######## uart_rx2tx_relay ########
**uart_rx2tx_relay: clock wires, drivers and flops**

Scale: 3 px per um.
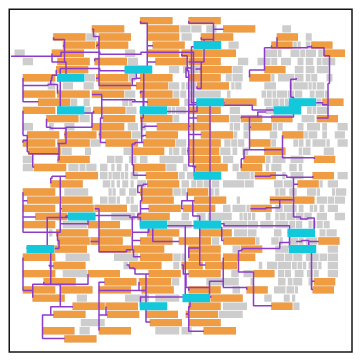
### src/rtl/uart_rx2tx_relay_pkg.sv
// Shared definitions for the UART receive-to-transmit relay: frame timing
// defaults, relay FSM state encoding and the byte type.
package uart_rx2tx_relay_pkg;

    localparam int OVERSAMPLE       = 16;
    localparam int FRAME_BITS       = 11;
    localparam int FRAME_CYCLES_DEF = FRAME_BITS * OVERSAMPLE;
    localparam int FIFO_AW_DEF      = 4;
    localparam int WR_HIGH_DEF      = 2;

    typedef logic [7:0] byte_t;

    typedef enum logic [1:0] {
        ST_IDLE   = 2'd0,
        ST_LOAD   = 2'd1,
        ST_STROBE = 2'd2,
        ST_GAP    = 2'd3
    } relay_state_e;

endpackage

### src/rtl/uart_rx2tx_relay_byte_fifo.sv
// Byte FIFO with a registered occupancy count.
// The read port is combinational from the head entry.
module uart_rx2tx_relay_byte_fifo
    import uart_rx2tx_relay_pkg::*;
#(
    parameter int AW = 4
) (
    input  logic        i_clk,
    input  logic        i_rst,
    input  logic        i_push,
    input  byte_t       i_din,
    input  logic        i_pop,
    output byte_t       o_dout,
    output logic [AW:0] o_fill,
    output logic        o_full,
    output logic        o_empty
);

    localparam int DEPTH = 1 << AW;

    byte_t         r_mem [DEPTH];
    logic [AW-1:0] r_wr_ptr;
    logic [AW-1:0] r_rd_ptr;
    logic [AW:0]   r_fill;
    logic          w_push;
    logic          w_pop;

    assign w_push = i_push & ~o_full;
    assign w_pop  = i_pop & ~o_empty;

    // NOTE: storage is not reset; the pointers and count define which entries are valid.
    always_ff @(posedge i_clk) begin
        if (w_push) begin
            r_mem[r_wr_ptr] <= i_din;
        end
    end

    // NOTE: all state updates are non-blocking so every register sees pre-edge values.
    always_ff @(posedge i_clk) begin
        if (i_rst) begin
            r_wr_ptr <= '0;
            r_rd_ptr <= '0;
            r_fill   <= '0;
        end else begin
            if (w_push) r_wr_ptr <= r_wr_ptr + 1'b1;
            if (w_pop)  r_rd_ptr <= r_rd_ptr + 1'b1;
            case ({w_push, w_pop})
                2'b10:   r_fill <= r_fill + 1'b1;
                2'b01:   r_fill <= r_fill - 1'b1;
                default: r_fill <= r_fill;
            endcase
        end
    end

    assign o_dout  = r_mem[r_rd_ptr];
    assign o_fill  = r_fill;
    assign o_full  = (r_fill == (AW + 1)'(DEPTH));
    assign o_empty = (r_fill == '0);

endmodule

### src/rtl/uart_rx2tx_relay.sv
// Buffers bytes from the UART receiver and replays them to the transmitter
// as start strobes spaced one full frame apart.
module uart_rx2tx_relay
    import uart_rx2tx_relay_pkg::*;
#(
    parameter int FIFO_AW      = FIFO_AW_DEF,
    parameter int FRAME_CYCLES = FRAME_CYCLES_DEF,
    parameter int WR_HIGH      = WR_HIGH_DEF
) (
    input  logic             i_clk,
    input  logic             i_rst,
    input  logic             i_rdsig,
    input  byte_t            i_rx_data,
    input  logic             i_clr_ovf,
    output byte_t            o_tx_data,
    output logic             o_wrsig,
    output logic [FIFO_AW:0] o_fill,
    output logic             o_empty,
    output logic             o_full,
    output logic             o_overflow
);

    localparam int            CW          = $clog2(FRAME_CYCLES);
    localparam logic [CW-1:0] STROBE_LOAD = CW'(WR_HIGH - 1);
    localparam logic [CW-1:0] GAP_LOAD    = CW'(FRAME_CYCLES - 3 - WR_HIGH);

    logic         r_rdsig_d;
    logic         r_overflow;
    relay_state_e r_state;
    logic [CW-1:0] r_cnt;
    logic         r_wrsig;
    byte_t        r_tx_data;

    logic         w_cap;
    logic         w_push;
    logic         w_pop;
    logic         w_full;
    logic         w_empty;
    byte_t        w_fifo_dout;

    assign w_cap  = i_rdsig & ~r_rdsig_d;
    assign w_push = w_cap & ~w_full;
    assign w_pop  = (r_state == ST_IDLE) & ~w_empty;

    uart_rx2tx_relay_byte_fifo #(
        .AW (FIFO_AW)
    ) u_fifo (
        .i_clk   (i_clk),
        .i_rst   (i_rst),
        .i_push  (w_push),
        .i_din   (i_rx_data),
        .i_pop   (w_pop),
        .o_dout  (w_fifo_dout),
        .o_fill  (o_fill),
        .o_full  (w_full),
        .o_empty (w_empty)
    );

    // rdsig_d resets high so a flag already asserted at reset release is not an edge.
    always_ff @(posedge i_clk) begin
        if (i_rst) begin
            r_rdsig_d  <= 1'b1;
            r_overflow <= 1'b0;
        end else begin
            r_rdsig_d <= i_rdsig;
            if (w_cap & w_full) begin
                r_overflow <= 1'b1;
            end else if (i_clr_ovf) begin
                r_overflow <= 1'b0;
            end
        end
    end

    // One pass IDLE->LOAD->STROBE->GAP->IDLE takes exactly FRAME_CYCLES cycles.
    always_ff @(posedge i_clk) begin
        if (i_rst) begin
            r_state   <= ST_IDLE;
            r_cnt     <= '0;
            r_wrsig   <= 1'b0;
            r_tx_data <= '0;
        end else begin
            case (r_state)
                ST_IDLE: begin
                    if (w_pop) begin
                        r_tx_data <= w_fifo_dout;
                        r_state   <= ST_LOAD;
                    end
                end
                ST_LOAD: begin
                    r_wrsig <= 1'b1;
                    r_cnt   <= STROBE_LOAD;
                    r_state <= ST_STROBE;
                end
                ST_STROBE: begin
                    if (r_cnt == '0) begin
                        r_wrsig <= 1'b0;
                        r_cnt   <= GAP_LOAD;
                        r_state <= ST_GAP;
                    end else begin
                        r_cnt <= r_cnt - 1'b1;
                    end
                end
                ST_GAP: begin
                    if (r_cnt == '0) begin
                        r_state <= ST_IDLE;
                    end else begin
                        r_cnt <= r_cnt - 1'b1;
                    end
                end
                default: r_state <= ST_IDLE;
            endcase
        end
    end

    assign o_tx_data  = r_tx_data;
    assign o_wrsig    = r_wrsig;
    assign o_empty    = w_empty;
    assign o_full     = w_full;
    assign o_overflow = r_overflow;

endmodule

### config.mk
export PLATFORM = sky130hd
export DESIGN_NAME = uart_rx2tx_relay
export DESIGN_NICKNAME = d
export VERILOG_FILES = /design/src/rtl/uart_rx2tx_relay_pkg.sv /design/src/rtl/uart_rx2tx_relay_byte_fifo.sv /design/src/rtl/uart_rx2tx_relay.sv
export SDC_FILE = /design/constraint.sdc
export NUM_CORES = 1
export LEC_CHECK = 0
export CORE_MARGIN = 1
export CORE_UTILIZATION = 54
export DETAILED_ROUTE_END_ITERATION = 10
export PLACE_DENSITY = 0.75
export SLEW_MARGIN = 25
export SYNTH_ARGS = -nofsm -noshare
export SYNTH_HDL_FRONTEND = slang
export SYNTH_SLANG_ARGS = --single-unit
### constraint.sdc
create_clock -name i_clk -period 3.4 [get_ports i_clk]
set_clock_uncertainty 0.15 [all_clocks]
set_input_delay 0.68 -clock i_clk [delete_from_list [all_inputs] [get_ports i_clk]]
set_output_delay 0.68 -clock i_clk [all_outputs]
set_load 0.01 [all_outputs]
==> flow_metrics.tcl <==
# implementation run metrics
set metrics [dict create \
    antenna-diode-count 0 \
    coreArea_um2 12110 \
    post_dp_cell_area_um2 7308 \
    synth-area-yosys_um2 6739 \
    ff_type "edfxtp_1" \
    holdBufCountCts 0 \
    synth.logic.top_family "multiplexers" \
    worstSetupEndpoint "o_full" \
    timing.reg2reg.setup_slack_ns 0.56 \
    die_height_um 113.7 \
    hold_path_depth 2 \
    final_instance_area_um2 7874 \
    globalRoute.totalOverflow 0 \
    worst_setup_path_start_kind "flip-flop" \
    synth_adder_area_share_pct 2.785 \
    synthMostInstantiatedCell "edfxtp_1" \
    power_density_nw_per_um2 727.7 \
    tns_ns 0 \
    cp_slowest_cell "or4_1" \
    yosys.area_share.aoi_pct 8.466 \
    floorplan.io_pins 29 \
    commonest_cells_post_synth "128 x edfxtp_1, 43 x nor2_1, 35 x mux2i_1" \
    netlist.area_leader.share_pct 57.04 \
    path_depth 3 \
    finalWorstPathRequiredPeriod_ns 3.039 \
    hold_violations 0 \
    antenna_violations_before_repair 0 \
    floorplanUtilization_pct 55.64 \
    netlist.top_cell.by_area "edfxtp_1" \
    run_status "complete, no violations" \
    syn-cell-area_um2 6739 \
    cts_setup_buffers 0 \
    pre_cts_ws_ns 0.1192 \
    rsz0062_at_grt "no" \
    die-area_um2 12930 \
    register_bit_count_reported_by_yosys 162 \
    hold_slack_ns 0.3292 \
]
About 'clock wires, drivers and flops' of uart_rx2tx_relay:
Purple stands for clock wires, length 1630 um. Cyan stands for cells driving clock nets, count 17. Orange stands for flip-flops, count 162.
There are 18 routed clock nets. Position of the flops: widely spread.
Clock net power: 1.81 mW
Clk network pwr share: 31.6%
source-to-sink clock delay at the later pin of the worst-skew pair: 0.42 ns

## registers in the layout, summed over array words and instances (netlist names)
signal and cells:
u_fifo.r_mem 128, r_state 2, o_overflow 1, r_cnt 8, o_wrsig 1, o_tx_data 8
r_rdsig_d 1, u_fifo.r_wr_ptr 4, u_fifo.o_fill 5, u_fifo.r_rd_ptr 4
## report_power, final
part | switching, mW | internal, mW | total (mW) | leakage, nW
clock network | 0.735 | 1.08 | 1.81 | 0.271
logic | 0.826 | 0.681 | 1.51 | 0.866
registers | 0.148 | 2.26 | 2.41 | 1.43
## routing by layer
layer | routed length, um | up-vias | global-route usage (%) | part of all wire [%]
met2 | 6725 | 163 | 37.03 | 51
met4 | 199 | 0 | 7.632 | 1.5
met5 | 0 | - | 0 | 0
li1 | - | 1858 | - | -
met1 | 5508 | 1981 | 28.97 | 41
met3 | 858 | 19 | 5.792 | 6.5
## area by class of cell
type                    instances  share of cell area, %
multi-input cells             259                  26.33
flip-flops and latches        162                  57.48
inverters                      11                 0.5244
clock buffers                  19                  5.498
well taps                     168                  2.670
clock inverters                12                  1.684
repair buffers                 50                  5.816

######## alu_req_responder ########
File: src/rtl/alu_pkg.sv
// Shared types and the combinational ALU evaluation used by the request/response front end.
package alu_pkg;

  typedef enum logic [2:0] {
    OP_ADD = 3'b000,
    OP_SUB = 3'b001,
    OP_AND = 3'b010,
    OP_OR  = 3'b011,
    OP_XOR = 3'b100,
    OP_SLT = 3'b101
  } alu_op_e;

  typedef struct packed {
    logic [3:0] out;
    logic       carry;
    logic       err;
  } alu_rsp_t;

  function automatic alu_rsp_t alu_eval(input logic [3:0] a, input logic [3:0] b,
                                        input logic [2:0] sel);
    alu_rsp_t   r;
    logic [4:0] wide;
    r    = '0;
    wide = '0;
    case (sel)
      OP_ADD: begin
        wide    = {1'b0, a} + {1'b0, b};
        r.out   = wide[3:0];
        r.carry = wide[4];
      end
      OP_SUB: begin
        // Bit 4 of the 5-bit difference is the unsigned borrow.
        wide    = {1'b0, a} - {1'b0, b};
        r.out   = wide[3:0];
        r.carry = wide[4];
      end
      OP_AND:  r.out = a & b;
      OP_OR:   r.out = a | b;
      OP_XOR:  r.out = a ^ b;
      OP_SLT:  r.out = {3'b000, ($signed(a) < $signed(b))};
      default: r.err = 1'b1;
    endcase
    return r;
  endfunction

endpackage

File: src/rtl/alu_rsp_fifo.sv
// In-order response buffer; the read port holds the last popped entry while empty.
module alu_rsp_fifo
  import alu_pkg::*;
#(
  parameter int unsigned DEPTH = 2,
  localparam int unsigned PtrW = (DEPTH > 1) ? $clog2(DEPTH) : 1,
  localparam int unsigned CntW = $clog2(DEPTH + 1)
) (
  input  logic            clk,
  input  logic            rst,
  input  logic            push_i,
  input  alu_rsp_t        wdata_i,
  input  logic            pop_i,
  output alu_rsp_t        rdata_o,
  output logic [CntW-1:0] count_o
);

  alu_rsp_t            mem_q [DEPTH];
  alu_rsp_t            last_q, last_d;
  logic [PtrW-1:0]     rd_ptr_q, rd_ptr_d;
  logic [PtrW-1:0]     wr_ptr_q, wr_ptr_d;
  logic [CntW-1:0]     count_q, count_d;

  function automatic logic [PtrW-1:0] ptr_inc(input logic [PtrW-1:0] p);
    return (p == PtrW'(DEPTH - 1)) ? '0 : p + 1'b1;
  endfunction

  always_comb begin
    rd_ptr_d = rd_ptr_q;
    wr_ptr_d = wr_ptr_q;
    last_d   = last_q;
    count_d  = count_q + CntW'(push_i) - CntW'(pop_i);
    if (pop_i) begin
      rd_ptr_d = ptr_inc(rd_ptr_q);
      last_d   = mem_q[rd_ptr_q];
    end
    if (push_i) begin
      wr_ptr_d = ptr_inc(wr_ptr_q);
    end
  end

  always_ff @(posedge clk) begin
    if (rst) begin
      rd_ptr_q <= '0;
      wr_ptr_q <= '0;
      count_q  <= '0;
      last_q   <= '0;
      for (int i = 0; i < DEPTH; i++) begin
        mem_q[i] <= '0;
      end
    end else begin
      // When full with a same-cycle pop, wr_ptr equals rd_ptr: the popped slot is reused.
      if (push_i) begin
        mem_q[wr_ptr_q] <= wdata_i;
      end
      rd_ptr_q <= rd_ptr_d;
      wr_ptr_q <= wr_ptr_d;
      count_q  <= count_d;
      last_q   <= last_d;
    end
  end

  assign rdata_o = (count_q != '0) ? mem_q[rd_ptr_q] : last_q;
  assign count_o = count_q;

endmodule

File: src/rtl/alu_req_responder.sv
// Valid/ready front end for the 4-bit ALU: evaluates each accepted request and returns it in order.
module alu_req_responder
  import alu_pkg::*;
#(
  parameter int unsigned DEPTH = 2,
  parameter int unsigned CNT_W = 8,
  localparam int unsigned CntW = $clog2(DEPTH + 1)
) (
  input  logic             clk,
  input  logic             rst,
  input  logic             req_valid,
  output logic             req_ready,
  input  logic [3:0]       req_a,
  input  logic [3:0]       req_b,
  input  logic [2:0]       req_sel,
  output logic             rsp_valid,
  input  logic             rsp_ready,
  output logic [3:0]       rsp_out,
  output logic             rsp_carry,
  output logic             rsp_err,
  output logic [CNT_W-1:0] req_count
);

  logic [CntW-1:0]  fifo_count;
  alu_rsp_t         head;
  logic             accept;
  logic             pop;
  logic [CNT_W-1:0] req_count_q, req_count_d;

  assign rsp_valid = (fifo_count != '0);
  assign pop       = rsp_valid & rsp_ready;
  assign req_ready = (fifo_count != CntW'(DEPTH)) | pop;
  assign accept    = req_valid & req_ready;

  alu_rsp_fifo #(
    .DEPTH(DEPTH)
  ) u_fifo (
    .clk    (clk),
    .rst    (rst),
    .push_i (accept),
    .wdata_i(alu_eval(req_a, req_b, req_sel)),
    .pop_i  (pop),
    .rdata_o(head),
    .count_o(fifo_count)
  );

  always_comb begin
    req_count_d = req_count_q;
    if (accept) begin
      req_count_d = req_count_q + 1'b1;
    end
  end

  always_ff @(posedge clk) begin
    if (rst) begin
      req_count_q <= '0;
    end else begin
      req_count_q <= req_count_d;
    end
  end

  assign rsp_out   = head.out;
  assign rsp_carry = head.carry;
  assign rsp_err   = head.err;
  assign req_count = req_count_q;

endmodule
File: config.mk
export PLATFORM = sky130hd
export DESIGN_NAME = alu_req_responder
export DESIGN_NICKNAME = d
export VERILOG_FILES = /design/src/rtl/alu_pkg.sv /design/src/rtl/alu_rsp_fifo.sv /design/src/rtl/alu_req_responder.sv
export SDC_FILE = /design/constraint.sdc
export NUM_CORES = 1
export LEC_CHECK = 0
export CORE_MARGIN = 3
export CORE_UTILIZATION = 30
export DETAILED_ROUTE_END_ITERATION = 10
export SETUP_SLACK_MARGIN = 0.1
export SLEW_MARGIN = 20
export SYNTH_ARGS = -nofsm -noshare
export SYNTH_HDL_FRONTEND = slang
export SYNTH_SLANG_ARGS = --single-unit
File: constraint.sdc
create_clock -name clk -period 3 [get_ports clk]
set_input_delay 0.6 -clock clk [delete_from_list [all_inputs] [get_ports clk]]
set_output_delay 0.6 -clock clk [all_outputs]
set_load 0.1 [all_outputs]
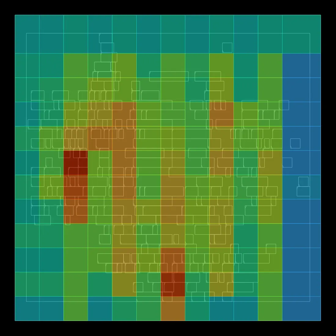
**Above:** alu_req_responder (congestion heat map).
routed length per placed instance: 11.77 um
fraction of met3 tracks used by global routing: 2.567%
layer with the highest usage: met2
utilization of the core after routing: 39.22%

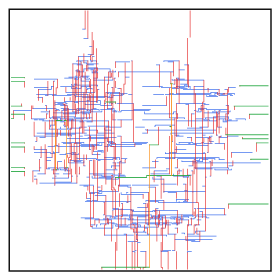
**Above:** alu_req_responder (metal layers overlaid).
Scale: 3 px per um.
Blue stands for met1, wire length 1820 um. Orange stands for met4, wire length 103 um. Red stands for met2, wire length 1640 um. Green stands for met3, wire length 158 um.

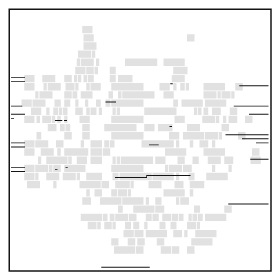
**Above:** alu_req_responder (signal wires on met3).
Scale: 3 px per um.
22 nets have wire on it. The layer holds 4.3% of the routed length. The longest straight run is 15.9 um. The layer carries 158 um of wire.

==> flow_metrics.tcl <==
# implementation run metrics
set metrics [dict create \
    cts_tree "built" \
    yosys_warnings 0 \
    cp_data_arrival_time_ns 1.90 \
    achievable-frequency_mhz 400.8 \
    timing.critical_path.from "rsp_ready" \
    floorplan.io_pins 31 \
    detail_route.vias_per_cell 4.820 \
    drt-pass1-iter-count 4 \
    final_max_slew_viol_count 0 \
    timing.hold.worst.start "req_count[7]" \
    netlist_top_cells_area "dfxtp_1 19%, edfxtp_1 18%, ha_1 10%" \
    run_status "complete, no violations" \
    numClockSinks 31 \
    finalWirelength_mm 3.719 \
    hold_violations 0 \
    netlist.area_leader.share_pct 19.42 \
    wire_length_of_the_first_global_routing_pass_mm 6.320 \
    synth_adder_area_share_pct 12.27 \
    placed_cells 308 \
    antenna-diode-count 0 \
    worstSetupEndpoint "req_ready" \
    clkLatencyLatePin_ns 0.28 \
    mux_share_pct 5.304 \
    cp-end-kind "primary output" \
    commonest_cells_post_synth "35 x nor2_1, 19 x dfxtp_1, 16 x a21oi_1, 16 x ha_1, 15 x inv_1" \
    floorplanUtilization_pct 31.94 \
    numCtsBuffers 5 \
    fin_nets 273 \
    netlist.top_cell.by_area "dfxtp_1" \
    synth_seq_share_pct 37.83 \
    synthMostInstantiatedCell "nor2_1" \
    antenna_violations_before_repair 0 \
]
[area by class of cell]
cell class,instances,area (um^2)
Multi-Input combinational cell,150,1111
Tap cell,75,93.84
Timing Repair Buffer,36,317.8
Clock buffer,7,76.32
Fill cell,622,3726
Clock inverter,1,5.005
Sequential cell,31,740.7
Inverter,16,60.06
[power by group through the flow]
stage	clock network [mW]	logic, mW	registers, mW
6_report	0.304	1.20	0.556
5_1_grt	0.335	1.27	0.564
4_1_cts	0.318	1.21	0.557
3_5_place_dp	0	1.21	0.566
3_3_place_gp	0	1.20	0.564
2_1_floorplan	0	0.973	0.579
[worst min-delay path: cells and delay by family, from the launching register on]
kind            cells  cell delay [ns]
flops               1             0.32
compound gates      2             0.13
[metal layers]
layer,track usage (%),share of wire [%]
met5,0,0
met3,2.567,4.2
met4,5.524,2.8
met2,16.36,44
met1,13.33,49
[registers in the layout (all words and copies together), names as in the netlist, named ones only]
name / flops
req_count: 8
u_fifo.count_o: 2
u_fifo.last_q: 6
u_fifo.mem_q: 12
u_fifo.rd_ptr_q: 1
u_fifo.wr_ptr_q: 1

######## seg_scan_rx ########
File: src/rtl/seg7_pkg.sv
// Shared 7-segment definitions: active-low hex glyphs, blank glyph and the
// scan receiver state encoding.
package seg7_pkg;

    // Active-low g..a patterns, index = hex value (index 0 in the low slice)
    localparam logic [15:0][6:0] SEG_PATTERNS = {
        7'h0E, 7'h06, 7'h21, 7'h46, 7'h03, 7'h08, 7'h10, 7'h00,
        7'h78, 7'h02, 7'h12, 7'h19, 7'h30, 7'h24, 7'h79, 7'h40
    };

    localparam logic [6:0] BLANK = 7'h7F;

    typedef enum logic [1:0] {
        S_IDLE,
        S_SETTLE,
        S_CAPTURE,
        S_HOLD
    } scan_state_t;

endpackage

File: src/rtl/seg7_pattern_dec.sv
// Combinational reverse decoder: active-low segment pattern back to a hex
// nibble, flagging recognized glyphs and the blank glyph separately.
module seg7_pattern_dec
    import seg7_pkg::*;
(
    input  logic [6:0] i_pattern,
    output logic       o_hit,
    output logic       o_blank,
    output logic [3:0] o_value
);

    always_comb begin
        o_hit   = 1'b0;
        o_value = 4'h0;
        for (int k = 0; k < 16; k++) begin
            if (i_pattern == SEG_PATTERNS[k]) begin
                o_hit   = 1'b1;
                o_value = 4'(k);
            end
        end
        o_blank = (i_pattern == BLANK);
    end

endmodule

File: src/rtl/seg_scan_rx.sv
// Receive side of a multiplexed common-anode 7-segment bus: synchronizes the
// scanned cs/seg pair, waits for each digit window to settle and decodes it.
module seg_scan_rx
    import seg7_pkg::*;
#(
    parameter int SETTLE  = 4,
    parameter int TIMEOUT = 200000,
    parameter int NDIG    = 4
) (
    input  logic                cp,
    input  logic                cr,
    input  logic [NDIG-1:0]     cs,
    input  logic [7:0]          seg,
    output logic [4*NDIG-1:0]   digits,
    output logic [NDIG-1:0]     dig_vld,
    output logic [NDIG-1:0]     dp,
    output logic                upd,
    output logic                err
);

    localparam int CW = $clog2(SETTLE + 1);
    localparam int TW = $clog2(TIMEOUT + 1);
    localparam logic [CW-1:0] CNT_LAST = CW'(SETTLE - 1);
    localparam logic [TW-1:0] TMO_MAX  = TW'(TIMEOUT);
    localparam logic [TW-1:0] TMO_LAST = TW'(TIMEOUT - 1);

    logic [NDIG-1:0]   r_cs_s1, r_cs_s2, r_lat_cs;
    logic [7:0]        r_seg_s1, r_seg_s2, r_lat_seg;
    scan_state_t       r_state, w_state_next;
    logic [CW-1:0]     r_count;
    logic [4*NDIG-1:0] r_digits;
    logic [NDIG-1:0]   r_vld, r_dp;
    logic              r_upd, r_err;
    logic [6*NDIG-1:0] r_prev;
    logic [TW-1:0]     r_tmo [NDIG];

    logic              w_onehot, w_same, w_latch, w_count_inc, w_capture;
    logic              w_hit, w_blank;
    logic [3:0]        w_value;
    logic [NDIG-1:0]   w_cap_mask;
    logic [6*NDIG-1:0] w_outs;

    always_ff @(posedge cp) begin
        if (cr) begin
            r_cs_s1  <= '1;
            r_cs_s2  <= '1;
            r_seg_s1 <= '1;
            r_seg_s2 <= '1;
        end else begin
            r_cs_s1  <= cs;
            r_cs_s2  <= r_cs_s1;
            r_seg_s1 <= seg;
            r_seg_s2 <= r_seg_s1;
        end
    end

    assign w_onehot = ($countones(~r_cs_s2) == 1);
    assign w_same   = (r_cs_s2 == r_lat_cs) && (r_seg_s2 == r_lat_seg);

    // CAPTURE re-checks the pair so a window of exactly SETTLE samples is still dropped
    always_comb begin
        w_state_next = r_state;
        w_latch      = 1'b0;
        w_count_inc  = 1'b0;
        w_capture    = 1'b0;
        case (r_state)
            S_IDLE: begin
                if (w_onehot) begin
                    w_latch      = 1'b1;
                    w_state_next = S_SETTLE;
                end
            end
            S_SETTLE: begin
                if (w_same) begin
                    w_count_inc = 1'b1;
                    if (r_count == CNT_LAST) w_state_next = S_CAPTURE;
                end else if (w_onehot) begin
                    w_latch = 1'b1;
                end else begin
                    w_state_next = S_IDLE;
                end
            end
            S_CAPTURE: begin
                w_capture    = w_same;
                w_state_next = w_same ? S_HOLD : S_IDLE;
            end
            S_HOLD: begin
                if (!w_same) w_state_next = S_IDLE;
            end
            default: w_state_next = S_IDLE;
        endcase
    end

    always_ff @(posedge cp) begin
        if (cr) begin
            r_state   <= S_IDLE;
            r_count   <= '0;
            r_lat_cs  <= '1;
            r_lat_seg <= '1;
        end else begin
            r_state <= w_state_next;
            if (w_latch) begin
                r_lat_cs  <= r_cs_s2;
                r_lat_seg <= r_seg_s2;
                r_count   <= CW'(1);
            end else if (w_count_inc) begin
                r_count <= r_count + CW'(1);
            end
        end
    end

    seg7_pattern_dec u_dec (
        .i_pattern (r_lat_seg[6:0]),
        .o_hit     (w_hit),
        .o_blank   (w_blank),
        .o_value   (w_value)
    );

    assign w_cap_mask = w_capture ? ~r_lat_cs : '0;

    always_ff @(posedge cp) begin
        if (cr) begin
            r_digits <= '0;
            r_vld    <= '0;
            r_dp     <= '0;
            r_err    <= 1'b0;
            for (int k = 0; k < NDIG; k++) r_tmo[k] <= '0;
        end else begin
            for (int k = 0; k < NDIG; k++) begin
                if (w_cap_mask[k]) begin
                    r_tmo[k] <= '0;
                    r_dp[k]  <= ~r_lat_seg[7];
                    r_vld[k] <= w_hit;
                    if (w_hit) r_digits[4*k +: 4] <= w_value;
                end else if (r_tmo[k] != TMO_MAX) begin
                    r_tmo[k] <= r_tmo[k] + TW'(1);
                    if (r_tmo[k] == TMO_LAST) r_vld[k] <= 1'b0;
                end
            end
            if (w_capture && !w_hit && !w_blank) r_err <= 1'b1;
        end
    end

    // Change detect against last cycle's outputs, so identical re-captures stay silent
    assign w_outs = {r_digits, r_vld, r_dp};

    always_ff @(posedge cp) begin
        if (cr) begin
            r_prev <= '0;
            r_upd  <= 1'b0;
        end else begin
            r_prev <= w_outs;
            r_upd  <= (w_outs != r_prev);
        end
    end

    assign digits  = r_digits;
    assign dig_vld = r_vld;
    assign dp      = r_dp;
    assign upd     = r_upd;
    assign err     = r_err;

endmodule

File: config.mk
export PLATFORM = sky130hd
export DESIGN_NAME = seg_scan_rx
export DESIGN_NICKNAME = d
export VERILOG_FILES = /design/src/rtl/seg7_pkg.sv /design/src/rtl/seg7_pattern_dec.sv /design/src/rtl/seg_scan_rx.sv
export SDC_FILE = /design/constraint.sdc
export NUM_CORES = 1
export LEC_CHECK = 0
export CAP_MARGIN = 20
export CORE_UTILIZATION = 60
export CTS_CLUSTER_DIAMETER = 100
export DETAILED_ROUTE_END_ITERATION = 7
export PLACE_DENSITY = 0.8
export SETUP_SLACK_MARGIN = 0.2
export SYNTH_ARGS = -nofsm -noshare
export SYNTH_HDL_FRONTEND = slang
export SYNTH_SLANG_ARGS = --single-unit
File: constraint.sdc
create_clock -name cp -period 3.1 [get_ports cp]
set_input_delay 0.62 -clock cp [delete_from_list [all_inputs] [get_ports cp]]
set_output_delay 0.62 -clock cp [all_outputs]
set_load 0.01 [all_outputs]
==> flow_metrics.tcl <==
# implementation run metrics
set metrics [dict create \
    area_share_nonclk_buffers_pct 5.591 \
    mux_share_pct 0.1287 \
    drt-pass1-iter-count 5 \
    layout.cells.most_common "nor2_1" \
    cp_data_arrival_time_ns 2.82 \
    post_drt_wl_per_cell_um 15.03 \
    totalPowerFinal_mw 4.609 \
    netlist.top_cell.by_area "edfxtp_1" \
    worstSetupEndpoint "r_tmo[0][17]" \
    netlist_top_cells_area "edfxtp_1 28%, dfxtp_1 23%, xor2_1 6.8%" \
    run_status "complete, no violations" \
    timing.hold.worst.start "r_seg_s1[4]" \
    antenna-diode-count 0 \
    coreArea_um2 12620 \
    finalWorstPathRequiredPeriod_ns 2.711 \
    regMostFlops "r_tmo" \
    stage_log_warnings 30 \
    rsz0062_at_grt "no" \
    numClockSinks 163 \
    ant_nets 0 \
    syn-instance-count 771 \
    via_count_of_the_first_global_routing_pass 5364 \
    tightest_pin_transition_ns 0.6584 \
    timing.critical_path.required_ns 3.21 \
    hp-class "reg -> reg" \
    cp-end-kind "flip-flop" \
    critPathMostFrequentCell "buf_4" \
]
## layer usage
layer	track usage, %	up-vias	wire, um
met5	0	-	0
met4	9.658	0	224
met3	5.753	19	567
met2	38.73	105	7107
met1	31.82	2716	7036
li1	-	2764	-
## stage by stage
step | cell area, um^2 | hold WS (ns) | worst slack (ns) | utilization, % | instances
global route | 8906 | 0.4155 | 0.3003 | 70.57 | 994
detailed placement | 8290 | 0.3973 | 0.3747 | 65.70 | 962
finish | 8906 | 0.4071 | 0.3885 | 70.57 | 994
CTS | 8900 | 0.4083 | 0.2783 | 70.52 | 994
floorplan | 7776 | 0.3895 | 0.7073 | - | 771
global placement | 8290 | 0.3945 | 0.5391 | 65.70 | 962
## critical path: cells and delay by family, from the launching register on
kind / cells / cell delay [ns]
simple gates: 5 / 1.04
xor+xnor: 1 / 0.18
buf+inv: 2 / 0.48
flops: 1 / 0.68
## power by group
part / switching (mW) / leakage (nW) / internal, mW
clock network: 0.843 / 0.299 / 1.25
logic: 0.123 / 1.34 / 0.0838
registers: 0.0413 / 1.62 / 2.27
total: 1.01 / 3.26 / 3.60
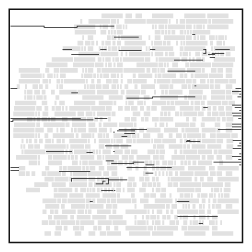
**Above:** seg_scan_rx (signal wires on met3).
Scale: 2 px per um.
The longest straight run is 40.3 um. The layer holds 3.8% of the routed length.

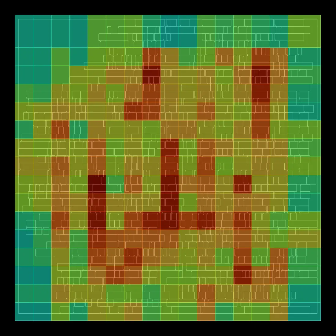
**Above:** seg_scan_rx (congestion heat map).
layer with the highest usage: met2
GRT Overall Usage: 24.24%
met2 capacity usage during global routing: 38.73%


######## icache ########
### src/rtl/icache.sv
// rtl/icache.sv - direct-mapped instruction cache, 16 sets of 2-word blocks
// A miss fetches both words of the block from the memory controller, then serves the hit from IDLE.
module icache (
  input  logic        CLK,
  input  logic        nRST,
  input  logic        imemREN,
  input  logic [31:0] imemaddr,
  output logic        ihit,
  output logic [31:0] imemload,
  input  logic        iflush,
  output logic        iREN,
  output logic [31:0] iaddr,
  input  logic        iwait,
  input  logic [31:0] iload,
  output logic [15:0] hitcnt,
  output logic [15:0] misscnt
);

  localparam logic [1:0] IDLE   = 2'd0;
  localparam logic [1:0] FETCH0 = 2'd1;
  localparam logic [1:0] FETCH1 = 2'd2;

  logic [1:0]  state, next_state;
  logic [15:0] valid;
  logic [24:0] tags   [16];
  logic [31:0] word0s [16];
  logic [31:0] word1s [16];
  logic [28:0] missaddr;
  logic [31:0] word0buf;

  logic [24:0] reqtag;
  logic [3:0]  reqidx;
  logic        reqoff;
  logic        miss;
  logic        fill_done;
  logic [1:0]  unused_bytesel;

  assign reqtag         = imemaddr[31:7];
  assign reqidx         = imemaddr[6:3];
  assign reqoff         = imemaddr[2];
  assign unused_bytesel = imemaddr[1:0];

  // No hit bypass while filling: lookups only happen in IDLE.
  assign ihit      = (state == IDLE) & imemREN & valid[reqidx] & (tags[reqidx] == reqtag);
  assign imemload  = ihit ? (reqoff ? word1s[reqidx] : word0s[reqidx]) : 32'h0;
  assign miss      = (state == IDLE) & imemREN & ~ihit;
  assign fill_done = (state == FETCH1) & ~iwait;
  assign iREN      = (state == FETCH0) | (state == FETCH1);

  always_comb begin
    iaddr = 32'h0;
    case (state)
      FETCH0:  iaddr = {missaddr, 3'b000};
      FETCH1:  iaddr = {missaddr, 3'b100};
      default: iaddr = 32'h0;
    endcase
  end

  always_comb begin
    next_state = state;
    case (state)
      IDLE:    if (miss)   next_state = FETCH0;
      FETCH0:  if (!iwait) next_state = FETCH1;
      FETCH1:  if (!iwait) next_state = IDLE;
      default: next_state = IDLE;
    endcase
  end

  always_ff @(posedge CLK or negedge nRST) begin
    if (!nRST) begin
      state    <= IDLE;
      valid    <= '0;
      hitcnt   <= '0;
      misscnt  <= '0;
      missaddr <= '0;
      word0buf <= '0;
    end else begin
      state <= next_state;
      // Flush wins over a fill completing in the same cycle.
      if (iflush)
        valid <= '0;
      else if (fill_done)
        valid[missaddr[3:0]] <= 1'b1;
      if (ihit && hitcnt != 16'hFFFF)
        hitcnt <= hitcnt + 16'd1;
      if (miss && misscnt != 16'hFFFF)
        misscnt <= misscnt + 16'd1;
      if (miss)
        missaddr <= imemaddr[31:3];
      if (state == FETCH0 && !iwait)
        word0buf <= iload;
    end
  end

  // Tag and data arrays carry no reset; valid bits alone gate their use.
  always_ff @(posedge CLK) begin
    if (fill_done) begin
      tags[missaddr[3:0]]   <= missaddr[28:4];
      word0s[missaddr[3:0]] <= word0buf;
      word1s[missaddr[3:0]] <= iload;
    end
  end

endmodule

### config.mk
export PLATFORM = sky130hd
export DESIGN_NAME = icache
export DESIGN_NICKNAME = d
export VERILOG_FILES = /design/src/rtl/icache.sv
export SDC_FILE = /design/constraint.sdc
export NUM_CORES = 1
export LEC_CHECK = 0
export CORE_AREA = 4 4 318 320
export CTS_CLUSTER_DIAMETER = 120
export DETAILED_ROUTE_END_ITERATION = 7
export DIE_AREA = 0 0 322 324
export PLACE_DENSITY = 0.78
export SLEW_MARGIN = 10
export SYNTH_ARGS = -nofsm -noshare
export SYNTH_HDL_FRONTEND = slang
export SYNTH_SLANG_ARGS = --single-unit
### constraint.sdc
create_clock -name CLK -period 11 [get_ports CLK]
set_clock_uncertainty 0.2 [all_clocks]
set_input_delay 2.2 -clock CLK [delete_from_list [all_inputs] [get_ports CLK]]
set_output_delay 2.2 -clock CLK [all_outputs]
set_load 0.005 [all_outputs]
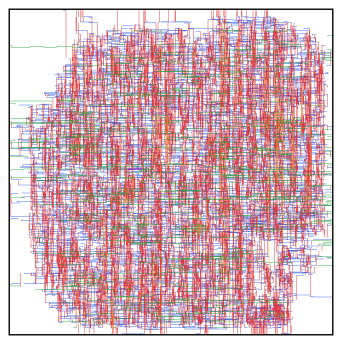
**Above:** icache (metal layers overlaid).
Scale: 1 px per um.
Orange stands for met4, wire length 4030 um. Green stands for met3, wire length 12300 um. Blue stands for met1, wire length 50.9 mm. Purple stands for met5, wire length 12.9 um. Red stands for met2, wire length 70.9 mm.
routed length per placed instance: 32.05 um
routed via count: 29030

[logic make-up (layout without fill, tap and decap cells)]
family                     Yosys count  after routing  synth area share (%)
muxes                              529            529                 17.95
xor gates and xnor gates            48             48                0.7069
and+or+nand+nor                    304            304                 2.602
buffers and inverters              146            516                 1.155
DFF                               1535           1535                 76.57
AOI/OAI and AO/OA                   78             78                0.8437
other                                1              7              0.006305
adders and majority gates            8              8                0.1683
[registers in the layout, indices dropped and copies added (netlist names)]
signal	flops
state	2
hitcnt	16
word0s	512
word0buf	32
word1s	512
missaddr	29
valid	16
tags	400
misscnt	16
[path summary, 6_finish.rpt]
kind	startpoint	end	slack (ns)	cells after the start
worst max-delay path	imemaddr[6]	imemload[13]	1.28	13
worst min-delay path	misscnt[11]	misscnt[11]	0.30	1
worst max register to register	tags[10][20]	missaddr[4]	6.62	10
worst min register to register	misscnt[11]	misscnt[11]	0.30	1
max in group asynchronous	nRST	missaddr[5]	7.77	2
min in group asynchronous	nRST	hitcnt[7]	1.31	1
==> flow_metrics.tcl <==
# implementation run metrics
set metrics [dict create \
    run_status "complete, no violations" \
    pre_cts_ws_ns 1.263 \
    layer_with_the_highest_usage "met2" \
    tightest_pin_transition_ns 1.242 \
    antenna_violations_before_repair 7 \
    critical_path_class "in -> out" \
    critPathMostFrequentCell "buf_4" \
    cp-end-kind "primary output" \
    post_dp_cell_area_um2 62700 \
    numClockSinks 1535 \
    static-leakage-power_nw 21.71 \
    tns_ns 0 \
    fin_nets 2969 \
    layout.cells.non_filler 4312 \
    critical_path.cell_chain "buf_4 -> buf_4 -> mux4_2 -> mux2i_1 -> mux2i_1 -> xnor2_1 -> nand4_1 -> nor4_1 -> buf_4 -> nand2_2 -> buf_4 -> a21oi_1 -> clkdlybuf4s50_1" \
    stage_log_warnings 37 \
    hold_violations 0 \
    tap_cell_instance_count 1287 \
    finalWirelength_mm 138.2 \
    drc 0 \
    layout.cells.most_common "edfxtp_1" \
    floorplanUtilization_pct 60.61 \
    clk_path_buf_depth 3 \
    holdBufCountCts 0 \
    cp_slowest_cell "nor4_1" \
    cts_tree "built" \
    setup_viol_count_final 0 \
    drt-pass1-iter-count 5 \
    gp_congestion 0.7814 \
    die_height_um 324 \
    die-area_um2 104300 \
    use_met2_pct 45.74 \
]

######## pxie_rx_cmd_decoder_mc ########
### src/rtl/pxie_rx_cmd_decoder_mc.sv
// PXIe downstream command decoder: control pulses, trigger parameters, C2H strobe,
// and address-incrementing burst writes into NUM_CH RAM channels.
`default_nettype none

module pxie_rx_cmd_decoder_mc #(
    parameter int DATA_W    = 128,
    parameter int NUM_CH    = 4,
    parameter int ADDR_W    = 32,
    parameter int PULSE_LEN = 50,
    parameter int TIMEOUT   = 1024
) (
    input  logic              I_PXIE_CLK,
    input  logic              I_Rst,
    input  logic [DATA_W-1:0] I_PXIE_DATA,
    input  logic              I_PXIE_DATA_VLD,
    output logic              O_Rst,
    output logic              O_Trig,
    output logic              O_Run,
    output logic [31:0]       O_Trig_Num,
    output logic [31:0]       O_Trig_Step,
    output logic [15:0]       O_c2h_addr,
    output logic [15:0]       O_c2h_len,
    output logic              O_c2h_en,
    output logic [NUM_CH-1:0] O_wr_en,
    output logic [ADDR_W-1:0] O_wr_addr,
    output logic [DATA_W-1:0] O_wr_data,
    output logic [15:0]       O_wr_num,
    output logic              O_busy,
    output logic              O_err,
    output logic [1:0]        O_err_code,
    output logic [15:0]       O_err_cnt
);

    localparam logic [1:0] S_IDLE  = 2'd0;
    localparam logic [1:0] S_PULSE = 2'd1;
    localparam logic [1:0] S_BURST = 2'd2;
    localparam logic [1:0] S_DONE  = 2'd3;

    localparam logic [1:0] E_HDR = 2'd1;
    localparam logic [1:0] E_TMO = 2'd2;
    localparam logic [1:0] E_OVR = 2'd3;

    localparam int PW = $clog2(PULSE_LEN + 1) + 1;
    localparam int SW = $clog2(TIMEOUT + 1) + 1;

    logic [15:0] w_h, w_p;
    logic [31:0] w_l;
    assign w_h = I_PXIE_DATA[DATA_W-1 -: 16];
    assign w_p = I_PXIE_DATA[111:96];
    assign w_l = I_PXIE_DATA[31:0];

    logic [1:0]        state_q, state_d;
    logic              rst_q, rst_d, trig_q, trig_d, run_q, run_d;
    logic [31:0]       trig_num_q, trig_num_d, trig_step_q, trig_step_d;
    logic [15:0]       c2h_addr_q, c2h_addr_d, c2h_len_q, c2h_len_d;
    logic              c2h_en_q, c2h_en_d;
    logic [NUM_CH-1:0] wr_en_q, wr_en_d;
    logic [ADDR_W-1:0] wr_addr_q, wr_addr_d, addr_q, addr_d;
    logic [DATA_W-1:0] wr_data_q, wr_data_d;
    logic [15:0]       wr_num_q, wr_num_d, rem_q, rem_d;
    logic [2:0]        ch_q, ch_d;
    logic [PW-1:0]     pcnt_q, pcnt_d;
    logic [SW-1:0]     stall_q, stall_d;
    logic              err_q;
    logic [1:0]        err_code_q;
    logic [15:0]       err_cnt_q;
    logic              w_err_det;
    logic [1:0]        w_err_code;

    always_comb begin
        state_d     = state_q;
        rst_d       = rst_q;
        trig_d      = trig_q;
        run_d       = run_q;
        trig_num_d  = trig_num_q;
        trig_step_d = trig_step_q;
        c2h_addr_d  = c2h_addr_q;
        c2h_len_d   = c2h_len_q;
        c2h_en_d    = 1'b0;
        wr_en_d     = '0;
        wr_addr_d   = wr_addr_q;
        wr_data_d   = wr_data_q;
        wr_num_d    = wr_num_q;
        addr_d      = addr_q;
        rem_d       = rem_q;
        ch_d        = ch_q;
        pcnt_d      = pcnt_q;
        stall_d     = stall_q;
        w_err_det   = 1'b0;
        w_err_code  = 2'd0;
        case (state_q)
            S_IDLE: begin
                if (I_PXIE_DATA_VLD) begin
                    if (w_h == 16'hEB9C) begin
                        if (w_p == 16'd3) begin
                            trig_num_d = w_l;
                        end else if (w_p == 16'd4) begin
                            trig_step_d = w_l;
                        end else if (w_p == 16'd5) begin
                            c2h_addr_d = w_l[15:0];
                            c2h_len_d  = w_l[31:16];
                        end else begin
                            case (w_l[15:0])
                                16'h0001: begin state_d = S_PULSE; rst_d  = 1'b1; pcnt_d = '0; end
                                16'h0002: begin state_d = S_PULSE; trig_d = 1'b1; pcnt_d = '0; end
                                16'h1100: begin state_d = S_PULSE; run_d  = 1'b1; pcnt_d = '0; end
                                16'h1010: c2h_en_d = 1'b1;
                                default: begin w_err_det = 1'b1; w_err_code = E_HDR; end
                            endcase
                        end
                    end else if (w_h[15:8] == 8'hEB) begin
                        if (w_h[7:0] < 8'(NUM_CH)) begin
                            addr_d   = I_PXIE_DATA[ADDR_W-1:0];
                            wr_num_d = w_p;
                            rem_d    = w_p;
                            ch_d     = w_h[2:0];
                            stall_d  = '0;
                            if (w_p != 16'd0) state_d = S_BURST;
                        end else begin
                            w_err_det  = 1'b1;
                            w_err_code = E_HDR;
                        end
                    end
                end
            end
            S_PULSE: begin
                if (I_PXIE_DATA_VLD) begin
                    w_err_det  = 1'b1;
                    w_err_code = E_OVR;
                end
                pcnt_d = pcnt_q + PW'(1);
                // Pulse drops after PULSE_LEN cycles; one trailing PULSE cycle precedes DONE.
                if (pcnt_q == PW'(PULSE_LEN - 1)) begin
                    rst_d  = 1'b0;
                    trig_d = 1'b0;
                    run_d  = 1'b0;
                end
                if (pcnt_q == PW'(PULSE_LEN)) state_d = S_DONE;
            end
            S_BURST: begin
                if (I_PXIE_DATA_VLD) begin
                    for (int i = 0; i < NUM_CH; i++) wr_en_d[i] = (ch_q == 3'(i));
                    wr_addr_d = addr_q;
                    wr_data_d = I_PXIE_DATA;
                    addr_d    = addr_q + ADDR_W'(1);
                    rem_d     = rem_q - 16'd1;
                    stall_d   = '0;
                    if (rem_q == 16'd1) state_d = S_DONE;
                end else if (stall_q == SW'(TIMEOUT - 1)) begin
                    w_err_det  = 1'b1;
                    w_err_code = E_TMO;
                    state_d    = S_DONE;
                end else begin
                    stall_d = stall_q + SW'(1);
                end
            end
            default: begin
                if (I_PXIE_DATA_VLD) begin
                    w_err_det  = 1'b1;
                    w_err_code = E_OVR;
                end
                rst_d   = 1'b0;
                trig_d  = 1'b0;
                run_d   = 1'b0;
                pcnt_d  = '0;
                stall_d = '0;
                state_d = S_IDLE;
            end
        endcase
    end

    always_ff @(posedge I_PXIE_CLK or posedge I_Rst) begin
        if (I_Rst) begin
            state_q     <= S_IDLE;
            rst_q       <= 1'b0;
            trig_q      <= 1'b0;
            run_q       <= 1'b0;
            trig_num_q  <= '0;
            trig_step_q <= '0;
            c2h_addr_q  <= '0;
            c2h_len_q   <= '0;
            c2h_en_q    <= 1'b0;
            wr_en_q     <= '0;
            wr_addr_q   <= '0;
            wr_data_q   <= '0;
            wr_num_q    <= '0;
            addr_q      <= '0;
            rem_q       <= '0;
            ch_q        <= '0;
            pcnt_q      <= '0;
            stall_q     <= '0;
            err_q       <= 1'b0;
            err_code_q  <= '0;
            err_cnt_q   <= '0;
        end else begin
            state_q     <= state_d;
            rst_q       <= rst_d;
            trig_q      <= trig_d;
            run_q       <= run_d;
            trig_num_q  <= trig_num_d;
            trig_step_q <= trig_step_d;
            c2h_addr_q  <= c2h_addr_d;
            c2h_len_q   <= c2h_len_d;
            c2h_en_q    <= c2h_en_d;
            wr_en_q     <= wr_en_d;
            wr_addr_q   <= wr_addr_d;
            wr_data_q   <= wr_data_d;
            wr_num_q    <= wr_num_d;
            addr_q      <= addr_d;
            rem_q       <= rem_d;
            ch_q        <= ch_d;
            pcnt_q      <= pcnt_d;
            stall_q     <= stall_d;
            err_q       <= w_err_det;
            if (w_err_det) begin
                err_code_q <= w_err_code;
                if (err_cnt_q != 16'hFFFF) err_cnt_q <= err_cnt_q + 16'd1;
            end
        end
    end

    assign O_Rst       = rst_q;
    assign O_Trig      = trig_q;
    assign O_Run       = run_q;
    assign O_Trig_Num  = trig_num_q;
    assign O_Trig_Step = trig_step_q;
    assign O_c2h_addr  = c2h_addr_q;
    assign O_c2h_len   = c2h_len_q;
    assign O_c2h_en    = c2h_en_q;
    assign O_wr_en     = wr_en_q;
    assign O_wr_addr   = wr_addr_q;
    assign O_wr_data   = wr_data_q;
    assign O_wr_num    = wr_num_q;
    assign O_busy      = (state_q != S_IDLE);
    assign O_err       = err_q;
    assign O_err_code  = err_code_q;
    assign O_err_cnt   = err_cnt_q;

endmodule

`default_nettype wire

### config.mk
export PLATFORM = sky130hd
export DESIGN_NAME = pxie_rx_cmd_decoder_mc
export DESIGN_NICKNAME = d
export VERILOG_FILES = /design/src/rtl/pxie_rx_cmd_decoder_mc.sv
export SDC_FILE = /design/constraint.sdc
export NUM_CORES = 1
export LEC_CHECK = 0
export ABC_AREA = 1
export CAP_MARGIN = 20
export CORE_MARGIN = 5
export CORE_UTILIZATION = 40
export DETAILED_ROUTE_END_ITERATION = 16
export GPL_ROUTABILITY_DRIVEN = 0
export MAX_ROUTING_LAYER = met4
export PLACE_DENSITY = 0.82
export SETUP_SLACK_MARGIN = 0.1
export SLEW_MARGIN = 20
export SYNTH_ARGS = -nofsm -noshare
export SYNTH_HDL_FRONTEND = slang
export SYNTH_SLANG_ARGS = --single-unit
### constraint.sdc
create_clock -name I_PXIE_CLK -period 13 [get_ports I_PXIE_CLK]
set_input_delay 2.6 -clock I_PXIE_CLK [delete_from_list [all_inputs] [get_ports I_PXIE_CLK]]
set_output_delay 2.6 -clock I_PXIE_CLK [all_outputs]
set_load 0.02 [all_outputs]
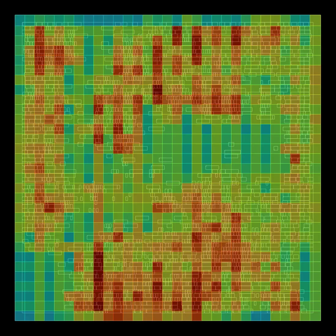
**Above:** pxie_rx_cmd_decoder_mc (congestion heat map).
routed length per placed instance: 18.32 um
global-route track usage on met1: 28.37%
layer with the highest usage: met2

sequential cells by signal, summed over array words and instances, names as in the netlist, 12 cells and up:
name         cells
O_c2h_addr      16
O_wr_data      128
O_err_cnt       16
O_wr_num        16
O_c2h_len       16
stall_q         12
O_Trig_Step     32
O_Trig_Num      32
rem_q           16
O_wr_addr       32
addr_q          32
stage by stage:
stage	hold slack (ns)	total power, mW	std cells
global placement	0.4555	3.541	2742
global route	0.4966	5.123	2818
finish	0.4773	4.849	2818
detailed placement	0.4625	3.600	2742
CTS	0.4805	4.883	2816
floorplan	0.4327	2.752	1835
synthesized netlist by cell type (all sizes together), types with 2 or more instances:
master	count
nand2	439
dfrtp	371
o21ai	267
inv	188
nor2	124
nand3	87
mux2	78
clkbuf	49
mux2i	32
nor3	31
nand4	30
a21oi	28
buf	26
xor2	20
ha	12
nor4	9
o211ai	8
a22oi	7
xnor2	7
o22ai	6
nand3b	3
a31oi	2
clkinv	2
or2	2
critical path, cell delays in order:
cell and delay (ns):
clkdlybuf4s50_1 0.66, nand2_4 0.81, buf_4 0.47, buf_16 0.30
buf_4 0.55, mux2_2 0.40
==> flow_metrics.tcl <==
# implementation run metrics
set metrics [dict create \
    antenna-diode-count 0 \
    cts_setup_buffers 0 \
    detail_route.vias_per_cell 5.185 \
    static-leakage-power_nw 10.73 \
    finalWirelength_mm 51.62 \
    clockBufferCount 60 \
    drc 0 \
    clk_network_pwr_share_pct 25.9 \
    via_count_of_the_first_global_routing_pass 14750 \
    regToRegStartpoint "state_q[0]" \
    worst_clock_skew_ns 0.01531 \
    numClockSinks 371 \
    hold_path_end "O_Rst" \
    coreArea_um2 41670 \
    min_period_over_period_pct 42.62 \
    ys_async_sr_fraction_pct 100.0 \
    timing.critical_path.from "I_PXIE_DATA_VLD" \
    yosys.area_share.aoi_pct 10.04 \
    pre_cts_ws_ns 6.690 \
    layout.non_clock_inverters 190 \
    critical_path_class "in -> reg" \
    globalRouteMet3Util_pct 5.266 \
    layout.clock.cell_area_share_pct 6.377 \
    run_status "complete, no violations" \
    fillerInstances 3576 \
    finish.utilization_pct 55.24 \
    synth.logic.top_family "simple AND/OR/NAND/NOR gates" \
    gr-usage-all-layers_pct 22.49 \
    power_density_nw_per_um2 210.7 \
    chipWidth_um 214.6 \
]

######## alu_arbiter ########
==> config.mk <==
export PLATFORM = sky130hd
export DESIGN_NAME = alu_arbiter
export DESIGN_NICKNAME = d
export VERILOG_FILES = /design/src/rtl/alu_arbiter.sv
export SDC_FILE = /design/constraint.sdc
export NUM_CORES = 1
export LEC_CHECK = 0
export CORE_MARGIN = 2
export CORE_UTILIZATION = 41
export DETAILED_ROUTE_END_ITERATION = 10
export PLACE_DENSITY = 0.85
export SLEW_MARGIN = 5
export SYNTH_ARGS = -nofsm -noshare
export SYNTH_HDL_FRONTEND = slang
export SYNTH_SLANG_ARGS = --single-unit
==> constraint.sdc <==
create_clock -name clk -period 2.5 [get_ports clk]
set_input_delay 0.5 -clock clk [delete_from_list [all_inputs] [get_ports clk]]
set_output_delay 0.5 -clock clk [all_outputs]
set_load 0.02 [all_outputs]
==> src/rtl/alu_arbiter.sv <==
// Shares one combinational ALU between requesters A and B.
// Each accepted op takes two cycles: operands are registered onto the ALU, then the result is captured per requester.
module alu_arbiter #(
    parameter int WIDTH      = 8,
    parameter int OPW        = 3,
    parameter bit FIXED_PRIO = 1'b0
) (
    input  logic             clk,
    input  logic             reset_n,

    input  logic             aReqValid,
    output logic             aReqReady,
    input  logic [OPW-1:0]   aReqOp,
    input  logic [WIDTH-1:0] aReqIn1,
    input  logic [WIDTH-1:0] aReqIn2,
    output logic             aRspValid,
    input  logic             aRspReady,
    output logic [WIDTH-1:0] aRspData,
    output logic             aRspJump,

    input  logic             bReqValid,
    output logic             bReqReady,
    input  logic [OPW-1:0]   bReqOp,
    input  logic [WIDTH-1:0] bReqIn1,
    input  logic [WIDTH-1:0] bReqIn2,
    output logic             bRspValid,
    input  logic             bRspReady,
    output logic [WIDTH-1:0] bRspData,
    output logic             bRspJump,

    output logic [OPW-1:0]   aluOp,
    output logic [WIDTH-1:0] aluIn1,
    output logic [WIDTH-1:0] aluIn2,
    input  logic [WIDTH-1:0] aluOut,
    input  logic             aluJump,

    output logic             busy
);

    typedef enum logic {
        IDLE = 1'b0,
        EXEC = 1'b1
    } state_t;

    state_t state;
    state_t nextState;

    // Requester encoding for lastGrant and grantee: 0 = A, 1 = B.
    logic lastGrant;
    logic grantee;
    logic aEligible;
    logic bEligible;
    logic pickB;
    logic accept;
    logic capture;

    // A held, unconsumed response blocks only its own requester.
    assign aEligible = aReqValid && (!aRspValid || aRspReady);
    assign bEligible = bReqValid && (!bRspValid || bRspReady);
    assign pickB     = bEligible && (!aEligible || (!FIXED_PRIO && !lastGrant));

    always_ff @(posedge clk or negedge reset_n) begin
        if (!reset_n) begin
            state <= IDLE;
        end else begin
            state <= nextState;
        end
    end

    // Ready is withheld while reset is asserted so nothing looks accepted during reset.
    always_comb begin
        nextState = state;
        aReqReady = 1'b0;
        bReqReady = 1'b0;
        busy      = 1'b0;
        accept    = 1'b0;
        capture   = 1'b0;
        case (state)
            IDLE: begin
                if ((aEligible || bEligible) && reset_n) begin
                    accept    = 1'b1;
                    aReqReady = !pickB;
                    bReqReady = pickB;
                    nextState = EXEC;
                end
            end
            EXEC: begin
                busy      = 1'b1;
                capture   = 1'b1;
                nextState = IDLE;
            end
            default: nextState = IDLE;
        endcase
    end

    always_ff @(posedge clk or negedge reset_n) begin
        if (!reset_n) begin
            aluOp     <= '0;
            aluIn1    <= '0;
            aluIn2    <= '0;
            grantee   <= 1'b0;
            lastGrant <= 1'b1;
        end else if (accept) begin
            aluOp     <= pickB ? bReqOp  : aReqOp;
            aluIn1    <= pickB ? bReqIn1 : aReqIn1;
            aluIn2    <= pickB ? bReqIn2 : aReqIn2;
            grantee   <= pickB;
            lastGrant <= pickB;
        end
    end

    // A fresh capture wins over consumption on the same edge, keeping valid high.
    always_ff @(posedge clk or negedge reset_n) begin
        if (!reset_n) begin
            aRspValid <= 1'b0;
            aRspData  <= '0;
            aRspJump  <= 1'b0;
            bRspValid <= 1'b0;
            bRspData  <= '0;
            bRspJump  <= 1'b0;
        end else begin
            if (capture && !grantee) begin
                aRspValid <= 1'b1;
                aRspData  <= aluOut;
                aRspJump  <= aluJump;
            end else if (aRspValid && aRspReady) begin
                aRspValid <= 1'b0;
            end
            if (capture && grantee) begin
                bRspValid <= 1'b1;
                bRspData  <= aluOut;
                bRspJump  <= aluJump;
            end else if (bRspValid && bRspReady) begin
                bRspValid <= 1'b0;
            end
        end
    end

endmodule

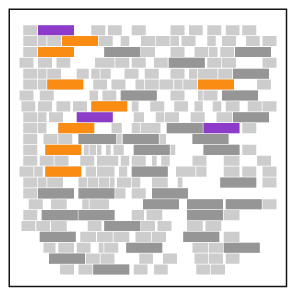
**Above:** alu_arbiter (sequential cells colored by netlist name).
Scale: 4 px per um. Other sequential cells in the stronger gray, the rest of the logic in the fainter gray.
Orange stands for aluIn1, sequential cells 8. Purple stands for aluOp, sequential cells 3.
Another 31 sequential cells are not colored.

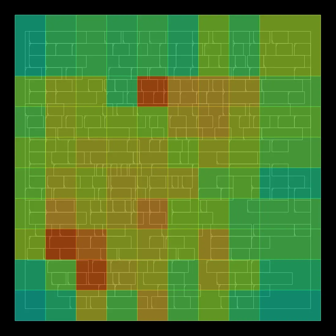
**Above:** alu_arbiter (congestion heat map).
global-route track usage on met1: 25.47%
GRT Overall Usage: 20.94%
met2 capacity usage during global routing: 32.81%
fraction of met3 tracks used by global routing: 9.416%

==> flow_metrics.tcl <==
# implementation run metrics
set metrics [dict create \
    drc 0 \
    achievable-frequency_mhz 424.2 \
    swShare_pct 33.19 \
    layout.clock.cell_area_share_pct 2.837 \
    seq_area_share_pct 37.28 \
    floorplanUtilization_pct 42.95 \
    run_status "complete, no violations" \
    grt_start_max_net_pins 43 \
    syn-cell-area_um2 1730 \
    clk_pin_slew_ns 0.08 \
    comb_area_share_pct 22.07 \
    cp_data_arrival_time_ns 1.86 \
    die_height_um 68.97 \
    yosys.area_share.simple_pct 11.14 \
    nMultiInputCombCells 73 \
    timing.reg2reg.setup_slack_ns 1.01 \
    antenna-diode-count 0 \
    tap_cell_instance_count 50 \
    clk_path_buf_depth 2 \
    cts_setup_buffers 0 \
    finalWirelength_mm 4.558 \
    max_slew_margin_pct 65.22 \
    cap_violations 0 \
]
-- routing by layer --
layer | vias up | routed length (um)
met1 | 681 | 1713
met3 | 9 | 438
met2 | 57 | 2337
li1 | 675 | -
met5 | - | 0
met4 | 0 | 68
-- cells in the mapped netlist --
master	number
a21o_1	1
a21oi_1	2
a221o_1	19
a311oi_1	1
and2_1	1
and3_1	19
buf_2	5
buf_6	2
clkbuf_1	2
dfrtp_1	41
dfstp_2	1
inv_1	3
mux2_2	18
nand2_1	4
nand2b_1	2
nand2b_2	1
nand3_1	1
nor2b_1	2
nor3b_1	1
or2_2	1
-- stage by stage --
stage / util, % / setup TNS (ns) / hold slack, ns / instances
4_1_cts: 70.06 / 0 / 0.2941 / 278
2_1_floorplan: - / 0 / 0.2044 / 127
3_3_place_gp: 68.14 / -0.2020 / 0.4866 / 270
3_5_place_dp: 68.14 / -0.2127 / 0.4912 / 270
5_1_grt: 70.06 / 0 / 0.3203 / 278
6_report: 70.06 / 0 / 0.2859 / 278
-- critical path, stage by stage --
cell and delay, ns:
clkdlybuf4s50_1 0.45, nand2b_2 0.12, nand2_1 0.09, a311oi_2 0.31, dlygate4sd2_1 0.39

######## calc_cmd_sequencer ########
### config.mk
export PLATFORM = sky130hd
export DESIGN_NAME = calc_cmd_sequencer
export DESIGN_NICKNAME = d
export VERILOG_FILES = /design/src/rtl/calc_cmd_sequencer.sv
export SDC_FILE = /design/constraint.sdc
export NUM_CORES = 1
export LEC_CHECK = 0
export CORE_ASPECT_RATIO = 0.6
export CORE_MARGIN = 1.5
export CORE_UTILIZATION = 54
export CTS_BUF_LIST = sky130_fd_sc_hd__clkbuf_16
export DETAILED_ROUTE_END_ITERATION = 8
export GPL_TIMING_DRIVEN = 0
export PLACE_DENSITY = 0.76
export SYNTH_ARGS = -nofsm -noshare
export SYNTH_HDL_FRONTEND = slang
export SYNTH_SLANG_ARGS = --single-unit
### constraint.sdc
create_clock -name clk -period 3.6 [get_ports clk]
set_clock_uncertainty 0.2 [all_clocks]
set_input_delay 0.72 -clock clk [delete_from_list [all_inputs] [get_ports clk]]
set_output_delay 0.72 -clock clk [all_outputs]
set_load 0.01 [all_outputs]
### src/rtl/calc_cmd_sequencer.sv
// Command FIFO feeding an external combinational calculator through an IDLE/EXEC/DONE sequencer.
// Optional status outputs res_ovf/res_zero are enabled with the CALC_SEQ_STATUS_EN macro.
module calc_cmd_sequencer #(
    parameter int DEPTH = 4
) (
    input  logic                     clk,
    input  logic                     rst,
    input  logic                     in_valid,
    output logic                     in_ready,
    input  logic [7:0]               in_x,
    input  logic [7:0]               in_y,
    input  logic [1:0]               in_sel,
    output logic [7:0]               calc_x,
    output logic [7:0]               calc_y,
    output logic [1:0]               calc_sel,
    input  logic [7:0]               calc_out,
    output logic                     res_valid,
    input  logic                     res_ready,
    output logic [7:0]               res_data,
`ifdef CALC_SEQ_STATUS_EN
    output logic                     res_ovf,
    output logic                     res_zero,
`endif
    output logic [$clog2(DEPTH):0]   fifo_count
);

    localparam int AW = $clog2(DEPTH);
    localparam int PW = AW + 1;

    typedef enum logic [1:0] {
        IDLE = 2'd0,
        EXEC = 2'd1,
        DONE = 2'd2
    } state_t;

    state_t         state_r;
    logic [17:0]    mem_r [DEPTH];
    logic [PW-1:0]  wr_ptr_r;
    logic [PW-1:0]  rd_ptr_r;
    logic [PW-1:0]  count_r;
    logic [17:0]    head_s;
    logic           full_s;
    logic           empty_s;
    logic           push_s;
    logic           pop_s;

`ifdef CALC_SEQ_STATUS_EN
    // Signed overflow of the operation itself, evaluated on the operand register.
    function automatic logic calc_ovf(input logic [1:0] sel, input logic [7:0] x, input logic [7:0] y);
        logic [7:0] r;
        case (sel)
            2'd0: begin
                r = x + y;
                return (x[7] == y[7]) && (r[7] != x[7]);
            end
            2'd1: begin
                r = x - y;
                return (x[7] != y[7]) && (r[7] != x[7]);
            end
            2'd3:    return ($signed(y) < 8'sd0) || ($signed(y) > 8'sd6);
            default: return 1'b0;
        endcase
    endfunction
`endif

    // Extra pointer bit separates full (MSBs differ) from empty (pointers equal).
    assign full_s     = (wr_ptr_r[AW] != rd_ptr_r[AW]) && (wr_ptr_r[AW-1:0] == rd_ptr_r[AW-1:0]);
    assign empty_s    = (wr_ptr_r == rd_ptr_r);
    assign in_ready   = !full_s;
    assign head_s     = mem_r[rd_ptr_r[AW-1:0]];
    assign fifo_count = count_r;

    // Handshake decode: push when accepted, pop when the sequencer can take a new command.
    always_comb begin
        push_s = in_valid && !full_s;
        pop_s  = 1'b0;
        if (!empty_s) begin
            case (state_r)
                IDLE:    pop_s = 1'b1;
                DONE:    pop_s = res_ready;
                default: pop_s = 1'b0;
            endcase
        end else begin
            pop_s = 1'b0;
        end
    end

    // FIFO storage write; contents are not reset.
    always_ff @(posedge clk) begin
        if (push_s) begin
            mem_r[wr_ptr_r[AW-1:0]] <= {in_sel, in_x, in_y};
        end
    end

    // FIFO pointers and occupancy.
    always_ff @(posedge clk) begin
        if (rst) begin
            wr_ptr_r <= '0;
            rd_ptr_r <= '0;
            count_r  <= '0;
        end else begin
            if (push_s) wr_ptr_r <= wr_ptr_r + PW'(1);
            if (pop_s)  rd_ptr_r <= rd_ptr_r + PW'(1);
            case ({push_s, pop_s})
                2'b10:   count_r <= count_r + PW'(1);
                2'b01:   count_r <= count_r - PW'(1);
                default: count_r <= count_r;
            endcase
        end
    end

    // Sequencer: operand register, result register and state.
    always_ff @(posedge clk) begin
        if (rst) begin
            state_r   <= IDLE;
            calc_x    <= 8'd0;
            calc_y    <= 8'd0;
            calc_sel  <= 2'd0;
            res_valid <= 1'b0;
            res_data  <= 8'd0;
`ifdef CALC_SEQ_STATUS_EN
            res_ovf   <= 1'b0;
            res_zero  <= 1'b0;
`endif
        end else begin
            case (state_r)
                IDLE: begin
                    if (pop_s) begin
                        {calc_sel, calc_x, calc_y} <= head_s;
                        state_r <= EXEC;
                    end else begin
                        state_r <= IDLE;
                    end
                end
                EXEC: begin
                    res_data  <= calc_out;
                    res_valid <= 1'b1;
`ifdef CALC_SEQ_STATUS_EN
                    res_ovf   <= calc_ovf(calc_sel, calc_x, calc_y);
                    res_zero  <= (calc_out == 8'd0);
`endif
                    state_r   <= DONE;
                end
                DONE: begin
                    if (res_ready) begin
                        res_valid <= 1'b0;
                        if (pop_s) begin
                            {calc_sel, calc_x, calc_y} <= head_s;
                            state_r <= EXEC;
                        end else begin
                            state_r <= IDLE;
                        end
                    end else begin
                        state_r <= DONE;
                    end
                end
                default: begin
                    state_r   <= IDLE;
                    res_valid <= 1'b0;
                end
            endcase
        end
    end

endmodule
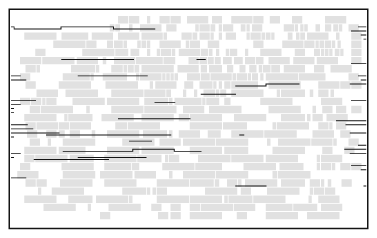
**Above:** calc_cmd_sequencer (signal wires on met3).
Scale: 3 px per um.
The layer carries 448 um of wire. 40 nets have wire on it. The longest straight run is 41.4 um. The layer holds 5.5% of the routed length.

==> flow_metrics.tcl <==
# implementation run metrics
set metrics [dict create \
    register_bit_count_reported_by_yosys 112 \
    run_status "complete, no violations" \
    netlist-cell-type-count 36 \
    synth-area-yosys_um2 4362 \
    power_density_nw_per_um2 752.7 \
    cts-resized-gates 0 \
    cts.htree.levels 3 \
    placed_cells 462 \
    holdBufCountCts 0 \
    yosys.area_share.simple_pct 8.090 \
    power_frac_seq_pct 42.7 \
    syn_to_final_growth_pct 23.32 \
    synthMostInstantiatedCell "edfxtp_1" \
    post_dp_cell_area_um2 5097 \
    chipWidth_um 119.0 \
    hp-class "reg -> reg" \
    mux_share_pct 14.66 \
    placement.io_buffers 60 \
    globalRoute.totalOverflow 0 \
    finalWorstPathRequiredPeriod_ns 3.040 \
    clk_path_buf_depth 2 \
    ys_async_sr_fraction_pct 0 \
    synth_seq_share_pct 67.93 \
    setup_slack_after_layout_ns 0.5604 \
    drive_gt1_share_pct 11.62 \
    netlist_top_cells_area "edfxtp_1 50%, dfxtp_1 18%, mux4_2 9.3%" \
    netlist.top_cell.by_area "edfxtp_1" \
    synth_adder_area_share_pct 2.180 \
    cellInternalPower_mw 2.852 \
    tightest_pin_transition_ns 0.9950 \
]
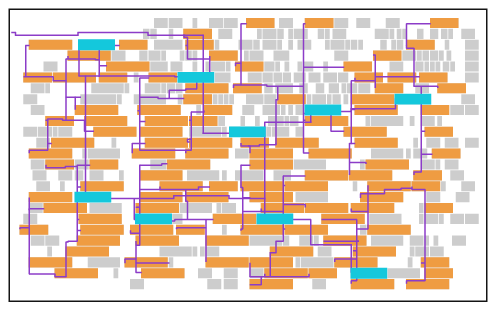
**Above:** calc_cmd_sequencer (clock wires, drivers and flops).
Scale: 4 px per um.
Cyan stands for cells driving clock nets, count 9. Purple stands for clock wires, length 1140 um. Orange stands for flip-flops, count 112.
There are 10 routed clock nets. Position of the flops: widely spread.
Clk network pwr share: 23.0%
Clock net power: 0.931 mW
source-to-sink clock delay at the later pin of the worst-skew pair: 0.34 ns

area by class of cell:
type | count | area, um^2
plain buffers | 14 | 82.58
clock buffers | 10 | 250.2
clock inverters | 6 | 31.28
fillers | 561 | 2472
inverters | 12 | 45.04
multi-input cells | 156 | 1271
flip-flops and latches | 112 | 2963
well taps | 108 | 135.1
repair buffers | 60 | 600.6
metal layers:
metal | wire length (um) | part of all wire, % | global-route usage (%) | vias up
met5 | 0 | 0 | 0 | -
met4 | 55 | 0.67 | 4.819 | 0
met3 | 447 | 5.5 | 7.422 | 4
met2 | 3910 | 48 | 33.53 | 60
met1 | 3781 | 46 | 27.09 | 1209
li1 | - | - | - | 1203
critical path: stages:
cell             delay [ns]
clkdlybuf4s50_1        0.51
nor2b_1                0.09
a311o_1                0.37
inv_1                  0.18
ha_1                   0.21
inv_1                  0.06
fa_1                   0.37
xor2_1                 0.16
or3_1                  0.31
a21oi_1                0.14
flip-flops by register name (all words and copies together), names as in the netlist, named ones only:
name / cells
fifo_count: 3
res_data: 8
state_r: 2
calc_x: 8
rd_ptr_r: 3
mem_r: 72
calc_sel: 2
wr_ptr_r: 3
res_valid: 1
calc_y: 8

######## if_stage ########
**src/rtl/sys_defs.sv**
```systemverilog
// ============================================================================
// Module      : sys_defs
// Description : Shared constants and types for the fetch pipeline.
// Revision    : 1.0 - initial release
// ============================================================================
`default_nettype none

package sys_defs;

    localparam logic [31:0] C_NOP_INST = 32'h0000_0013;
    localparam logic [31:0] C_RESET_PC = 32'h0000_0000;

    typedef enum logic [1:0] {
        REQ  = 2'd0,
        WAIT = 2'd1,
        HOLD = 2'd2
    } if_state_t;

endpackage

`default_nettype wire

```
**src/rtl/if_out_buf.sv**
```systemverilog
// ============================================================================
// Module      : if_out_buf
// Description : One-entry IR/PC output register with load, consume and flush.
// Revision    : 1.0 - initial release
// ============================================================================
`default_nettype none

module if_out_buf
    import sys_defs::*;
#(
    parameter logic [31:0] NOP_INST = C_NOP_INST
) (
    input  logic        clk,
    input  logic        rst,
    input  logic        load,
    input  logic        consume,
    input  logic        flush,
    input  logic [31:0] load_ir,
    input  logic [31:0] load_pc,
    output logic        valid,
    output logic [31:0] ir,
    output logic [31:0] pc,
    output logic [31:0] npc
);

    logic        r_valid;
    logic [31:0] r_ir;
    logic [31:0] r_pc;
    logic [31:0] r_npc;

    // IR itself reverts to NOP when empty so the output needs no mux.
    always_ff @(posedge clk or posedge rst) begin
        if (rst) begin
            r_valid <= 1'b0;
            r_ir    <= NOP_INST;
            r_pc    <= 32'h0000_0000;
            r_npc   <= 32'h0000_0004;
        end else if (flush) begin
            r_valid <= 1'b0;
            r_ir    <= NOP_INST;
        end else if (load) begin
            r_valid <= 1'b1;
            r_ir    <= load_ir;
            r_pc    <= load_pc;
            r_npc   <= load_pc + 32'd4;
        end else if (consume) begin
            r_valid <= 1'b0;
            r_ir    <= NOP_INST;
        end
    end

    assign valid = r_valid;
    assign ir    = r_ir;
    assign pc    = r_pc;
    assign npc   = r_npc;

endmodule

`default_nettype wire

```
**src/rtl/if_stage.sv**
```systemverilog
// ============================================================================
// Module      : if_stage
// Description : Instruction fetch stage: request FSM, PC and output buffer.
// Revision    : 1.0 - initial release
// ============================================================================
`default_nettype none

module if_stage
    import sys_defs::*;
#(
    parameter logic [31:0] RESET_PC = C_RESET_PC,
    parameter logic [31:0] NOP_INST = C_NOP_INST
) (
    input  logic        clk,
    input  logic        rst,
    input  logic        stall,
    input  logic        ex_take_branch,
    input  logic [31:0] ex_target_pc,
    output logic        imem_req,
    output logic [31:0] imem_addr,
    input  logic        imem_rdy,
    input  logic        imem_rvalid,
    input  logic [31:0] imem_rdata,
    output logic [31:0] if_IR,
    output logic [31:0] if_PC,
    output logic [31:0] if_NPC,
    output logic        if_valid_inst
);

    if_state_t   r_state;
    if_state_t   w_next_state;
    logic [31:0] r_pc;
    logic        r_squash;
    logic        w_accept;
    logic        w_capture;
    logic        w_consume;

    assign w_accept  = imem_req && imem_rdy;
    assign w_capture = (r_state == WAIT) && imem_rvalid && !r_squash && !ex_take_branch;
    assign w_consume = if_valid_inst && !stall;

    always_ff @(posedge clk or posedge rst) begin
        if (rst) begin
            r_state <= REQ;
        end else begin
            r_state <= w_next_state;
        end
    end

    // A redirect in WAIT with no data yet keeps waiting (squashed) so the
    // stale response drains before a new request goes out.
    always_comb begin
        w_next_state = r_state;
        if (ex_take_branch) begin
            w_next_state = ((r_state == WAIT) && !imem_rvalid) ? WAIT : REQ;
        end else begin
            case (r_state)
                REQ:     if (w_accept) w_next_state = WAIT;
                WAIT:    if (imem_rvalid) w_next_state = (w_capture && stall) ? HOLD : REQ;
                HOLD:    if (!stall) w_next_state = REQ;
                default: w_next_state = REQ;
            endcase
        end
    end

    always_comb begin
        imem_req = 1'b0;
        if ((r_state == REQ) && !rst && !ex_take_branch && !(if_valid_inst && stall)) begin
            imem_req = 1'b1;
        end
    end

    assign imem_addr = r_pc & 32'hFFFF_FFFC;

    always_ff @(posedge clk or posedge rst) begin
        if (rst) begin
            r_pc <= RESET_PC & 32'hFFFF_FFFC;
        end else if (ex_take_branch) begin
            r_pc <= ex_target_pc & 32'hFFFF_FFFC;
        end else if (w_capture) begin
            r_pc <= r_pc + 32'd4;
        end
    end

    always_ff @(posedge clk or posedge rst) begin
        if (rst) begin
            r_squash <= 1'b0;
        end else if (r_state == WAIT) begin
            if (imem_rvalid) begin
                r_squash <= 1'b0;
            end else if (ex_take_branch) begin
                r_squash <= 1'b1;
            end
        end else begin
            r_squash <= 1'b0;
        end
    end

    if_out_buf #(
        .NOP_INST (NOP_INST)
    ) u_out_buf (
        .clk     (clk),
        .rst     (rst),
        .load    (w_capture),
        .consume (w_consume),
        .flush   (ex_take_branch),
        .load_ir (imem_rdata),
        .load_pc (imem_addr),
        .valid   (if_valid_inst),
        .ir      (if_IR),
        .pc      (if_PC),
        .npc     (if_NPC)
    );

endmodule

`default_nettype wire

```
**config.mk**
```make
export PLATFORM = sky130hd
export DESIGN_NAME = if_stage
export DESIGN_NICKNAME = d
export VERILOG_FILES = /design/src/rtl/sys_defs.sv /design/src/rtl/if_out_buf.sv /design/src/rtl/if_stage.sv
export SDC_FILE = /design/constraint.sdc
export NUM_CORES = 1
export LEC_CHECK = 0
export ABC_AREA = 1
export CAP_MARGIN = 0
export CORE_ASPECT_RATIO = 0.7
export CORE_MARGIN = 4
export CORE_UTILIZATION = 41
export DETAILED_ROUTE_END_ITERATION = 12
export HOLD_SLACK_MARGIN = 0.15
export PLACE_DENSITY = 0.77
export SLEW_MARGIN = 20
export SYNTH_ARGS = -nofsm -noshare
export SYNTH_HDL_FRONTEND = slang
export SYNTH_SLANG_ARGS = --single-unit
```
**constraint.sdc**
```tcl
create_clock -name clk -period 4.9 [get_ports clk]
set_input_delay 0.735 -clock clk [delete_from_list [all_inputs] [get_ports clk]]
set_output_delay 0.735 -clock clk [all_outputs]
set_load 0.02 [all_outputs]
```
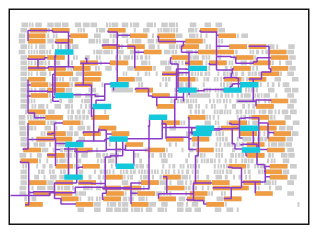
**Above:** if_stage (clock wires, drivers and flops).
Scale: 2 px per um.
Orange stands for flip-flops, count 126. Purple stands for clock wires, length 1710 um. Cyan stands for cells driving clock nets, count 17.
Position of the flops: widely spread.
final worst clock skew: 0.01025 ns
Clk network pwr share: 29.1%
source-to-sink clock delay at the later pin of the worst-skew pair: 0.41 ns

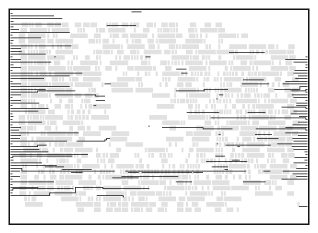
**Above:** if_stage (signal wires on met3).
Scale: 2 px per um.
The wires run mostly horizontal. The layer carries 1760 um of wire.
fraction of met3 tracks used by global routing: 9.632%
aggregate routed wire length: 17.19 mm

==> flow_metrics.tcl <==
# implementation run metrics
set metrics [dict create \
    postSynthAreaPerCell_um2 7.924 \
    cts.htree.levels 4 \
    static-leakage-power_nw 3.981 \
    ff_type "dfrtp_1" \
    critPathMostFrequentCell "clkdlybuf4s50_1" \
    layout.cells.non_filler 1108 \
    chipWidth_um 149.0 \
    power_frac_comb_pct 35.6 \
    hold_path_end "u_out_buf.ir[7]" \
    max_slew_margin_pct 33.94 \
    cts_tree "built" \
    worst_path_dominant_cell_family "buffers and inverters" \
    place.detailed.hpwl_mm 12.03 \
    timing.hold.worst.start "u_out_buf.ir[7]" \
    clk_pin_slew_ns 0.06 \
    floorplan.io_pins 200 \
    yosys_warnings 0 \
    placement.io_buffers 191 \
    cts-resized-gates 0 \
    power_frac_seq_pct 35.3 \
    largestPowerGroup "combinational cells" \
    ant_nets 0 \
    fp-row-count 35 \
    synthMostInstantiatedCell "nand2_1" \
    synth.logic.top_family "simple AND/OR/NAND/NOR gates" \
    routed_met1_length_mm 7.763 \
    timing.critical_path.from "rst" \
    timing.reg2reg.setup_slack_ns 2.99 \
    syn_to_final_growth_pct 46.23 \
    yosys.area_share.aoi_pct 6.711 \
    setup_viol_count_final 0 \
    floorplanUtilization_pct 42.58 \
    stage_log_warnings 28 \
    numCtsBuffers 17 \
    drt-pass1-iter-count 5 \
    cp-end-kind "primary output" \
    run_status "complete, no violations" \
    dr.first_iter.drc_count 360 \
    hold_path_depth 2 \
    routed-via-count 5386 \
    power_clock_mw 1.29 \
    via_count_of_the_first_global_routing_pass 5342 \
    critical_path_class "in -> out" \
    netlist.top_cell.by_area "dfrtp_1" \
    min_period_over_period_pct 62.56 \
]
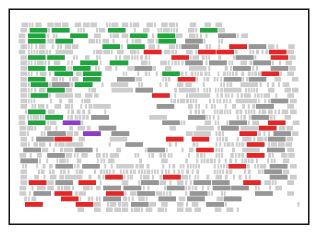
**Above:** if_stage (sequential cells colored by netlist name).
Scale: 2 px per um. Other sequential cells in the stronger gray, the rest of the logic in the fainter gray.
Red stands for u_out_buf.pc, sequential cells 30, where widely spread. Purple stands for r_state, sequential cells 2. Green stands for u_out_buf.ir, sequential cells 32, where upper left.

==> layout make-up <==
| type | instances | share of cell area, % |
|---|---|---|
| Multi-Input combinational cell | 507 | 25.81 |
| Tap cell | 185 | 2.774 |
| Clock inverter | 10 | 1.635 |
| Clock buffer | 22 | 5.684 |
| Sequential cell | 126 | 37.85 |
| Timing Repair Buffer | 197 | 23.46 |
| Inverter | 61 | 2.789 |
==> cells in the final DEF, fill, tap and decap left out, drive strengths merged <==
cell type | Yosys | final
clkdlybuf4s50 | 0 | 191
dfrtp | 122 | 122
inv | 61 | 60
a31oi | 1 | 1
nor2 | 52 | 52
nand4 | 1 | 1
nand2 | 318 | 318
clkinvlp | 0 | 4
clkbuf | 6 | 22
ha | 1 | 1
bufinv | 0 | 3
and2 | 2 | 2
o211ai | 10 | 10
a21oi | 2 | 2
dfstp | 4 | 4
nor4 | 1 | 1
conb | 1 | 6
clkinv | 0 | 4
or2 | 1 | 1
nor3 | 1 | 1
nand3 | 54 | 54
o21a | 1 | 1
buf | 25 | 6
o21ai | 56 | 56
==> routing by layer <==
metal  GRT usage, %  vias to the layer above
met2          33.01                      203
met1          29.33                     2545
li1               -                     2622
met5              0                        -
met3          9.632                       16
met4          5.160                        0

######## demux8_wb_flat ########
**demux8_wb_flat: clock wires, drivers and flops**

Scale: 2 px per um.
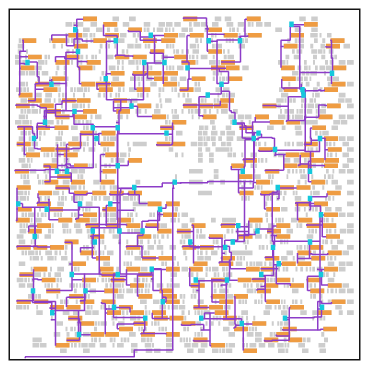
## src/rtl/demux_pkg.sv

```systemverilog
// demux_pkg: shared sizes for demux8_wb (slot count, select width, write-counter width)
package demux_pkg;
  localparam int SLOTS = 8;
  localparam int SEL_W = 3;
  localparam int CNT_W = 16;
endpackage

```

## src/rtl/demux8_wb_if.sv

```systemverilog
// demux8_wb_if: write/slot bus for demux8_wb; master drives in_valid/in_data/in_sel/out_ack, slave drives in_ready/out_data/out_valid/wr_count
interface demux8_wb_if import demux_pkg::*; #(parameter int WIDTH = 32);
  logic                   in_valid;
  logic                   in_ready;
  logic [WIDTH-1:0]       in_data;
  logic [SEL_W-1:0]       in_sel;
  logic [SLOTS*WIDTH-1:0] out_data;
  logic [SLOTS-1:0]       out_valid;
  logic [SLOTS-1:0]       out_ack;
  logic [CNT_W-1:0]       wr_count;
  modport master (output in_valid, in_data, in_sel, out_ack, input in_ready, out_data, out_valid, wr_count);
  modport slave (input in_valid, in_data, in_sel, out_ack, output in_ready, out_data, out_valid, wr_count);
endinterface

```

## src/rtl/demux8_wb_decoder.sv

```systemverilog
// decoder3to8: one-hot slot write enables from i_sel, all zero unless i_en is set
module decoder3to8 import demux_pkg::*; (
  input  logic [SEL_W-1:0] i_sel,
  input  logic             i_en,
  output logic [SLOTS-1:0] o_we
);
  assign o_we = i_en ? (SLOTS'(1) << i_sel) : '0;
endmodule

```

## src/rtl/demux8_wb.sv

```systemverilog
// demux8_wb: 8-slot write demux with per-slot valid/ack and saturating write count; ports clk, reset, bus (demux8_wb_if.slave); DEMUX8_WB_NO_OVERWRITE_EN back-pressures writes to occupied slots
module demux8_wb import demux_pkg::*; #(parameter int WIDTH = 32) (
  input logic        clk,
  input logic        reset,
  demux8_wb_if.slave bus
);
  logic [SLOTS-1:0][WIDTH-1:0] r_data;
  logic [SLOTS-1:0]            r_valid;
  logic [CNT_W-1:0]            r_cnt;
  logic                        w_acc;
  logic [SLOTS-1:0]            w_we;
`ifdef DEMUX8_WB_NO_OVERWRITE_EN
  assign bus.in_ready = !reset && (!r_valid[bus.in_sel] || bus.out_ack[bus.in_sel]);
`else
  assign bus.in_ready = !reset;
`endif
  assign w_acc = bus.in_valid && bus.in_ready;
  decoder3to8 u_dec (.i_sel(bus.in_sel), .i_en(w_acc), .o_we(w_we));
  always_ff @(posedge clk) begin
    if (reset) begin
      r_data  <= '0;
      r_valid <= '0;
      r_cnt   <= '0;
    end else begin
      for (int k = 0; k < SLOTS; k++)
        if (w_we[k]) r_data[k] <= bus.in_data;
      r_valid <= (r_valid & ~bus.out_ack) | w_we;
      if (w_acc && r_cnt != '1) r_cnt <= r_cnt + 1'b1;
    end
  end
  assign bus.out_data  = r_data;
  assign bus.out_valid = r_valid;
  assign bus.wr_count  = r_cnt;
endmodule

```

## src/flat_wrapper.sv

```systemverilog
// flat-port wrapper written by rule: the top's interface ports become plain ports
module demux8_wb_flat import demux_pkg::*;
#(parameter int WIDTH = 32)
  (clk, reset, bus_in_valid, bus_in_data, bus_in_sel, bus_out_ack, bus_in_ready, bus_out_data, bus_out_valid, bus_wr_count);
  demux8_wb_if #(.WIDTH(WIDTH)) bus_i ();
  input logic clk;
  input logic reset;
  input wire logic [$bits(bus_i.in_valid)-1:0] bus_in_valid;
  input wire logic [$bits(bus_i.in_data)-1:0] bus_in_data;
  input wire logic [$bits(bus_i.in_sel)-1:0] bus_in_sel;
  input wire logic [$bits(bus_i.out_ack)-1:0] bus_out_ack;
  output wire logic [$bits(bus_i.in_ready)-1:0] bus_in_ready;
  output wire logic [$bits(bus_i.out_data)-1:0] bus_out_data;
  output wire logic [$bits(bus_i.out_valid)-1:0] bus_out_valid;
  output wire logic [$bits(bus_i.wr_count)-1:0] bus_wr_count;
  assign bus_i.in_valid = bus_in_valid;
  assign bus_i.in_data = bus_in_data;
  assign bus_i.in_sel = bus_in_sel;
  assign bus_i.out_ack = bus_out_ack;
  assign bus_in_ready = bus_i.in_ready;
  assign bus_out_data = bus_i.out_data;
  assign bus_out_valid = bus_i.out_valid;
  assign bus_wr_count = bus_i.wr_count;
  demux8_wb #(.WIDTH(WIDTH)) u_core (.clk(clk), .reset(reset), .bus(bus_i));
endmodule
```

## config.mk

```make
export PLATFORM = sky130hd
export DESIGN_NAME = demux8_wb_flat
export DESIGN_NICKNAME = d
export VERILOG_FILES = /design/src/rtl/demux_pkg.sv /design/src/rtl/demux8_wb_if.sv /design/src/rtl/demux8_wb_decoder.sv /design/src/rtl/demux8_wb.sv /design/src/flat_wrapper.sv
export SDC_FILE = /design/constraint.sdc
export NUM_CORES = 1
export LEC_CHECK = 0
export ABC_CLOCK_PERIOD_IN_PS = 3100
export CAP_MARGIN = 5
export CORE_MARGIN = 2
export CORE_UTILIZATION = 35
export CTS_BUF_LIST = sky130_fd_sc_hd__clkbuf_2
export DETAILED_ROUTE_END_ITERATION = 8
export PLACE_DENSITY_LB_ADDON = 0.12
export REMOVE_ABC_BUFFERS = 1
export SYNTH_ARGS = -nofsm -noshare
export SYNTH_HDL_FRONTEND = slang
export SYNTH_SLANG_ARGS = --single-unit
```

## constraint.sdc

```tcl
create_clock -name clk -period 3.1 [get_ports clk]
set_input_delay 0.31 -clock clk [delete_from_list [all_inputs] [get_ports clk]]
set_output_delay 0.31 -clock clk [all_outputs]
set_load 0.02 [all_outputs]
```

==> flow_metrics.tcl <==
# implementation run metrics
set metrics [dict create \
    floorplan.io_pins 327 \
    die-area_um2 30430 \
    hold_violations 0 \
    postSynthAreaPerCell_um2 7.889 \
    swShare_pct 27.50 \
    hold_slack_ns 0.1190 \
    placed_cells 1905 \
    power_clock_mw 2.56 \
    pwr.group.combinational_mw 0.480 \
    rsz0062_at_grt "no" \
    synth_seq_share_pct 55.12 \
    gp_congestion 0.8376 \
    run_status "complete, no violations" \
    detailroute.wirelength.met3_mm 2.963 \
    drt-pass1-iter-count 5 \
    drc 0 \
    largest_register_ffs 256 \
    syn-cell-area_um2 10170 \
    worst_setup_path_start_kind "primary input" \
    netlist.top_cell.by_area "dfxtp_1" \
    placement.io_buffers 326 \
    drive_gt1_share_pct 10.23 \
    tns_ns 0 \
    place.detailed.hpwl_mm 23.82 \
    die_height_um 174.5 \
    cts.root.buffer_cell "clkbuf_2" \
    ys_async_sr_fraction_pct 0 \
    gr-usage-all-layers_pct 23.16 \
    totalPowerFinal_mw 6.715 \
    static-leakage-power_nw 4.842 \
    timing.critical_path.required_ns 2.79 \
    routed-via-count 9673 \
    syn-instance-count 1289 \
    netlist-cell-type-count 39 \
    finalWirelength_mm 35.92 \
    numCtsBuffers 77 \
    routed_met1_length_mm 15.22 \
    grt_start_max_net_pins 73 \
    netlist.area_leader.share_pct 55.12 \
    pre_cts_ws_ns 0.5943 \
    coreArea_um2 28630 \
]
Notes on 'clock wires, drivers and flops' of demux8_wb_flat above:
Cyan stands for cells driving clock nets, count 77. Orange stands for flip-flops, count 280. Purple stands for clock wires, length 4040 um.
Position of the flops: widely spread. There are 78 routed clock nets.
final worst clock skew: 0.06805 ns
Clk network pwr share: 38.2%

==> cells by family (layout without fill, tap and decap cells) <==
group           Yosys count  count (layout)  share of synthesized area (%)
mux                       8               8                         0.8490
fa+ha+maj                 1               1                         0.1230
other cells               0               1                              0
compound gates          284             284                          14.31
buf+inv                 124             487                          6.017
flops                   280             280                          55.12
simple gates            592             592                          23.58
==> worst paths after layout <==
check	depth (start not counted)	slack (ns)	endpoint	startpoint
setup / recovery	4	0.79	bus_in_ready	reset
hold / removal	3	0.12	u_core.bus.out_valid[3]	bus_out_ack[3]
setup reg to reg	5	1.14	u_core.bus.wr_count[10]	u_core.bus.wr_count[0]
hold reg to reg	2	0.46	u_core.bus.out_data[105]	u_core.bus.out_data[105]
==> final cells by class <==
type	instances	area [um^2]
flip-flops and latches	280	5605
well taps	384	480.5
fillers	2820	14300
clock buffers	113	565.5
multi-input cells	885	3986
diodes	1	2.502
inverters	3	11.26
clock inverters	17	95.09
repair buffers	354	3580
==> layer usage <==
metal	track usage (%)	vias to the layer above
met5	0	-
met2	37.35	326
met3	7.983	65
met1	28.34	4467
met4	9.209	0
li1	-	4815
==> worst max-delay path, delay by kind of cell <==
family	cells	cell delay, ns
buffers and inverters	4	1.64

######## mmio_sim_ctrl ########
**mmio_sim_ctrl: signal wires on met3**

Scale: 1.5 px per um.
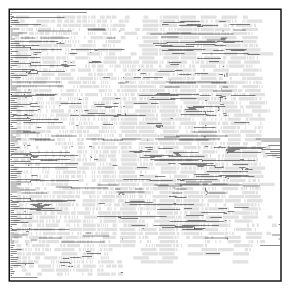
**mmio_sim_ctrl: sequential cells colored by netlist name**

Scale: 1.5 px per um. Other sequential cells in the stronger gray, the rest of the logic in the fainter gray.
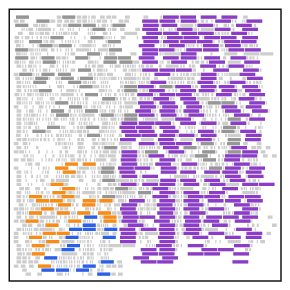
$ cat src/rtl/mmio_sim_pkg.sv
// Shared constants for the simulation-control MMIO peripheral: register offsets,
// done_code values and the controller state encoding.
package mmio_sim_pkg;

   localparam logic [31:0] PUTC_OFS    = 32'h1C;
   localparam logic [31:0] CHAN_STRIDE = 32'h100;
   localparam logic [31:0] EXIT_OFS    = 32'h2C;
   localparam logic [31:0] STATUS_OFS  = 32'h30;

   localparam logic [1:0] DONE_EXIT    = 2'd0;
   localparam logic [1:0] DONE_TIMEOUT = 2'd1;
   localparam logic [1:0] DONE_RANGE   = 2'd2;
   localparam logic [1:0] DONE_EXC     = 2'd3;

   typedef enum logic [1:0] {
      RUN   = 2'd0,
      DRAIN = 2'd1,
      DONE  = 2'd2
   } state_e;

   // Registers are decoded on the 32-bit word address.
   function automatic logic [29:0] word_of(input logic [31:0] byte_addr);
      return byte_addr[31:2];
   endfunction

endpackage

$ cat src/rtl/byte_fifo.sv
// Byte-wide FIFO with first-word fall-through read; a push into a full FIFO is
// accepted when a pop happens in the same cycle.
module byte_fifo #(
   parameter int DEPTH = 16
) (
   input  logic                     clk,
   input  logic                     resetb,
   input  logic                     push,
   input  logic [7:0]               wdata,
   input  logic                     pop,
   output logic [7:0]               rdata,
   output logic                     full,
   output logic                     empty,
   output logic [$clog2(DEPTH):0]   level
);

   localparam int AW = $clog2(DEPTH);

   logic [7:0]    mem_q [DEPTH];
   logic [AW-1:0] wr_ptr_q;
   logic [AW-1:0] rd_ptr_q;
   logic [AW:0]   level_q;
   logic          push_ok;
   logic          pop_ok;

   assign empty   = (level_q == '0);
   assign full    = (level_q == (AW+1)'(DEPTH));
   assign pop_ok  = pop && !empty;
   assign push_ok = push && (!full || pop_ok);
   assign rdata   = mem_q[rd_ptr_q];
   assign level   = level_q;

   always_ff @(posedge clk) begin
      if (push_ok) begin
         mem_q[wr_ptr_q] <= wdata;
      end
   end

   always_ff @(posedge clk or negedge resetb) begin
      if (!resetb) begin
         wr_ptr_q <= '0;
         rd_ptr_q <= '0;
         level_q  <= '0;
      end else begin
         if (push_ok) begin
            wr_ptr_q <= wr_ptr_q + 1'b1;
         end
         if (pop_ok) begin
            rd_ptr_q <= rd_ptr_q + 1'b1;
         end
         level_q <= level_q + (AW+1)'(push_ok) - (AW+1)'(pop_ok);
      end
   end

endmodule

$ cat src/rtl/mmio_sim_ctrl.sv
// Simulation-control peripheral: console FIFOs with round-robin drain, EXIT/drain
// sequencing, watchdog and range checks. Optional STATUS read port: MMIO_STATUS_EN.
module mmio_sim_ctrl
   import mmio_sim_pkg::*;
#(
   parameter logic [31:0] MMIO_BASE  = 32'h8000_0000,
   parameter int          NCHAN      = 2,
   parameter int          FIFO_DEPTH = 16,
   parameter int          IRAMSIZE   = 128*1024,
   parameter int          DRAMSIZE   = 128*1024,
   parameter int          WDOG_LIMIT = 100,
   localparam int         CW         = (NCHAN > 1) ? $clog2(NCHAN) : 1
) (
   input  logic              clk,
   input  logic              resetb,
   input  logic              stall,
   input  logic              exception,
   input  logic [31:0]       if_pc,
   input  logic              imem_ready,
   input  logic [31:0]       imem_addr,
   input  logic              dmem_wready,
   input  logic [31:0]       dmem_waddr,
   input  logic [31:0]       dmem_wdata,
   input  logic [3:0]        dmem_wstrb,
   output logic              ch_valid,
   input  logic              ch_ready,
   output logic [7:0]        ch_data,
   output logic [CW-1:0]     ch_chan,
   output logic              done,
   output logic [1:0]        done_code,
   output logic [31:0]       done_value,
   output logic [NCHAN-1:0]  ovf
`ifdef MMIO_STATUS_EN
   ,
   input  logic              dmem_rready,
   input  logic [31:0]       dmem_raddr,
   output logic [31:0]       mmio_rdata
`endif
);

   localparam int          LW       = $clog2(FIFO_DEPTH) + 1;
   localparam int          IW       = $clog2(IRAMSIZE);
   localparam logic [32:0] MEM_TOP  = 33'(IRAMSIZE) + 33'(DRAMSIZE);
   localparam logic [32:0] WIN_LO   = {1'b0, MMIO_BASE};
   localparam logic [32:0] WIN_HI   = WIN_LO + 33'(CHAN_STRIDE) * 33'(NCHAN);
   localparam logic [15:0] WDOG_LIM = 16'(WDOG_LIMIT);
   localparam logic [LW-1:0] DEPTH_L = LW'(FIFO_DEPTH);
   localparam logic [29:0] EXIT_W   = word_of(MMIO_BASE + EXIT_OFS);
   localparam logic [29:0] STATUS_W = word_of(MMIO_BASE + STATUS_OFS);

   state_e              state_q, state_d;
   logic                done_q, done_d;
   logic [1:0]          code_q, code_d;
   logic [31:0]         value_q, value_d;
   logic                ch_valid_q, ch_valid_d;
   logic [7:0]          ch_data_q, ch_data_d;
   logic [CW-1:0]       ch_chan_q, ch_chan_d;
   logic [CW-1:0]       last_q, last_d;
   logic [NCHAN-1:0]    ovf_q, ovf_d;
   logic [15:0]         wdog_q, wdog_d;
   logic [31:0]         pc_q;

   logic                active;
   logic                wr_en;
   logic                xfer;
   logic                load_ok;
   logic                exit_wr;
   logic                ovf_clear;
   logic                imem_bad;
   logic                dmem_bad;
   logic                in_win;
   logic                timeout;
   logic                grant_found;
   logic [CW-1:0]       grant_idx;
   logic [CW:0]         rr_sum;

   logic [NCHAN-1:0]          putc_hit;
   logic [NCHAN-1:0]          held;
   logic [NCHAN-1:0]          push;
   logic [NCHAN-1:0]          pop;
   logic [NCHAN-1:0]          drop;
   logic [NCHAN-1:0]          fifo_empty;
   logic [NCHAN-1:0]          fifo_full;
   logic [NCHAN-1:0][7:0]     fifo_rdata;
   logic [NCHAN-1:0][LW-1:0]  fifo_level;
   logic [LW-1:0]             occ [NCHAN];

   assign active  = (state_q != DONE);
   assign wr_en   = dmem_wready && active;
   assign xfer    = ch_valid_q && ch_ready && active;
   assign load_ok = active && (!ch_valid_q || ch_ready) && grant_found;
   assign exit_wr = wr_en && (dmem_waddr[31:2] == EXIT_W);

   // Occupancy counts the byte parked in the output register, so each channel
   // holds FIFO_DEPTH bytes in total and a transfer frees a slot for a same-cycle push.
   generate
      for (genvar gi = 0; gi < NCHAN; gi++) begin : g_chan
         assign putc_hit[gi] = (dmem_waddr[31:2] ==
                                word_of(MMIO_BASE + PUTC_OFS + CHAN_STRIDE * 32'(gi)));
         assign held[gi]     = ch_valid_q && (ch_chan_q == CW'(gi));
         assign occ[gi]      = fifo_level[gi] + LW'(held[gi]);
         assign push[gi]     = wr_en && putc_hit[gi] && dmem_wstrb[0] &&
                               ((occ[gi] != DEPTH_L) || (xfer && held[gi]));
         assign drop[gi]     = wr_en && putc_hit[gi] && dmem_wstrb[0] && !push[gi];
         assign pop[gi]      = load_ok && (grant_idx == CW'(gi));

         byte_fifo #(.DEPTH(FIFO_DEPTH)) u_fifo (
            .clk    (clk),
            .resetb (resetb),
            .push   (push[gi]),
            .wdata  (dmem_wdata[7:0]),
            .pop    (pop[gi]),
            .rdata  (fifo_rdata[gi]),
            .full   (fifo_full[gi]),
            .empty  (fifo_empty[gi]),
            .level  (fifo_level[gi])
         );
      end
   endgenerate

   // Round-robin search starting one past the last granted channel.
   always_comb begin
      grant_found = 1'b0;
      grant_idx   = '0;
      rr_sum      = '0;
      for (int i = 1; i <= NCHAN; i++) begin
         rr_sum = {1'b0, last_q} + (CW+1)'(i);
         if (rr_sum >= (CW+1)'(NCHAN)) begin
            rr_sum = rr_sum - (CW+1)'(NCHAN);
         end
         if (!grant_found && !fifo_empty[rr_sum[CW-1:0]]) begin
            grant_found = 1'b1;
            grant_idx   = rr_sum[CW-1:0];
         end
      end
   end

   always_comb begin
      ch_valid_d = ch_valid_q;
      ch_data_d  = ch_data_q;
      ch_chan_d  = ch_chan_q;
      last_d     = last_q;
      if (load_ok) begin
         ch_valid_d = 1'b1;
         ch_data_d  = fifo_rdata[grant_idx];
         ch_chan_d  = grant_idx;
         last_d     = grant_idx;
      end else if (xfer) begin
         ch_valid_d = 1'b0;
      end
   end

   always_comb begin
      ovf_d = ovf_q;
      if (ovf_clear) begin
         ovf_d = '0;
      end
      ovf_d = ovf_d | drop;
   end

   always_comb begin
      wdog_d = wdog_q;
      if (if_pc != pc_q) begin
         wdog_d = '0;
      end else if (!stall && (wdog_q != 16'hFFFF)) begin
         wdog_d = wdog_q + 16'd1;
      end
   end

   assign imem_bad = imem_ready && (|(imem_addr >> IW));
   assign in_win   = ({1'b0, dmem_waddr} >= WIN_LO) && ({1'b0, dmem_waddr} < WIN_HI);
   assign dmem_bad = dmem_wready && ({1'b0, dmem_waddr} >= MEM_TOP) && !in_win;
   assign timeout  = (wdog_q > WDOG_LIM);

   always_comb begin
      state_d = state_q;
      code_d  = code_q;
      value_d = value_q;
      if (active) begin
         if (exception) begin
            state_d = DONE;
            code_d  = DONE_EXC;
         end else if (imem_bad) begin
            state_d = DONE;
            code_d  = DONE_RANGE;
            value_d = imem_addr;
         end else if (dmem_bad) begin
            state_d = DONE;
            code_d  = DONE_RANGE;
            value_d = dmem_waddr;
         end else if (timeout) begin
            state_d = DONE;
            code_d  = DONE_TIMEOUT;
            value_d = if_pc;
         end else if ((state_q == RUN) && exit_wr) begin
            state_d = DRAIN;
            value_d = dmem_wdata;
         end else if ((state_q == DRAIN) && (&fifo_empty) && !ch_valid_q && !(|push)) begin
            state_d = DONE;
            code_d  = DONE_EXIT;
         end
      end
      done_d = (state_d == DONE);
   end

   always_ff @(posedge clk or negedge resetb) begin
      if (!resetb) begin
         state_q    <= RUN;
         done_q     <= 1'b0;
         code_q     <= '0;
         value_q    <= '0;
         ch_valid_q <= 1'b0;
         ch_data_q  <= '0;
         ch_chan_q  <= '0;
         last_q     <= '0;
         ovf_q      <= '0;
         wdog_q     <= '0;
         pc_q       <= '0;
      end else begin
         state_q    <= state_d;
         done_q     <= done_d;
         code_q     <= code_d;
         value_q    <= value_d;
         ch_valid_q <= ch_valid_d;
         ch_data_q  <= ch_data_d;
         ch_chan_q  <= ch_chan_d;
         last_q     <= last_d;
         ovf_q      <= ovf_d;
         wdog_q     <= wdog_d;
         pc_q       <= if_pc;
      end
   end

`ifdef MMIO_STATUS_EN
   logic [31:0] rdata_q;
   logic        unused_raddr;

   assign ovf_clear    = wr_en && (dmem_waddr[31:2] == STATUS_W) && dmem_wdata[0];
   assign mmio_rdata   = rdata_q;
   assign unused_raddr = ^dmem_raddr[1:0];

   always_ff @(posedge clk or negedge resetb) begin
      if (!resetb) begin
         rdata_q <= '0;
      end else if (dmem_rready && (dmem_raddr[31:2] == STATUS_W)) begin
         rdata_q <= {8'(ovf_q), 8'h00, 8'(occ[0]), 8'(state_q)};
      end else begin
         rdata_q <= '0;
      end
   end
`else
   assign ovf_clear = 1'b0;
`endif

   logic unused_sig;
   assign unused_sig = ^{imem_addr[IW-1:0], dmem_wstrb[3:1], fifo_full};

   assign ch_valid   = ch_valid_q;
   assign ch_data    = ch_data_q;
   assign ch_chan    = ch_chan_q;
   assign done       = done_q;
   assign done_code  = code_q;
   assign done_value = value_q;
   assign ovf        = ovf_q;

endmodule

$ cat config.mk
export PLATFORM = sky130hd
export DESIGN_NAME = mmio_sim_ctrl
export DESIGN_NICKNAME = d
export VERILOG_FILES = /design/src/rtl/mmio_sim_pkg.sv /design/src/rtl/byte_fifo.sv /design/src/rtl/mmio_sim_ctrl.sv
export SDC_FILE = /design/constraint.sdc
export NUM_CORES = 1
export LEC_CHECK = 0
export ABC_AREA = 1
export CORE_MARGIN = 2
export CORE_UTILIZATION = 57
export DETAILED_ROUTE_END_ITERATION = 7
export PLACE_DENSITY = 0.8
export SLEW_MARGIN = 20
export SYNTH_ARGS = -nofsm -noshare
export SYNTH_HDL_FRONTEND = slang
export SYNTH_SLANG_ARGS = --single-unit
$ cat constraint.sdc
create_clock -name clk -period 4 [get_ports clk]
set_clock_uncertainty 0.15 [all_clocks]
set_input_delay 1.2 -clock clk [delete_from_list [all_inputs] [get_ports clk]]
set_output_delay 1.2 -clock clk [all_outputs]
set_load 0.02 [all_outputs]
==> flow_metrics.tcl <==
# implementation run metrics
set metrics [dict create \
    run_status "complete, no violations" \
    fin_nets 2238 \
    worst-path-buf-inv 2 \
    clk_pin_slew_ns 0.06 \
    layout.cells.non_filler 2491 \
    antenna-diode-count 0 \
    seqCellArea_um2 10770 \
    power_frac_comb_pct 6.1 \
    dr.first_iter.drc_count 1480 \
    postSynthAreaPerCell_um2 9.572 \
    worst_setup_path_start_kind "primary input" \
    final_max_slew_viol_count 0 \
    power_density_nw_per_um2 385.0 \
    detail_route.vias_per_cell 5.708 \
    clockBufferCount 48 \
    rsz0062_at_grt "no" \
    globalRoute.totalOverflow 0 \
    wl_met2_mm 23.76 \
    layer_with_the_highest_usage "met2" \
    mux_share_pct 0 \
    die_height_um 180.2 \
    path_depth 12 \
    syn-cell-area_um2 17700 \
    pwr.group.combinational_mw 0.506 \
    power_frac_seq_pct 51.3 \
    routed_met1_length_mm 17.84 \
    tightest_pin_transition_ns 0.9312 \
]
## Picture notes: 'signal wires on met3' of mmio_sim_ctrl
317 nets have wire on it. The layer carries 4490 um of wire.
routed via count: 14220
fraction of met3 tracks used by global routing: 6.407%
aggregate routed wire length: 48.12 mm

## Picture notes: 'sequential cells colored by netlist name' of mmio_sim_ctrl
Orange stands for pc_q, sequential cells 32, where lower left. Purple stands for g_chan.u_fifo.mem_q, sequential cells 256. Blue stands for wdog_q, sequential cells 16, where lower left.

[worst reg2reg max path: cells and delay by family, from the launching register on]
kind / cells / cell delay (ns)
AOI/OAI and AO/OA: 1 / 0.15
buffers and inverters: 3 / 0.16
xor gates and xnor gates: 1 / 0.15
and+or+nand+nor: 9 / 0.80
DFF: 1 / 0.46
adders and majority gates: 4 / 1.12
[synthesized netlist by cell type, drive strengths merged, types with 15 or more instances]
| master | instances | share of area, % |
|---|---|---|
| o22ai | 38 | 1.3 |
| a21oi | 18 | 0.62 |
| nor2 | 248 | 5.3 |
| dfrtp | 123 | 17 |
| nand4 | 15 | 0.57 |
| inv | 111 | 2.4 |
| ha | 32 | 2.3 |
| edfxtp | 256 | 43 |
| nor3 | 33 | 0.96 |
| o21ai | 168 | 4.8 |
| xor2 | 38 | 1.9 |
| buf | 28 | 0.91 |
| nand3 | 133 | 3.8 |
| clkbuf | 52 | 1.1 |
| nand2 | 499 | 11 |
[cells by family (layout without fill, tap and decap cells)]
kind of cell | after synthesis | after routing
xor+xnor | 43 | 43
compound gates | 255 | 255
flops | 379 | 379
simple gates | 945 | 945
buf+inv | 193 | 439
fa+ha+maj | 34 | 34

######## fir_dac_out ########
**fir_dac_out: sequential cells colored by netlist name**

Scale: 2 px per um. Other sequential cells in the stronger gray, the rest of the logic in the fainter gray.
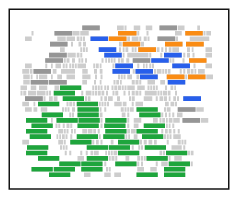
**fir_dac_out: metal layers overlaid**

Scale: 2 px per um.
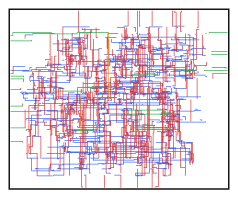
**fir_dac_out: signal wires on met3**

Scale: 2 px per um.
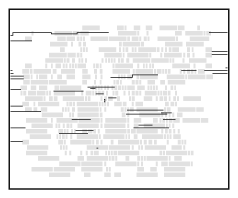
File: config.mk
export PLATFORM = sky130hd
export DESIGN_NAME = fir_dac_out
export DESIGN_NICKNAME = d
export VERILOG_FILES = /design/src/rtl/fir_dac_out.sv
export SDC_FILE = /design/constraint.sdc
export NUM_CORES = 1
export LEC_CHECK = 0
export ABC_AREA = 1
export ABC_CLOCK_PERIOD_IN_PS = 7250
export CAP_MARGIN = 5
export CORE_ASPECT_RATIO = 0.8
export CORE_MARGIN = 5
export CORE_UTILIZATION = 50
export CTS_BUF_LIST = sky130_fd_sc_hd__clkbuf_4
export DETAILED_ROUTE_END_ITERATION = 10
export GPL_TIMING_DRIVEN = 0
export HOLD_SLACK_MARGIN = 0.12
export PLACE_DENSITY = 0.73
export SLEW_MARGIN = 25
export SYNTH_ARGS = -nofsm -noshare
export SYNTH_HDL_FRONTEND = slang
export SYNTH_SLANG_ARGS = --single-unit
File: constraint.sdc
create_clock -name sys_clk -period 7.25 [get_ports sys_clk]
set_input_delay 1.45 -clock sys_clk [delete_from_list [all_inputs] [get_ports sys_clk]]
set_output_delay 1.45 -clock sys_clk [all_outputs]
set_load 0.005 [all_outputs]
File: src/rtl/fir_dac_out.sv
// fir_dac_out: Avalon-ST sink for the FIR core's signed output stream,
// driving a parallel offset-binary DAC.
// Samples are buffered in a small FIFO and primed to half depth. They are
// then popped at a fixed rate, rounded half-up, shifted right by SHIFT and
// saturated to DOUT_W bits before reaching the DAC pins.
//
// Optional feature macro: FIR_DAC_MIDSCALE_ON_UNDERRUN_EN
//   defined   : entering underrun forces da_data to midscale with a da_valid pulse
//   undefined : da_data holds the last sample during underrun
//
// Ports:
//   sys_clk, sys_rst_n  clock, asynchronous active-low reset
//   ast_sink_*          Avalon-ST sink (data/valid/error in, ready out)
//   da_data             DAC code, offset binary
//   da_clk              inverted sys_clk; the DAC latches on the sys_clk falling edge
//   da_oe               DAC output enable, active-low, always enabled
//   da_valid            one-cycle pulse when da_data takes a new value
//   sat_flag            one-cycle pulse with da_valid when that sample saturated
//   underrun            sticky, set when a pop is due and the FIFO is empty
module fir_dac_out #(
  parameter int unsigned DIN_W      = 25,
  parameter int unsigned DOUT_W     = 10,
  parameter int unsigned SHIFT      = 14,
  parameter int unsigned FIFO_DEPTH = 4,
  parameter int unsigned RATE_DIV   = 1
) (
  input  logic              sys_clk,
  input  logic              sys_rst_n,
  input  logic [DIN_W-1:0]  ast_sink_data,
  input  logic              ast_sink_valid,
  input  logic [1:0]        ast_sink_error,
  output logic              ast_sink_ready,
  output logic [DOUT_W-1:0] da_data,
  output logic              da_clk,
  output logic              da_oe,
  output logic              da_valid,
  output logic              sat_flag,
  output logic              underrun
);

  localparam int unsigned AW    = (FIFO_DEPTH > 1) ? $clog2(FIFO_DEPTH) : 1;
  localparam int unsigned CW    = AW + 1;
  localparam int unsigned RCW   = (RATE_DIV > 1) ? $clog2(RATE_DIV) : 1;
  localparam int unsigned PRIME = FIFO_DEPTH / 2;
  localparam int unsigned XW    = DIN_W + 1;

  localparam logic [CW-1:0]         CNT_FULL  = CW'(FIFO_DEPTH);
  localparam logic [CW-1:0]         CNT_PRIME = CW'(PRIME);
  localparam logic [RCW-1:0]        RATE_LAST = RCW'(RATE_DIV - 1);
  localparam logic [XW-1:0]         HALF      = XW'(1) << (SHIFT - 1);
  localparam logic [DOUT_W-1:0]     MIDSCALE  = {1'b1, {(DOUT_W-1){1'b0}}};
  localparam logic [DOUT_W-1:0]     POS_FS    = {1'b0, {(DOUT_W-1){1'b1}}};
  localparam logic [DOUT_W-1:0]     NEG_FS    = {1'b1, {(DOUT_W-1){1'b0}}};
  localparam logic signed [XW-1:0]  SAT_HI    = XW'(POS_FS);
  localparam logic signed [XW-1:0]  SAT_LO    = ~SAT_HI;

  typedef enum logic [1:0] {
    S_IDLE  = 2'd0,
    S_RUN   = 2'd1,
    S_UNDER = 2'd2
  } state_t;

  // FIFO storage and control
  logic [DIN_W-1:0] mem [FIFO_DEPTH];
  logic [AW-1:0]    wr_ptr;
  logic [AW-1:0]    rd_ptr;
  logic [CW-1:0]    count;
  logic [CW-1:0]    count_nxt;
  logic             empty;
  logic             accept;
  logic             push;
  logic             pop;

  // Pacing and sequencing
  logic [RCW-1:0]   rate_cnt;
  logic             tick;
  state_t           state;
  logic             underrun_set;

  // Datapath
  logic [DIN_W-1:0]        head;
  logic [XW-1:0]           x_ext;
  logic signed [XW-1:0]    x_rnd;
  logic signed [XW-1:0]    s1_r;
  logic                    s1_valid;
  logic [DOUT_W-1:0]       s2_s;
  logic                    s2_sat;
  logic [DOUT_W-1:0]       s2_code;
`ifdef FIR_DAC_MIDSCALE_ON_UNDERRUN_EN
  logic                    s1_mid;
`endif

  assign da_clk = ~sys_clk;
  assign da_oe  = 1'b0;

  // Handshake: error-tagged samples complete the handshake but are dropped
  assign empty     = (count == '0);
  assign accept    = ast_sink_valid && ast_sink_ready;
  assign push      = accept && (ast_sink_error == 2'b00);
  assign count_nxt = count + CW'(push) - CW'(pop);

  // Sample storage; no reset needed since occupancy is tracked by count
  always_ff @(posedge sys_clk) begin
    if (push) begin
      mem[wr_ptr] <= ast_sink_data;
    end
  end

  // FIFO pointers, occupancy and registered ready
  always_ff @(posedge sys_clk or negedge sys_rst_n) begin
    if (!sys_rst_n) begin
      wr_ptr         <= '0;
      rd_ptr         <= '0;
      count          <= '0;
      ast_sink_ready <= 1'b0;
    end else begin
      if (push) begin
        wr_ptr <= wr_ptr + AW'(1);
      end
      if (pop) begin
        rd_ptr <= rd_ptr + AW'(1);
      end
      count          <= count_nxt;
      // Ready tracks !full of the count register it is updated alongside
      ast_sink_ready <= (count_nxt != CNT_FULL);
    end
  end

  // Free-running DAC rate counter
  assign tick = (rate_cnt == RATE_LAST);

  always_ff @(posedge sys_clk or negedge sys_rst_n) begin
    if (!sys_rst_n) begin
      rate_cnt <= '0;
    end else if (tick) begin
      rate_cnt <= '0;
    end else begin
      rate_cnt <= rate_cnt + RCW'(1);
    end
  end

  // Pop and underrun decisions for the current state
  always_comb begin
    pop          = 1'b0;
    underrun_set = 1'b0;
    case (state)
      S_RUN: begin
        pop          = tick && !empty;
        underrun_set = tick && empty;
      end
      S_UNDER: begin
        pop = tick && !empty;
      end
      default: begin
      end
    endcase
  end

  // Sequencer: prime, run, and recover from underrun
  always_ff @(posedge sys_clk or negedge sys_rst_n) begin
    if (!sys_rst_n) begin
      state    <= S_IDLE;
      underrun <= 1'b0;
    end else begin
      if (underrun_set) begin
        underrun <= 1'b1;
      end
      case (state)
        S_IDLE: begin
          if (count >= CNT_PRIME) begin
            state <= S_RUN;
          end
        end
        S_RUN: begin
          if (underrun_set) begin
            state <= S_UNDER;
          end
        end
        S_UNDER: begin
          if (pop) begin
            state <= S_RUN;
          end
        end
        default: begin
          state <= S_IDLE;
        end
      endcase
    end
  end

  // Stage 1: round half-up and arithmetic shift, one bit wider than the input
  assign head  = mem[rd_ptr];
  assign x_ext = {head[DIN_W-1], head};
  assign x_rnd = $signed(x_ext + HALF) >>> SHIFT;

  always_ff @(posedge sys_clk or negedge sys_rst_n) begin
    if (!sys_rst_n) begin
      s1_r     <= '0;
      s1_valid <= 1'b0;
`ifdef FIR_DAC_MIDSCALE_ON_UNDERRUN_EN
      s1_mid   <= 1'b0;
`endif
    end else begin
      s1_valid <= pop;
      if (pop) begin
        s1_r <= x_rnd;
      end
`ifdef FIR_DAC_MIDSCALE_ON_UNDERRUN_EN
      // Midscale token travels the same path so it lands when a sample would have
      s1_mid   <= underrun_set;
`endif
    end
  end

  // Stage 2 combinational: saturate and convert to offset binary
  always_comb begin
    s2_s   = s1_r[DOUT_W-1:0];
    s2_sat = 1'b0;
    if (s1_r > SAT_HI) begin
      s2_s   = POS_FS;
      s2_sat = 1'b1;
    end else if (s1_r < SAT_LO) begin
      s2_s   = NEG_FS;
      s2_sat = 1'b1;
    end
    s2_code = {~s2_s[DOUT_W-1], s2_s[DOUT_W-2:0]};
  end

  // Stage 2 registers: DAC pins and status pulses
  always_ff @(posedge sys_clk or negedge sys_rst_n) begin
    if (!sys_rst_n) begin
      da_data  <= MIDSCALE;
      da_valid <= 1'b0;
      sat_flag <= 1'b0;
    end else begin
      da_valid <= s1_valid;
      sat_flag <= s1_valid && s2_sat;
      if (s1_valid) begin
        da_data <= s2_code;
      end
`ifdef FIR_DAC_MIDSCALE_ON_UNDERRUN_EN
      else if (s1_mid) begin
        da_data  <= MIDSCALE;
        da_valid <= 1'b1;
      end
`endif
    end
  end

endmodule
==> flow_metrics.tcl <==
# implementation run metrics
set metrics [dict create \
    run_status "complete, no violations" \
    hold_slack_ns 0.4199 \
    power_frac_comb_pct 48.1 \
    tns_ns 0 \
    netlist_top_cells_area "edfxtp_1 37%, dfrtp_1 22%, nand2_1 12%" \
    layer_with_the_highest_usage "met2" \
    timing.reg2reg.setup_slack_ns 4.66 \
    syn-instance-count 403 \
    stage_log_warnings 47 \
    worst-path-buf-inv 4 \
    regMostFlops "mem" \
    power_frac_seq_pct 36.6 \
    final_max_slew_viol_count 0 \
    layout.area.top_class "flip-flops and latches" \
    layout.non_clock_inverters 47 \
    yosys_warnings 0 \
    largestRegisters "mem: 48 flops, s1_r: 12 flops, da_data: 10 flops" \
    place.detailed.hpwl_mm 5.462 \
    hp-class "reg -> reg" \
    via_count_of_the_first_global_routing_pass 2813 \
    cp-end-kind "primary output" \
]
## Picture notes: 'sequential cells colored by netlist name' of fir_dac_out
Green stands for mem, sequential cells 48. Orange stands for da_data, sequential cells 10. Blue stands for s1_r, sequential cells 12.
Another 14 sequential cells are not colored.
utilization of the core after routing: 60.17%
P_seq: 0.684 mW
sequential cell area: 2344 um^2

## Picture notes: 'metal layers overlaid' of fir_dac_out
Red stands for met2, wire length 3570 um. Blue stands for met1, wire length 3390 um. Orange stands for met4, wire length 106 um. Green stands for met3, wire length 335 um.
routed length per placed instance: 13.31 um
routed via count: 2716

## Picture notes: 'signal wires on met3' of fir_dac_out
The longest straight run is 20.2 um. The wires run mostly horizontal. The layer carries 335 um of wire. 28 nets have wire on it.
fraction of met3 tracks used by global routing: 4.549%
aggregate routed wire length: 7.401 mm

## cells in the mapped netlist
cell type  number
a21oi_1         6
a32oi_1         1
and2_2          1
buf_2           1
buf_4           2
buf_6           6
buf_8           1
clkbuf_1        2
conb_1          1
dfrtp_1        35
dfstp_2         1
edfxtp_1       48
fa_1            1
ha_1           12
inv_1          46
inv_2           1
inv_8           1
nand2_1       129
nand2_2         9
nand3_1        35
nand3_2         1
nand3_4         1
nor2_1         29
nor2_2          3
nor2_4          3
nor3_1          1
o21ai_0        18
o21ai_1         3
o21bai_1        1
o31ai_1         1
xor2_1          3
## power groups by stage
stage / logic [mW] / clock network (mW) / registers [mW]
after floorplan: 0.636 / 0.00316 / 0.687
after global placement: 0.869 / 0.0135 / 0.691
after detailed placement: 0.901 / 0.0135 / 0.695
after CTS: 0.905 / 0.292 / 0.685
after global routing: 1.04 / 0.310 / 0.698
final: 0.897 / 0.285 / 0.684
## worst register-to-register path: stages (launching register included)
cell and delay, ns:
dfrtp_1 0.43, inv_1 0.11, ha_1 0.23, nand2_1 0.22, inv_1 0.15, buf_6 0.17
ha_1 0.27, inv_1 0.06, ha_1 0.13, inv_1 0.05, fa_1 0.48, inv_1 0.05
nor2_1 0.08, nand2_1 0.06

######## status_register ########
**status_register: metal layers overlaid**

Scale: 4 px per um.
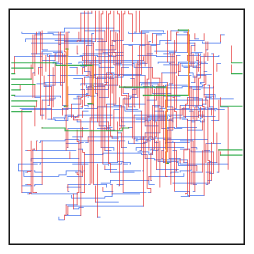
**status_register: clock wires, drivers and flops**

Scale: 6 px per um.
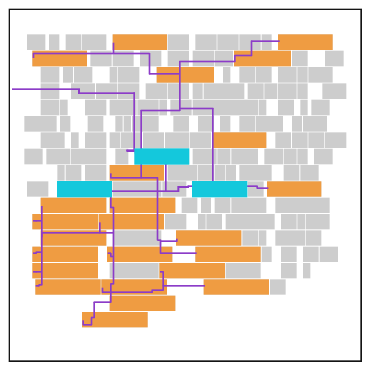
## src/rtl/status_register.sv

```systemverilog
// Z/N/C/V flags register with masked update, save/restore stack and branch conditions.
// Optional sticky overflow flag enabled by defining STATUS_STICKY_OVERFLOW_EN.
module status_register #(
    parameter int WIDTH       = 8,
    parameter int STACK_DEPTH = 4
) (
    input  logic             clock,
    input  logic             reset,
    input  logic             alu_valid,
    input  logic [WIDTH-1:0] alu_result,
    input  logic             alu_carry,
    input  logic             alu_overflow,
    input  logic [3:0]       flag_mask,
    input  logic             push,
    input  logic             pop,
    input  logic [2:0]       cond,
    output logic [3:0]       flags,
    output logic             cond_true,
    output logic             stack_empty,
    output logic             stack_full,
`ifdef STATUS_STICKY_OVERFLOW_EN
    output logic             so_flag,
    input  logic             clr_so,
`endif
    output logic             stack_error
);

    localparam int PW = $clog2(STACK_DEPTH + 1);
    localparam int AW = (STACK_DEPTH > 1) ? $clog2(STACK_DEPTH) : 1;

    logic [PW-1:0] count;
    logic [PW-1:0] count_n;
    logic [3:0]    mem [2**AW];
    logic [AW-1:0] top_a;
    logic [AW-1:0] cnt_a;
    logic [AW-1:0] waddr;
    logic [3:0]    alu_flags;
    logic [3:0]    upd;
    logic [3:0]    flags_n;
    logic          alu_apply;
    logic          restore;
    logic          we;
    logic          err_set;

    assign stack_empty = (count == '0);
    assign stack_full  = (count == PW'(STACK_DEPTH));
    assign top_a       = AW'(count - 1'b1);
    assign cnt_a       = AW'(count);

    assign alu_flags = {~|alu_result, alu_result[WIDTH-1],
                        alu_carry, alu_overflow};
    assign upd = (flag_mask & alu_flags) | (~flag_mask & flags);

    always_comb begin
        alu_apply = 1'b0;
        restore   = 1'b0;
        we        = 1'b0;
        waddr     = cnt_a;
        err_set   = 1'b0;
        count_n   = count;
        if (push && pop) begin
            // swap: old flags take the top slot, count unchanged
            if (stack_empty) begin
                err_set = 1'b1;
            end else begin
                restore = 1'b1;
                we      = 1'b1;
                waddr   = top_a;
            end
        end else if (pop) begin
            if (stack_empty) begin
                err_set   = 1'b1;
                alu_apply = alu_valid;
            end else begin
                restore = 1'b1;
                count_n = count - 1'b1;
            end
        end else if (push) begin
            if (stack_full) begin
                err_set = 1'b1;
            end else begin
                we        = 1'b1;
                count_n   = count + 1'b1;
                alu_apply = alu_valid;
            end
        end else begin
            alu_apply = alu_valid;
        end
    end

    always_comb begin
        flags_n = flags;
        if (restore) begin
            flags_n = mem[top_a];
        end else if (alu_apply) begin
            flags_n = upd;
        end
    end

    always_ff @(posedge clock or posedge reset) begin
        if (reset) begin
            flags       <= 4'b0000;
            count       <= '0;
            stack_error <= 1'b0;
        end else begin
            flags   <= flags_n;
            count   <= count_n;
            if (err_set) begin
                stack_error <= 1'b1;
            end
        end
    end

    // stack contents need no reset; count gates every read
    always_ff @(posedge clock) begin
        if (we) begin
            mem[waddr] <= flags;
        end
    end

`ifdef STATUS_STICKY_OVERFLOW_EN
    logic so_set;
    assign so_set = (restore && mem[top_a][0]) ||
                    (alu_apply && flag_mask[0] && alu_overflow);

    always_ff @(posedge clock or posedge reset) begin
        if (reset) begin
            so_flag <= 1'b0;
        end else if (so_set) begin
            so_flag <= 1'b1;
        end else if (clr_so) begin
            so_flag <= 1'b0;
        end
    end
`endif

    always_comb begin
        cond_true = 1'b0;
        unique case (cond)
            3'b000: cond_true = 1'b1;
            3'b001: cond_true = flags[3];
            3'b010: cond_true = ~flags[3];
            3'b011: cond_true = flags[1];
            3'b100: cond_true = ~flags[1];
            3'b101: cond_true = flags[2];
            3'b110: cond_true = flags[0];
            3'b111: cond_true = flags[2] ^ flags[0];
            default: cond_true = 1'b0;
        endcase
    end

endmodule

```

## config.mk

```make
export PLATFORM = sky130hd
export DESIGN_NAME = status_register
export DESIGN_NICKNAME = d
export VERILOG_FILES = /design/src/rtl/status_register.sv
export SDC_FILE = /design/constraint.sdc
export NUM_CORES = 1
export LEC_CHECK = 0
export CORE_MARGIN = 2
export CORE_UTILIZATION = 44
export CTS_BUF_LIST = sky130_fd_sc_hd__clkbuf_16
export DETAILED_ROUTE_END_ITERATION = 16
export PLACE_DENSITY = 0.74
export SETUP_SLACK_MARGIN = 0.4
export SYNTH_ARGS = -nofsm -noshare
export SYNTH_HDL_FRONTEND = slang
export SYNTH_SLANG_ARGS = --single-unit
```

## constraint.sdc

```tcl
create_clock -name clock -period 2.2 [get_ports clock]
set_input_delay 0.66 -clock clock [delete_from_list [all_inputs] [get_ports clock]]
set_output_delay 0.66 -clock clock [all_outputs]
set_load 0.02 [all_outputs]
```

==> flow_metrics.tcl <==
# implementation run metrics
set metrics [dict create \
    run_status "complete, no violations" \
    cp_slowest_cell "xor2_2" \
    layout_top_cells "18 x buf_4, 17 x clkdlybuf4s50_1, 16 x edfxtp_1" \
    hold_slack_ns 0.4488 \
    coreArea_um2 2781 \
    synth.logic.top_family "simple AND/OR/NAND/NOR gates" \
    swShare_pct 35.22 \
    cts.root.buffer_cell "clkbuf_16" \
    drive_gt1_share_pct 39.10 \
    ff_type "edfxtp_1" \
    pwr.group.combinational_mw 1.40 \
    layout.cells.non_filler 187 \
    finalWorstPathRequiredPeriod_ns 1.977 \
    ir_worst_vdd_mv 1.399 \
    tns_ns 0 \
    dr.first_iter.drc_count 55 \
    placed_cells 175 \
    clk_pin_slew_ns 0.07 \
    detail_route.vias_per_cell 5.759 \
    power_frac_comb_pct 51.7 \
    syn-cell-area_um2 1302 \
    numClockSinks 24 \
    worst_r2r_path_depth 8 \
    cp_max_fo 4 \
    die_height_um 58.41 \
    cts_tree "built" \
    placement.io_buffers 29 \
    post_dp_cell_area_um2 1700 \
    timing.critical_path.required_ns 1.54 \
    largestPowerGroup "combinational cells" \
    cts_setup_buffers 3 \
    tightest_pin_transition_ns 0.3605 \
    achievable-frequency_mhz 505.8 \
    synthesis.nets 135 \
]
Notes on 'metal layers overlaid' of status_register above:
Blue stands for met1, wire length 1350 um. Red stands for met2, wire length 1880 um. Orange stands for met4, wire length 59.2 um. Green stands for met3, wire length 130 um.
routed length per placed instance: 18.26 um
GRT Overall Usage: 19.39%
routed via count: 1077
aggregate routed wire length: 3.415 mm

Notes on 'clock wires, drivers and flops' of status_register above:
Orange stands for flip-flops, count 24. Purple stands for clock wires, length 281 um. Cyan stands for cells driving clock nets, count 3.
There are 4 routed clock nets.
Clk network pwr share: 19.1%
source-to-sink clock delay at the later pin of the worst-skew pair: 0.26 ns
final worst clock skew: 0.008406 ns
Clock net power: 0.519 mW

critical path: cells and delay by family:
family / cells / cell delay, ns
buffers and inverters: 2 / 0.21
and+or+nand+nor: 1 / 0.04
AOI/OAI and AO/OA: 2 / 0.22
xor gates and xnor gates: 1 / 0.17
metal layers:
metal / part of all wire [%] / up-vias / track usage (%)
li1: - / 501 / -
met1: 40 / 544 / 21.80
met2: 55 / 24 / 35.79
met3: 3.8 / 8 / 4.835
met4: 1.7 / 0 / 5.980
met5: 0 / - / 0
worst paths after layout:
| check | start | end | slack [ns] |
|---|---|---|---|
| worst max-delay path | cond[0] | cond_true | 0.22 |
| worst min-delay path | stack_error | stack_error | 0.45 |
| worst max register to register | count[0] | flip-flop | 0.42 |
| worst min register to register | stack_error | stack_error | 0.45 |
| max in group asynchronous | reset | count[2] | 1.26 |
| min in group asynchronous | reset | asynchronous set/reset pin | 0.66 |
cell usage after synthesis (4+ instances only):
cell and number:
a21oi_1 4, nand2_1 8, nor2_1 5, a31oi_1 4, dfrtp_1 8, buf_2 5
nor3_1 7, nand3_1 6, inv_1 5, mux4_2 4, edfxtp_1 16


==> notes/layouts.md <==
Pictures saved along the way, in no particular order.

Sequential cells colored by netlist name.
(a)
Scale: 1 px per um. Other sequential cells in the stronger gray, the rest of the logic in the fainter gray.
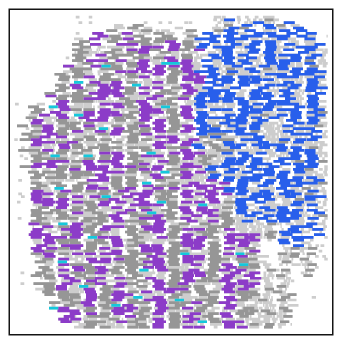
(b)
Scale: 2 px per um. Other sequential cells in the stronger gray, the rest of the logic in the fainter gray.
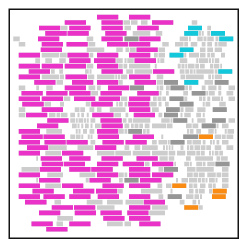
(c)
Scale: 2 px per um. Other sequential cells in the stronger gray, the rest of the logic in the fainter gray.
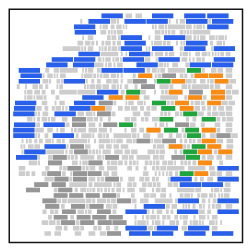
(d)
Scale: 4 px per um. Other sequential cells in the stronger gray, the rest of the logic in the fainter gray.
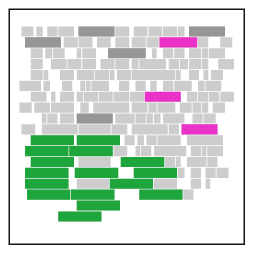
(e)
Scale: 3 px per um. Other sequential cells in the stronger gray, the rest of the logic in the fainter gray.
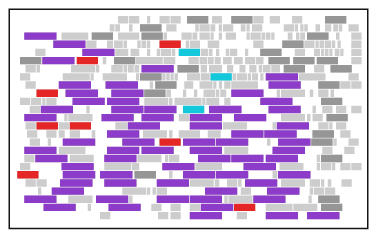
(f)
Scale: 1 px per um. Other sequential cells in the stronger gray, the rest of the logic in the fainter gray.
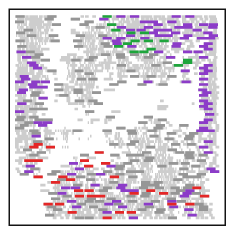
| picture | from |
|---|---|
| (c) | seg_scan_rx |
| (a) | icache |
| (e) | calc_cmd_sequencer |
| (b) | uart_rx2tx_relay |
| (d) | status_register |
| (f) | pxie_rx_cmd_decoder_mc |


==> screenshots <==
Signal wires on met3.
image #1
Scale: 4 px per um.
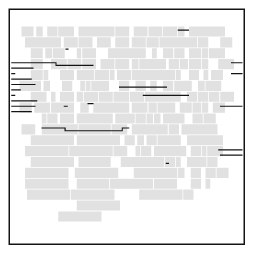
image #2
Scale: 4 px per um.
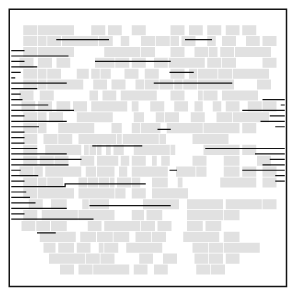
image #3
Scale: 1.5 px per um.
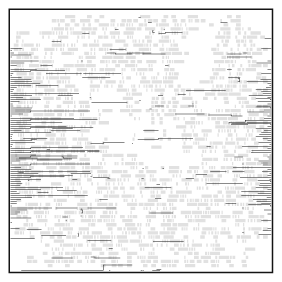
image #4
Scale: 1 px per um.
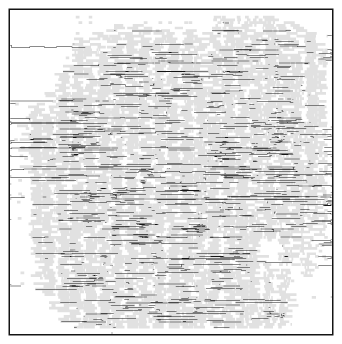
image #5
Scale: 2 px per um.
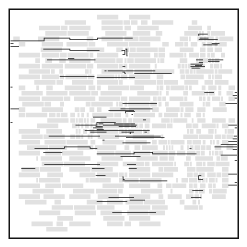
image #6
Scale: 1 px per um.
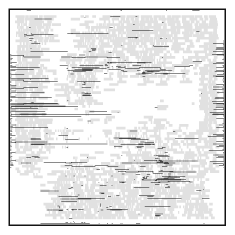
demux8_wb_flat -> image #3
icache -> image #4
alu_arbiter -> image #2
status_register -> image #1
pxie_rx_cmd_decoder_mc -> image #6
uart_rx2tx_relay -> image #5
- smallest die: image #1
- largest die: image #4

Power is estimated from default activity; no workload was simulated.
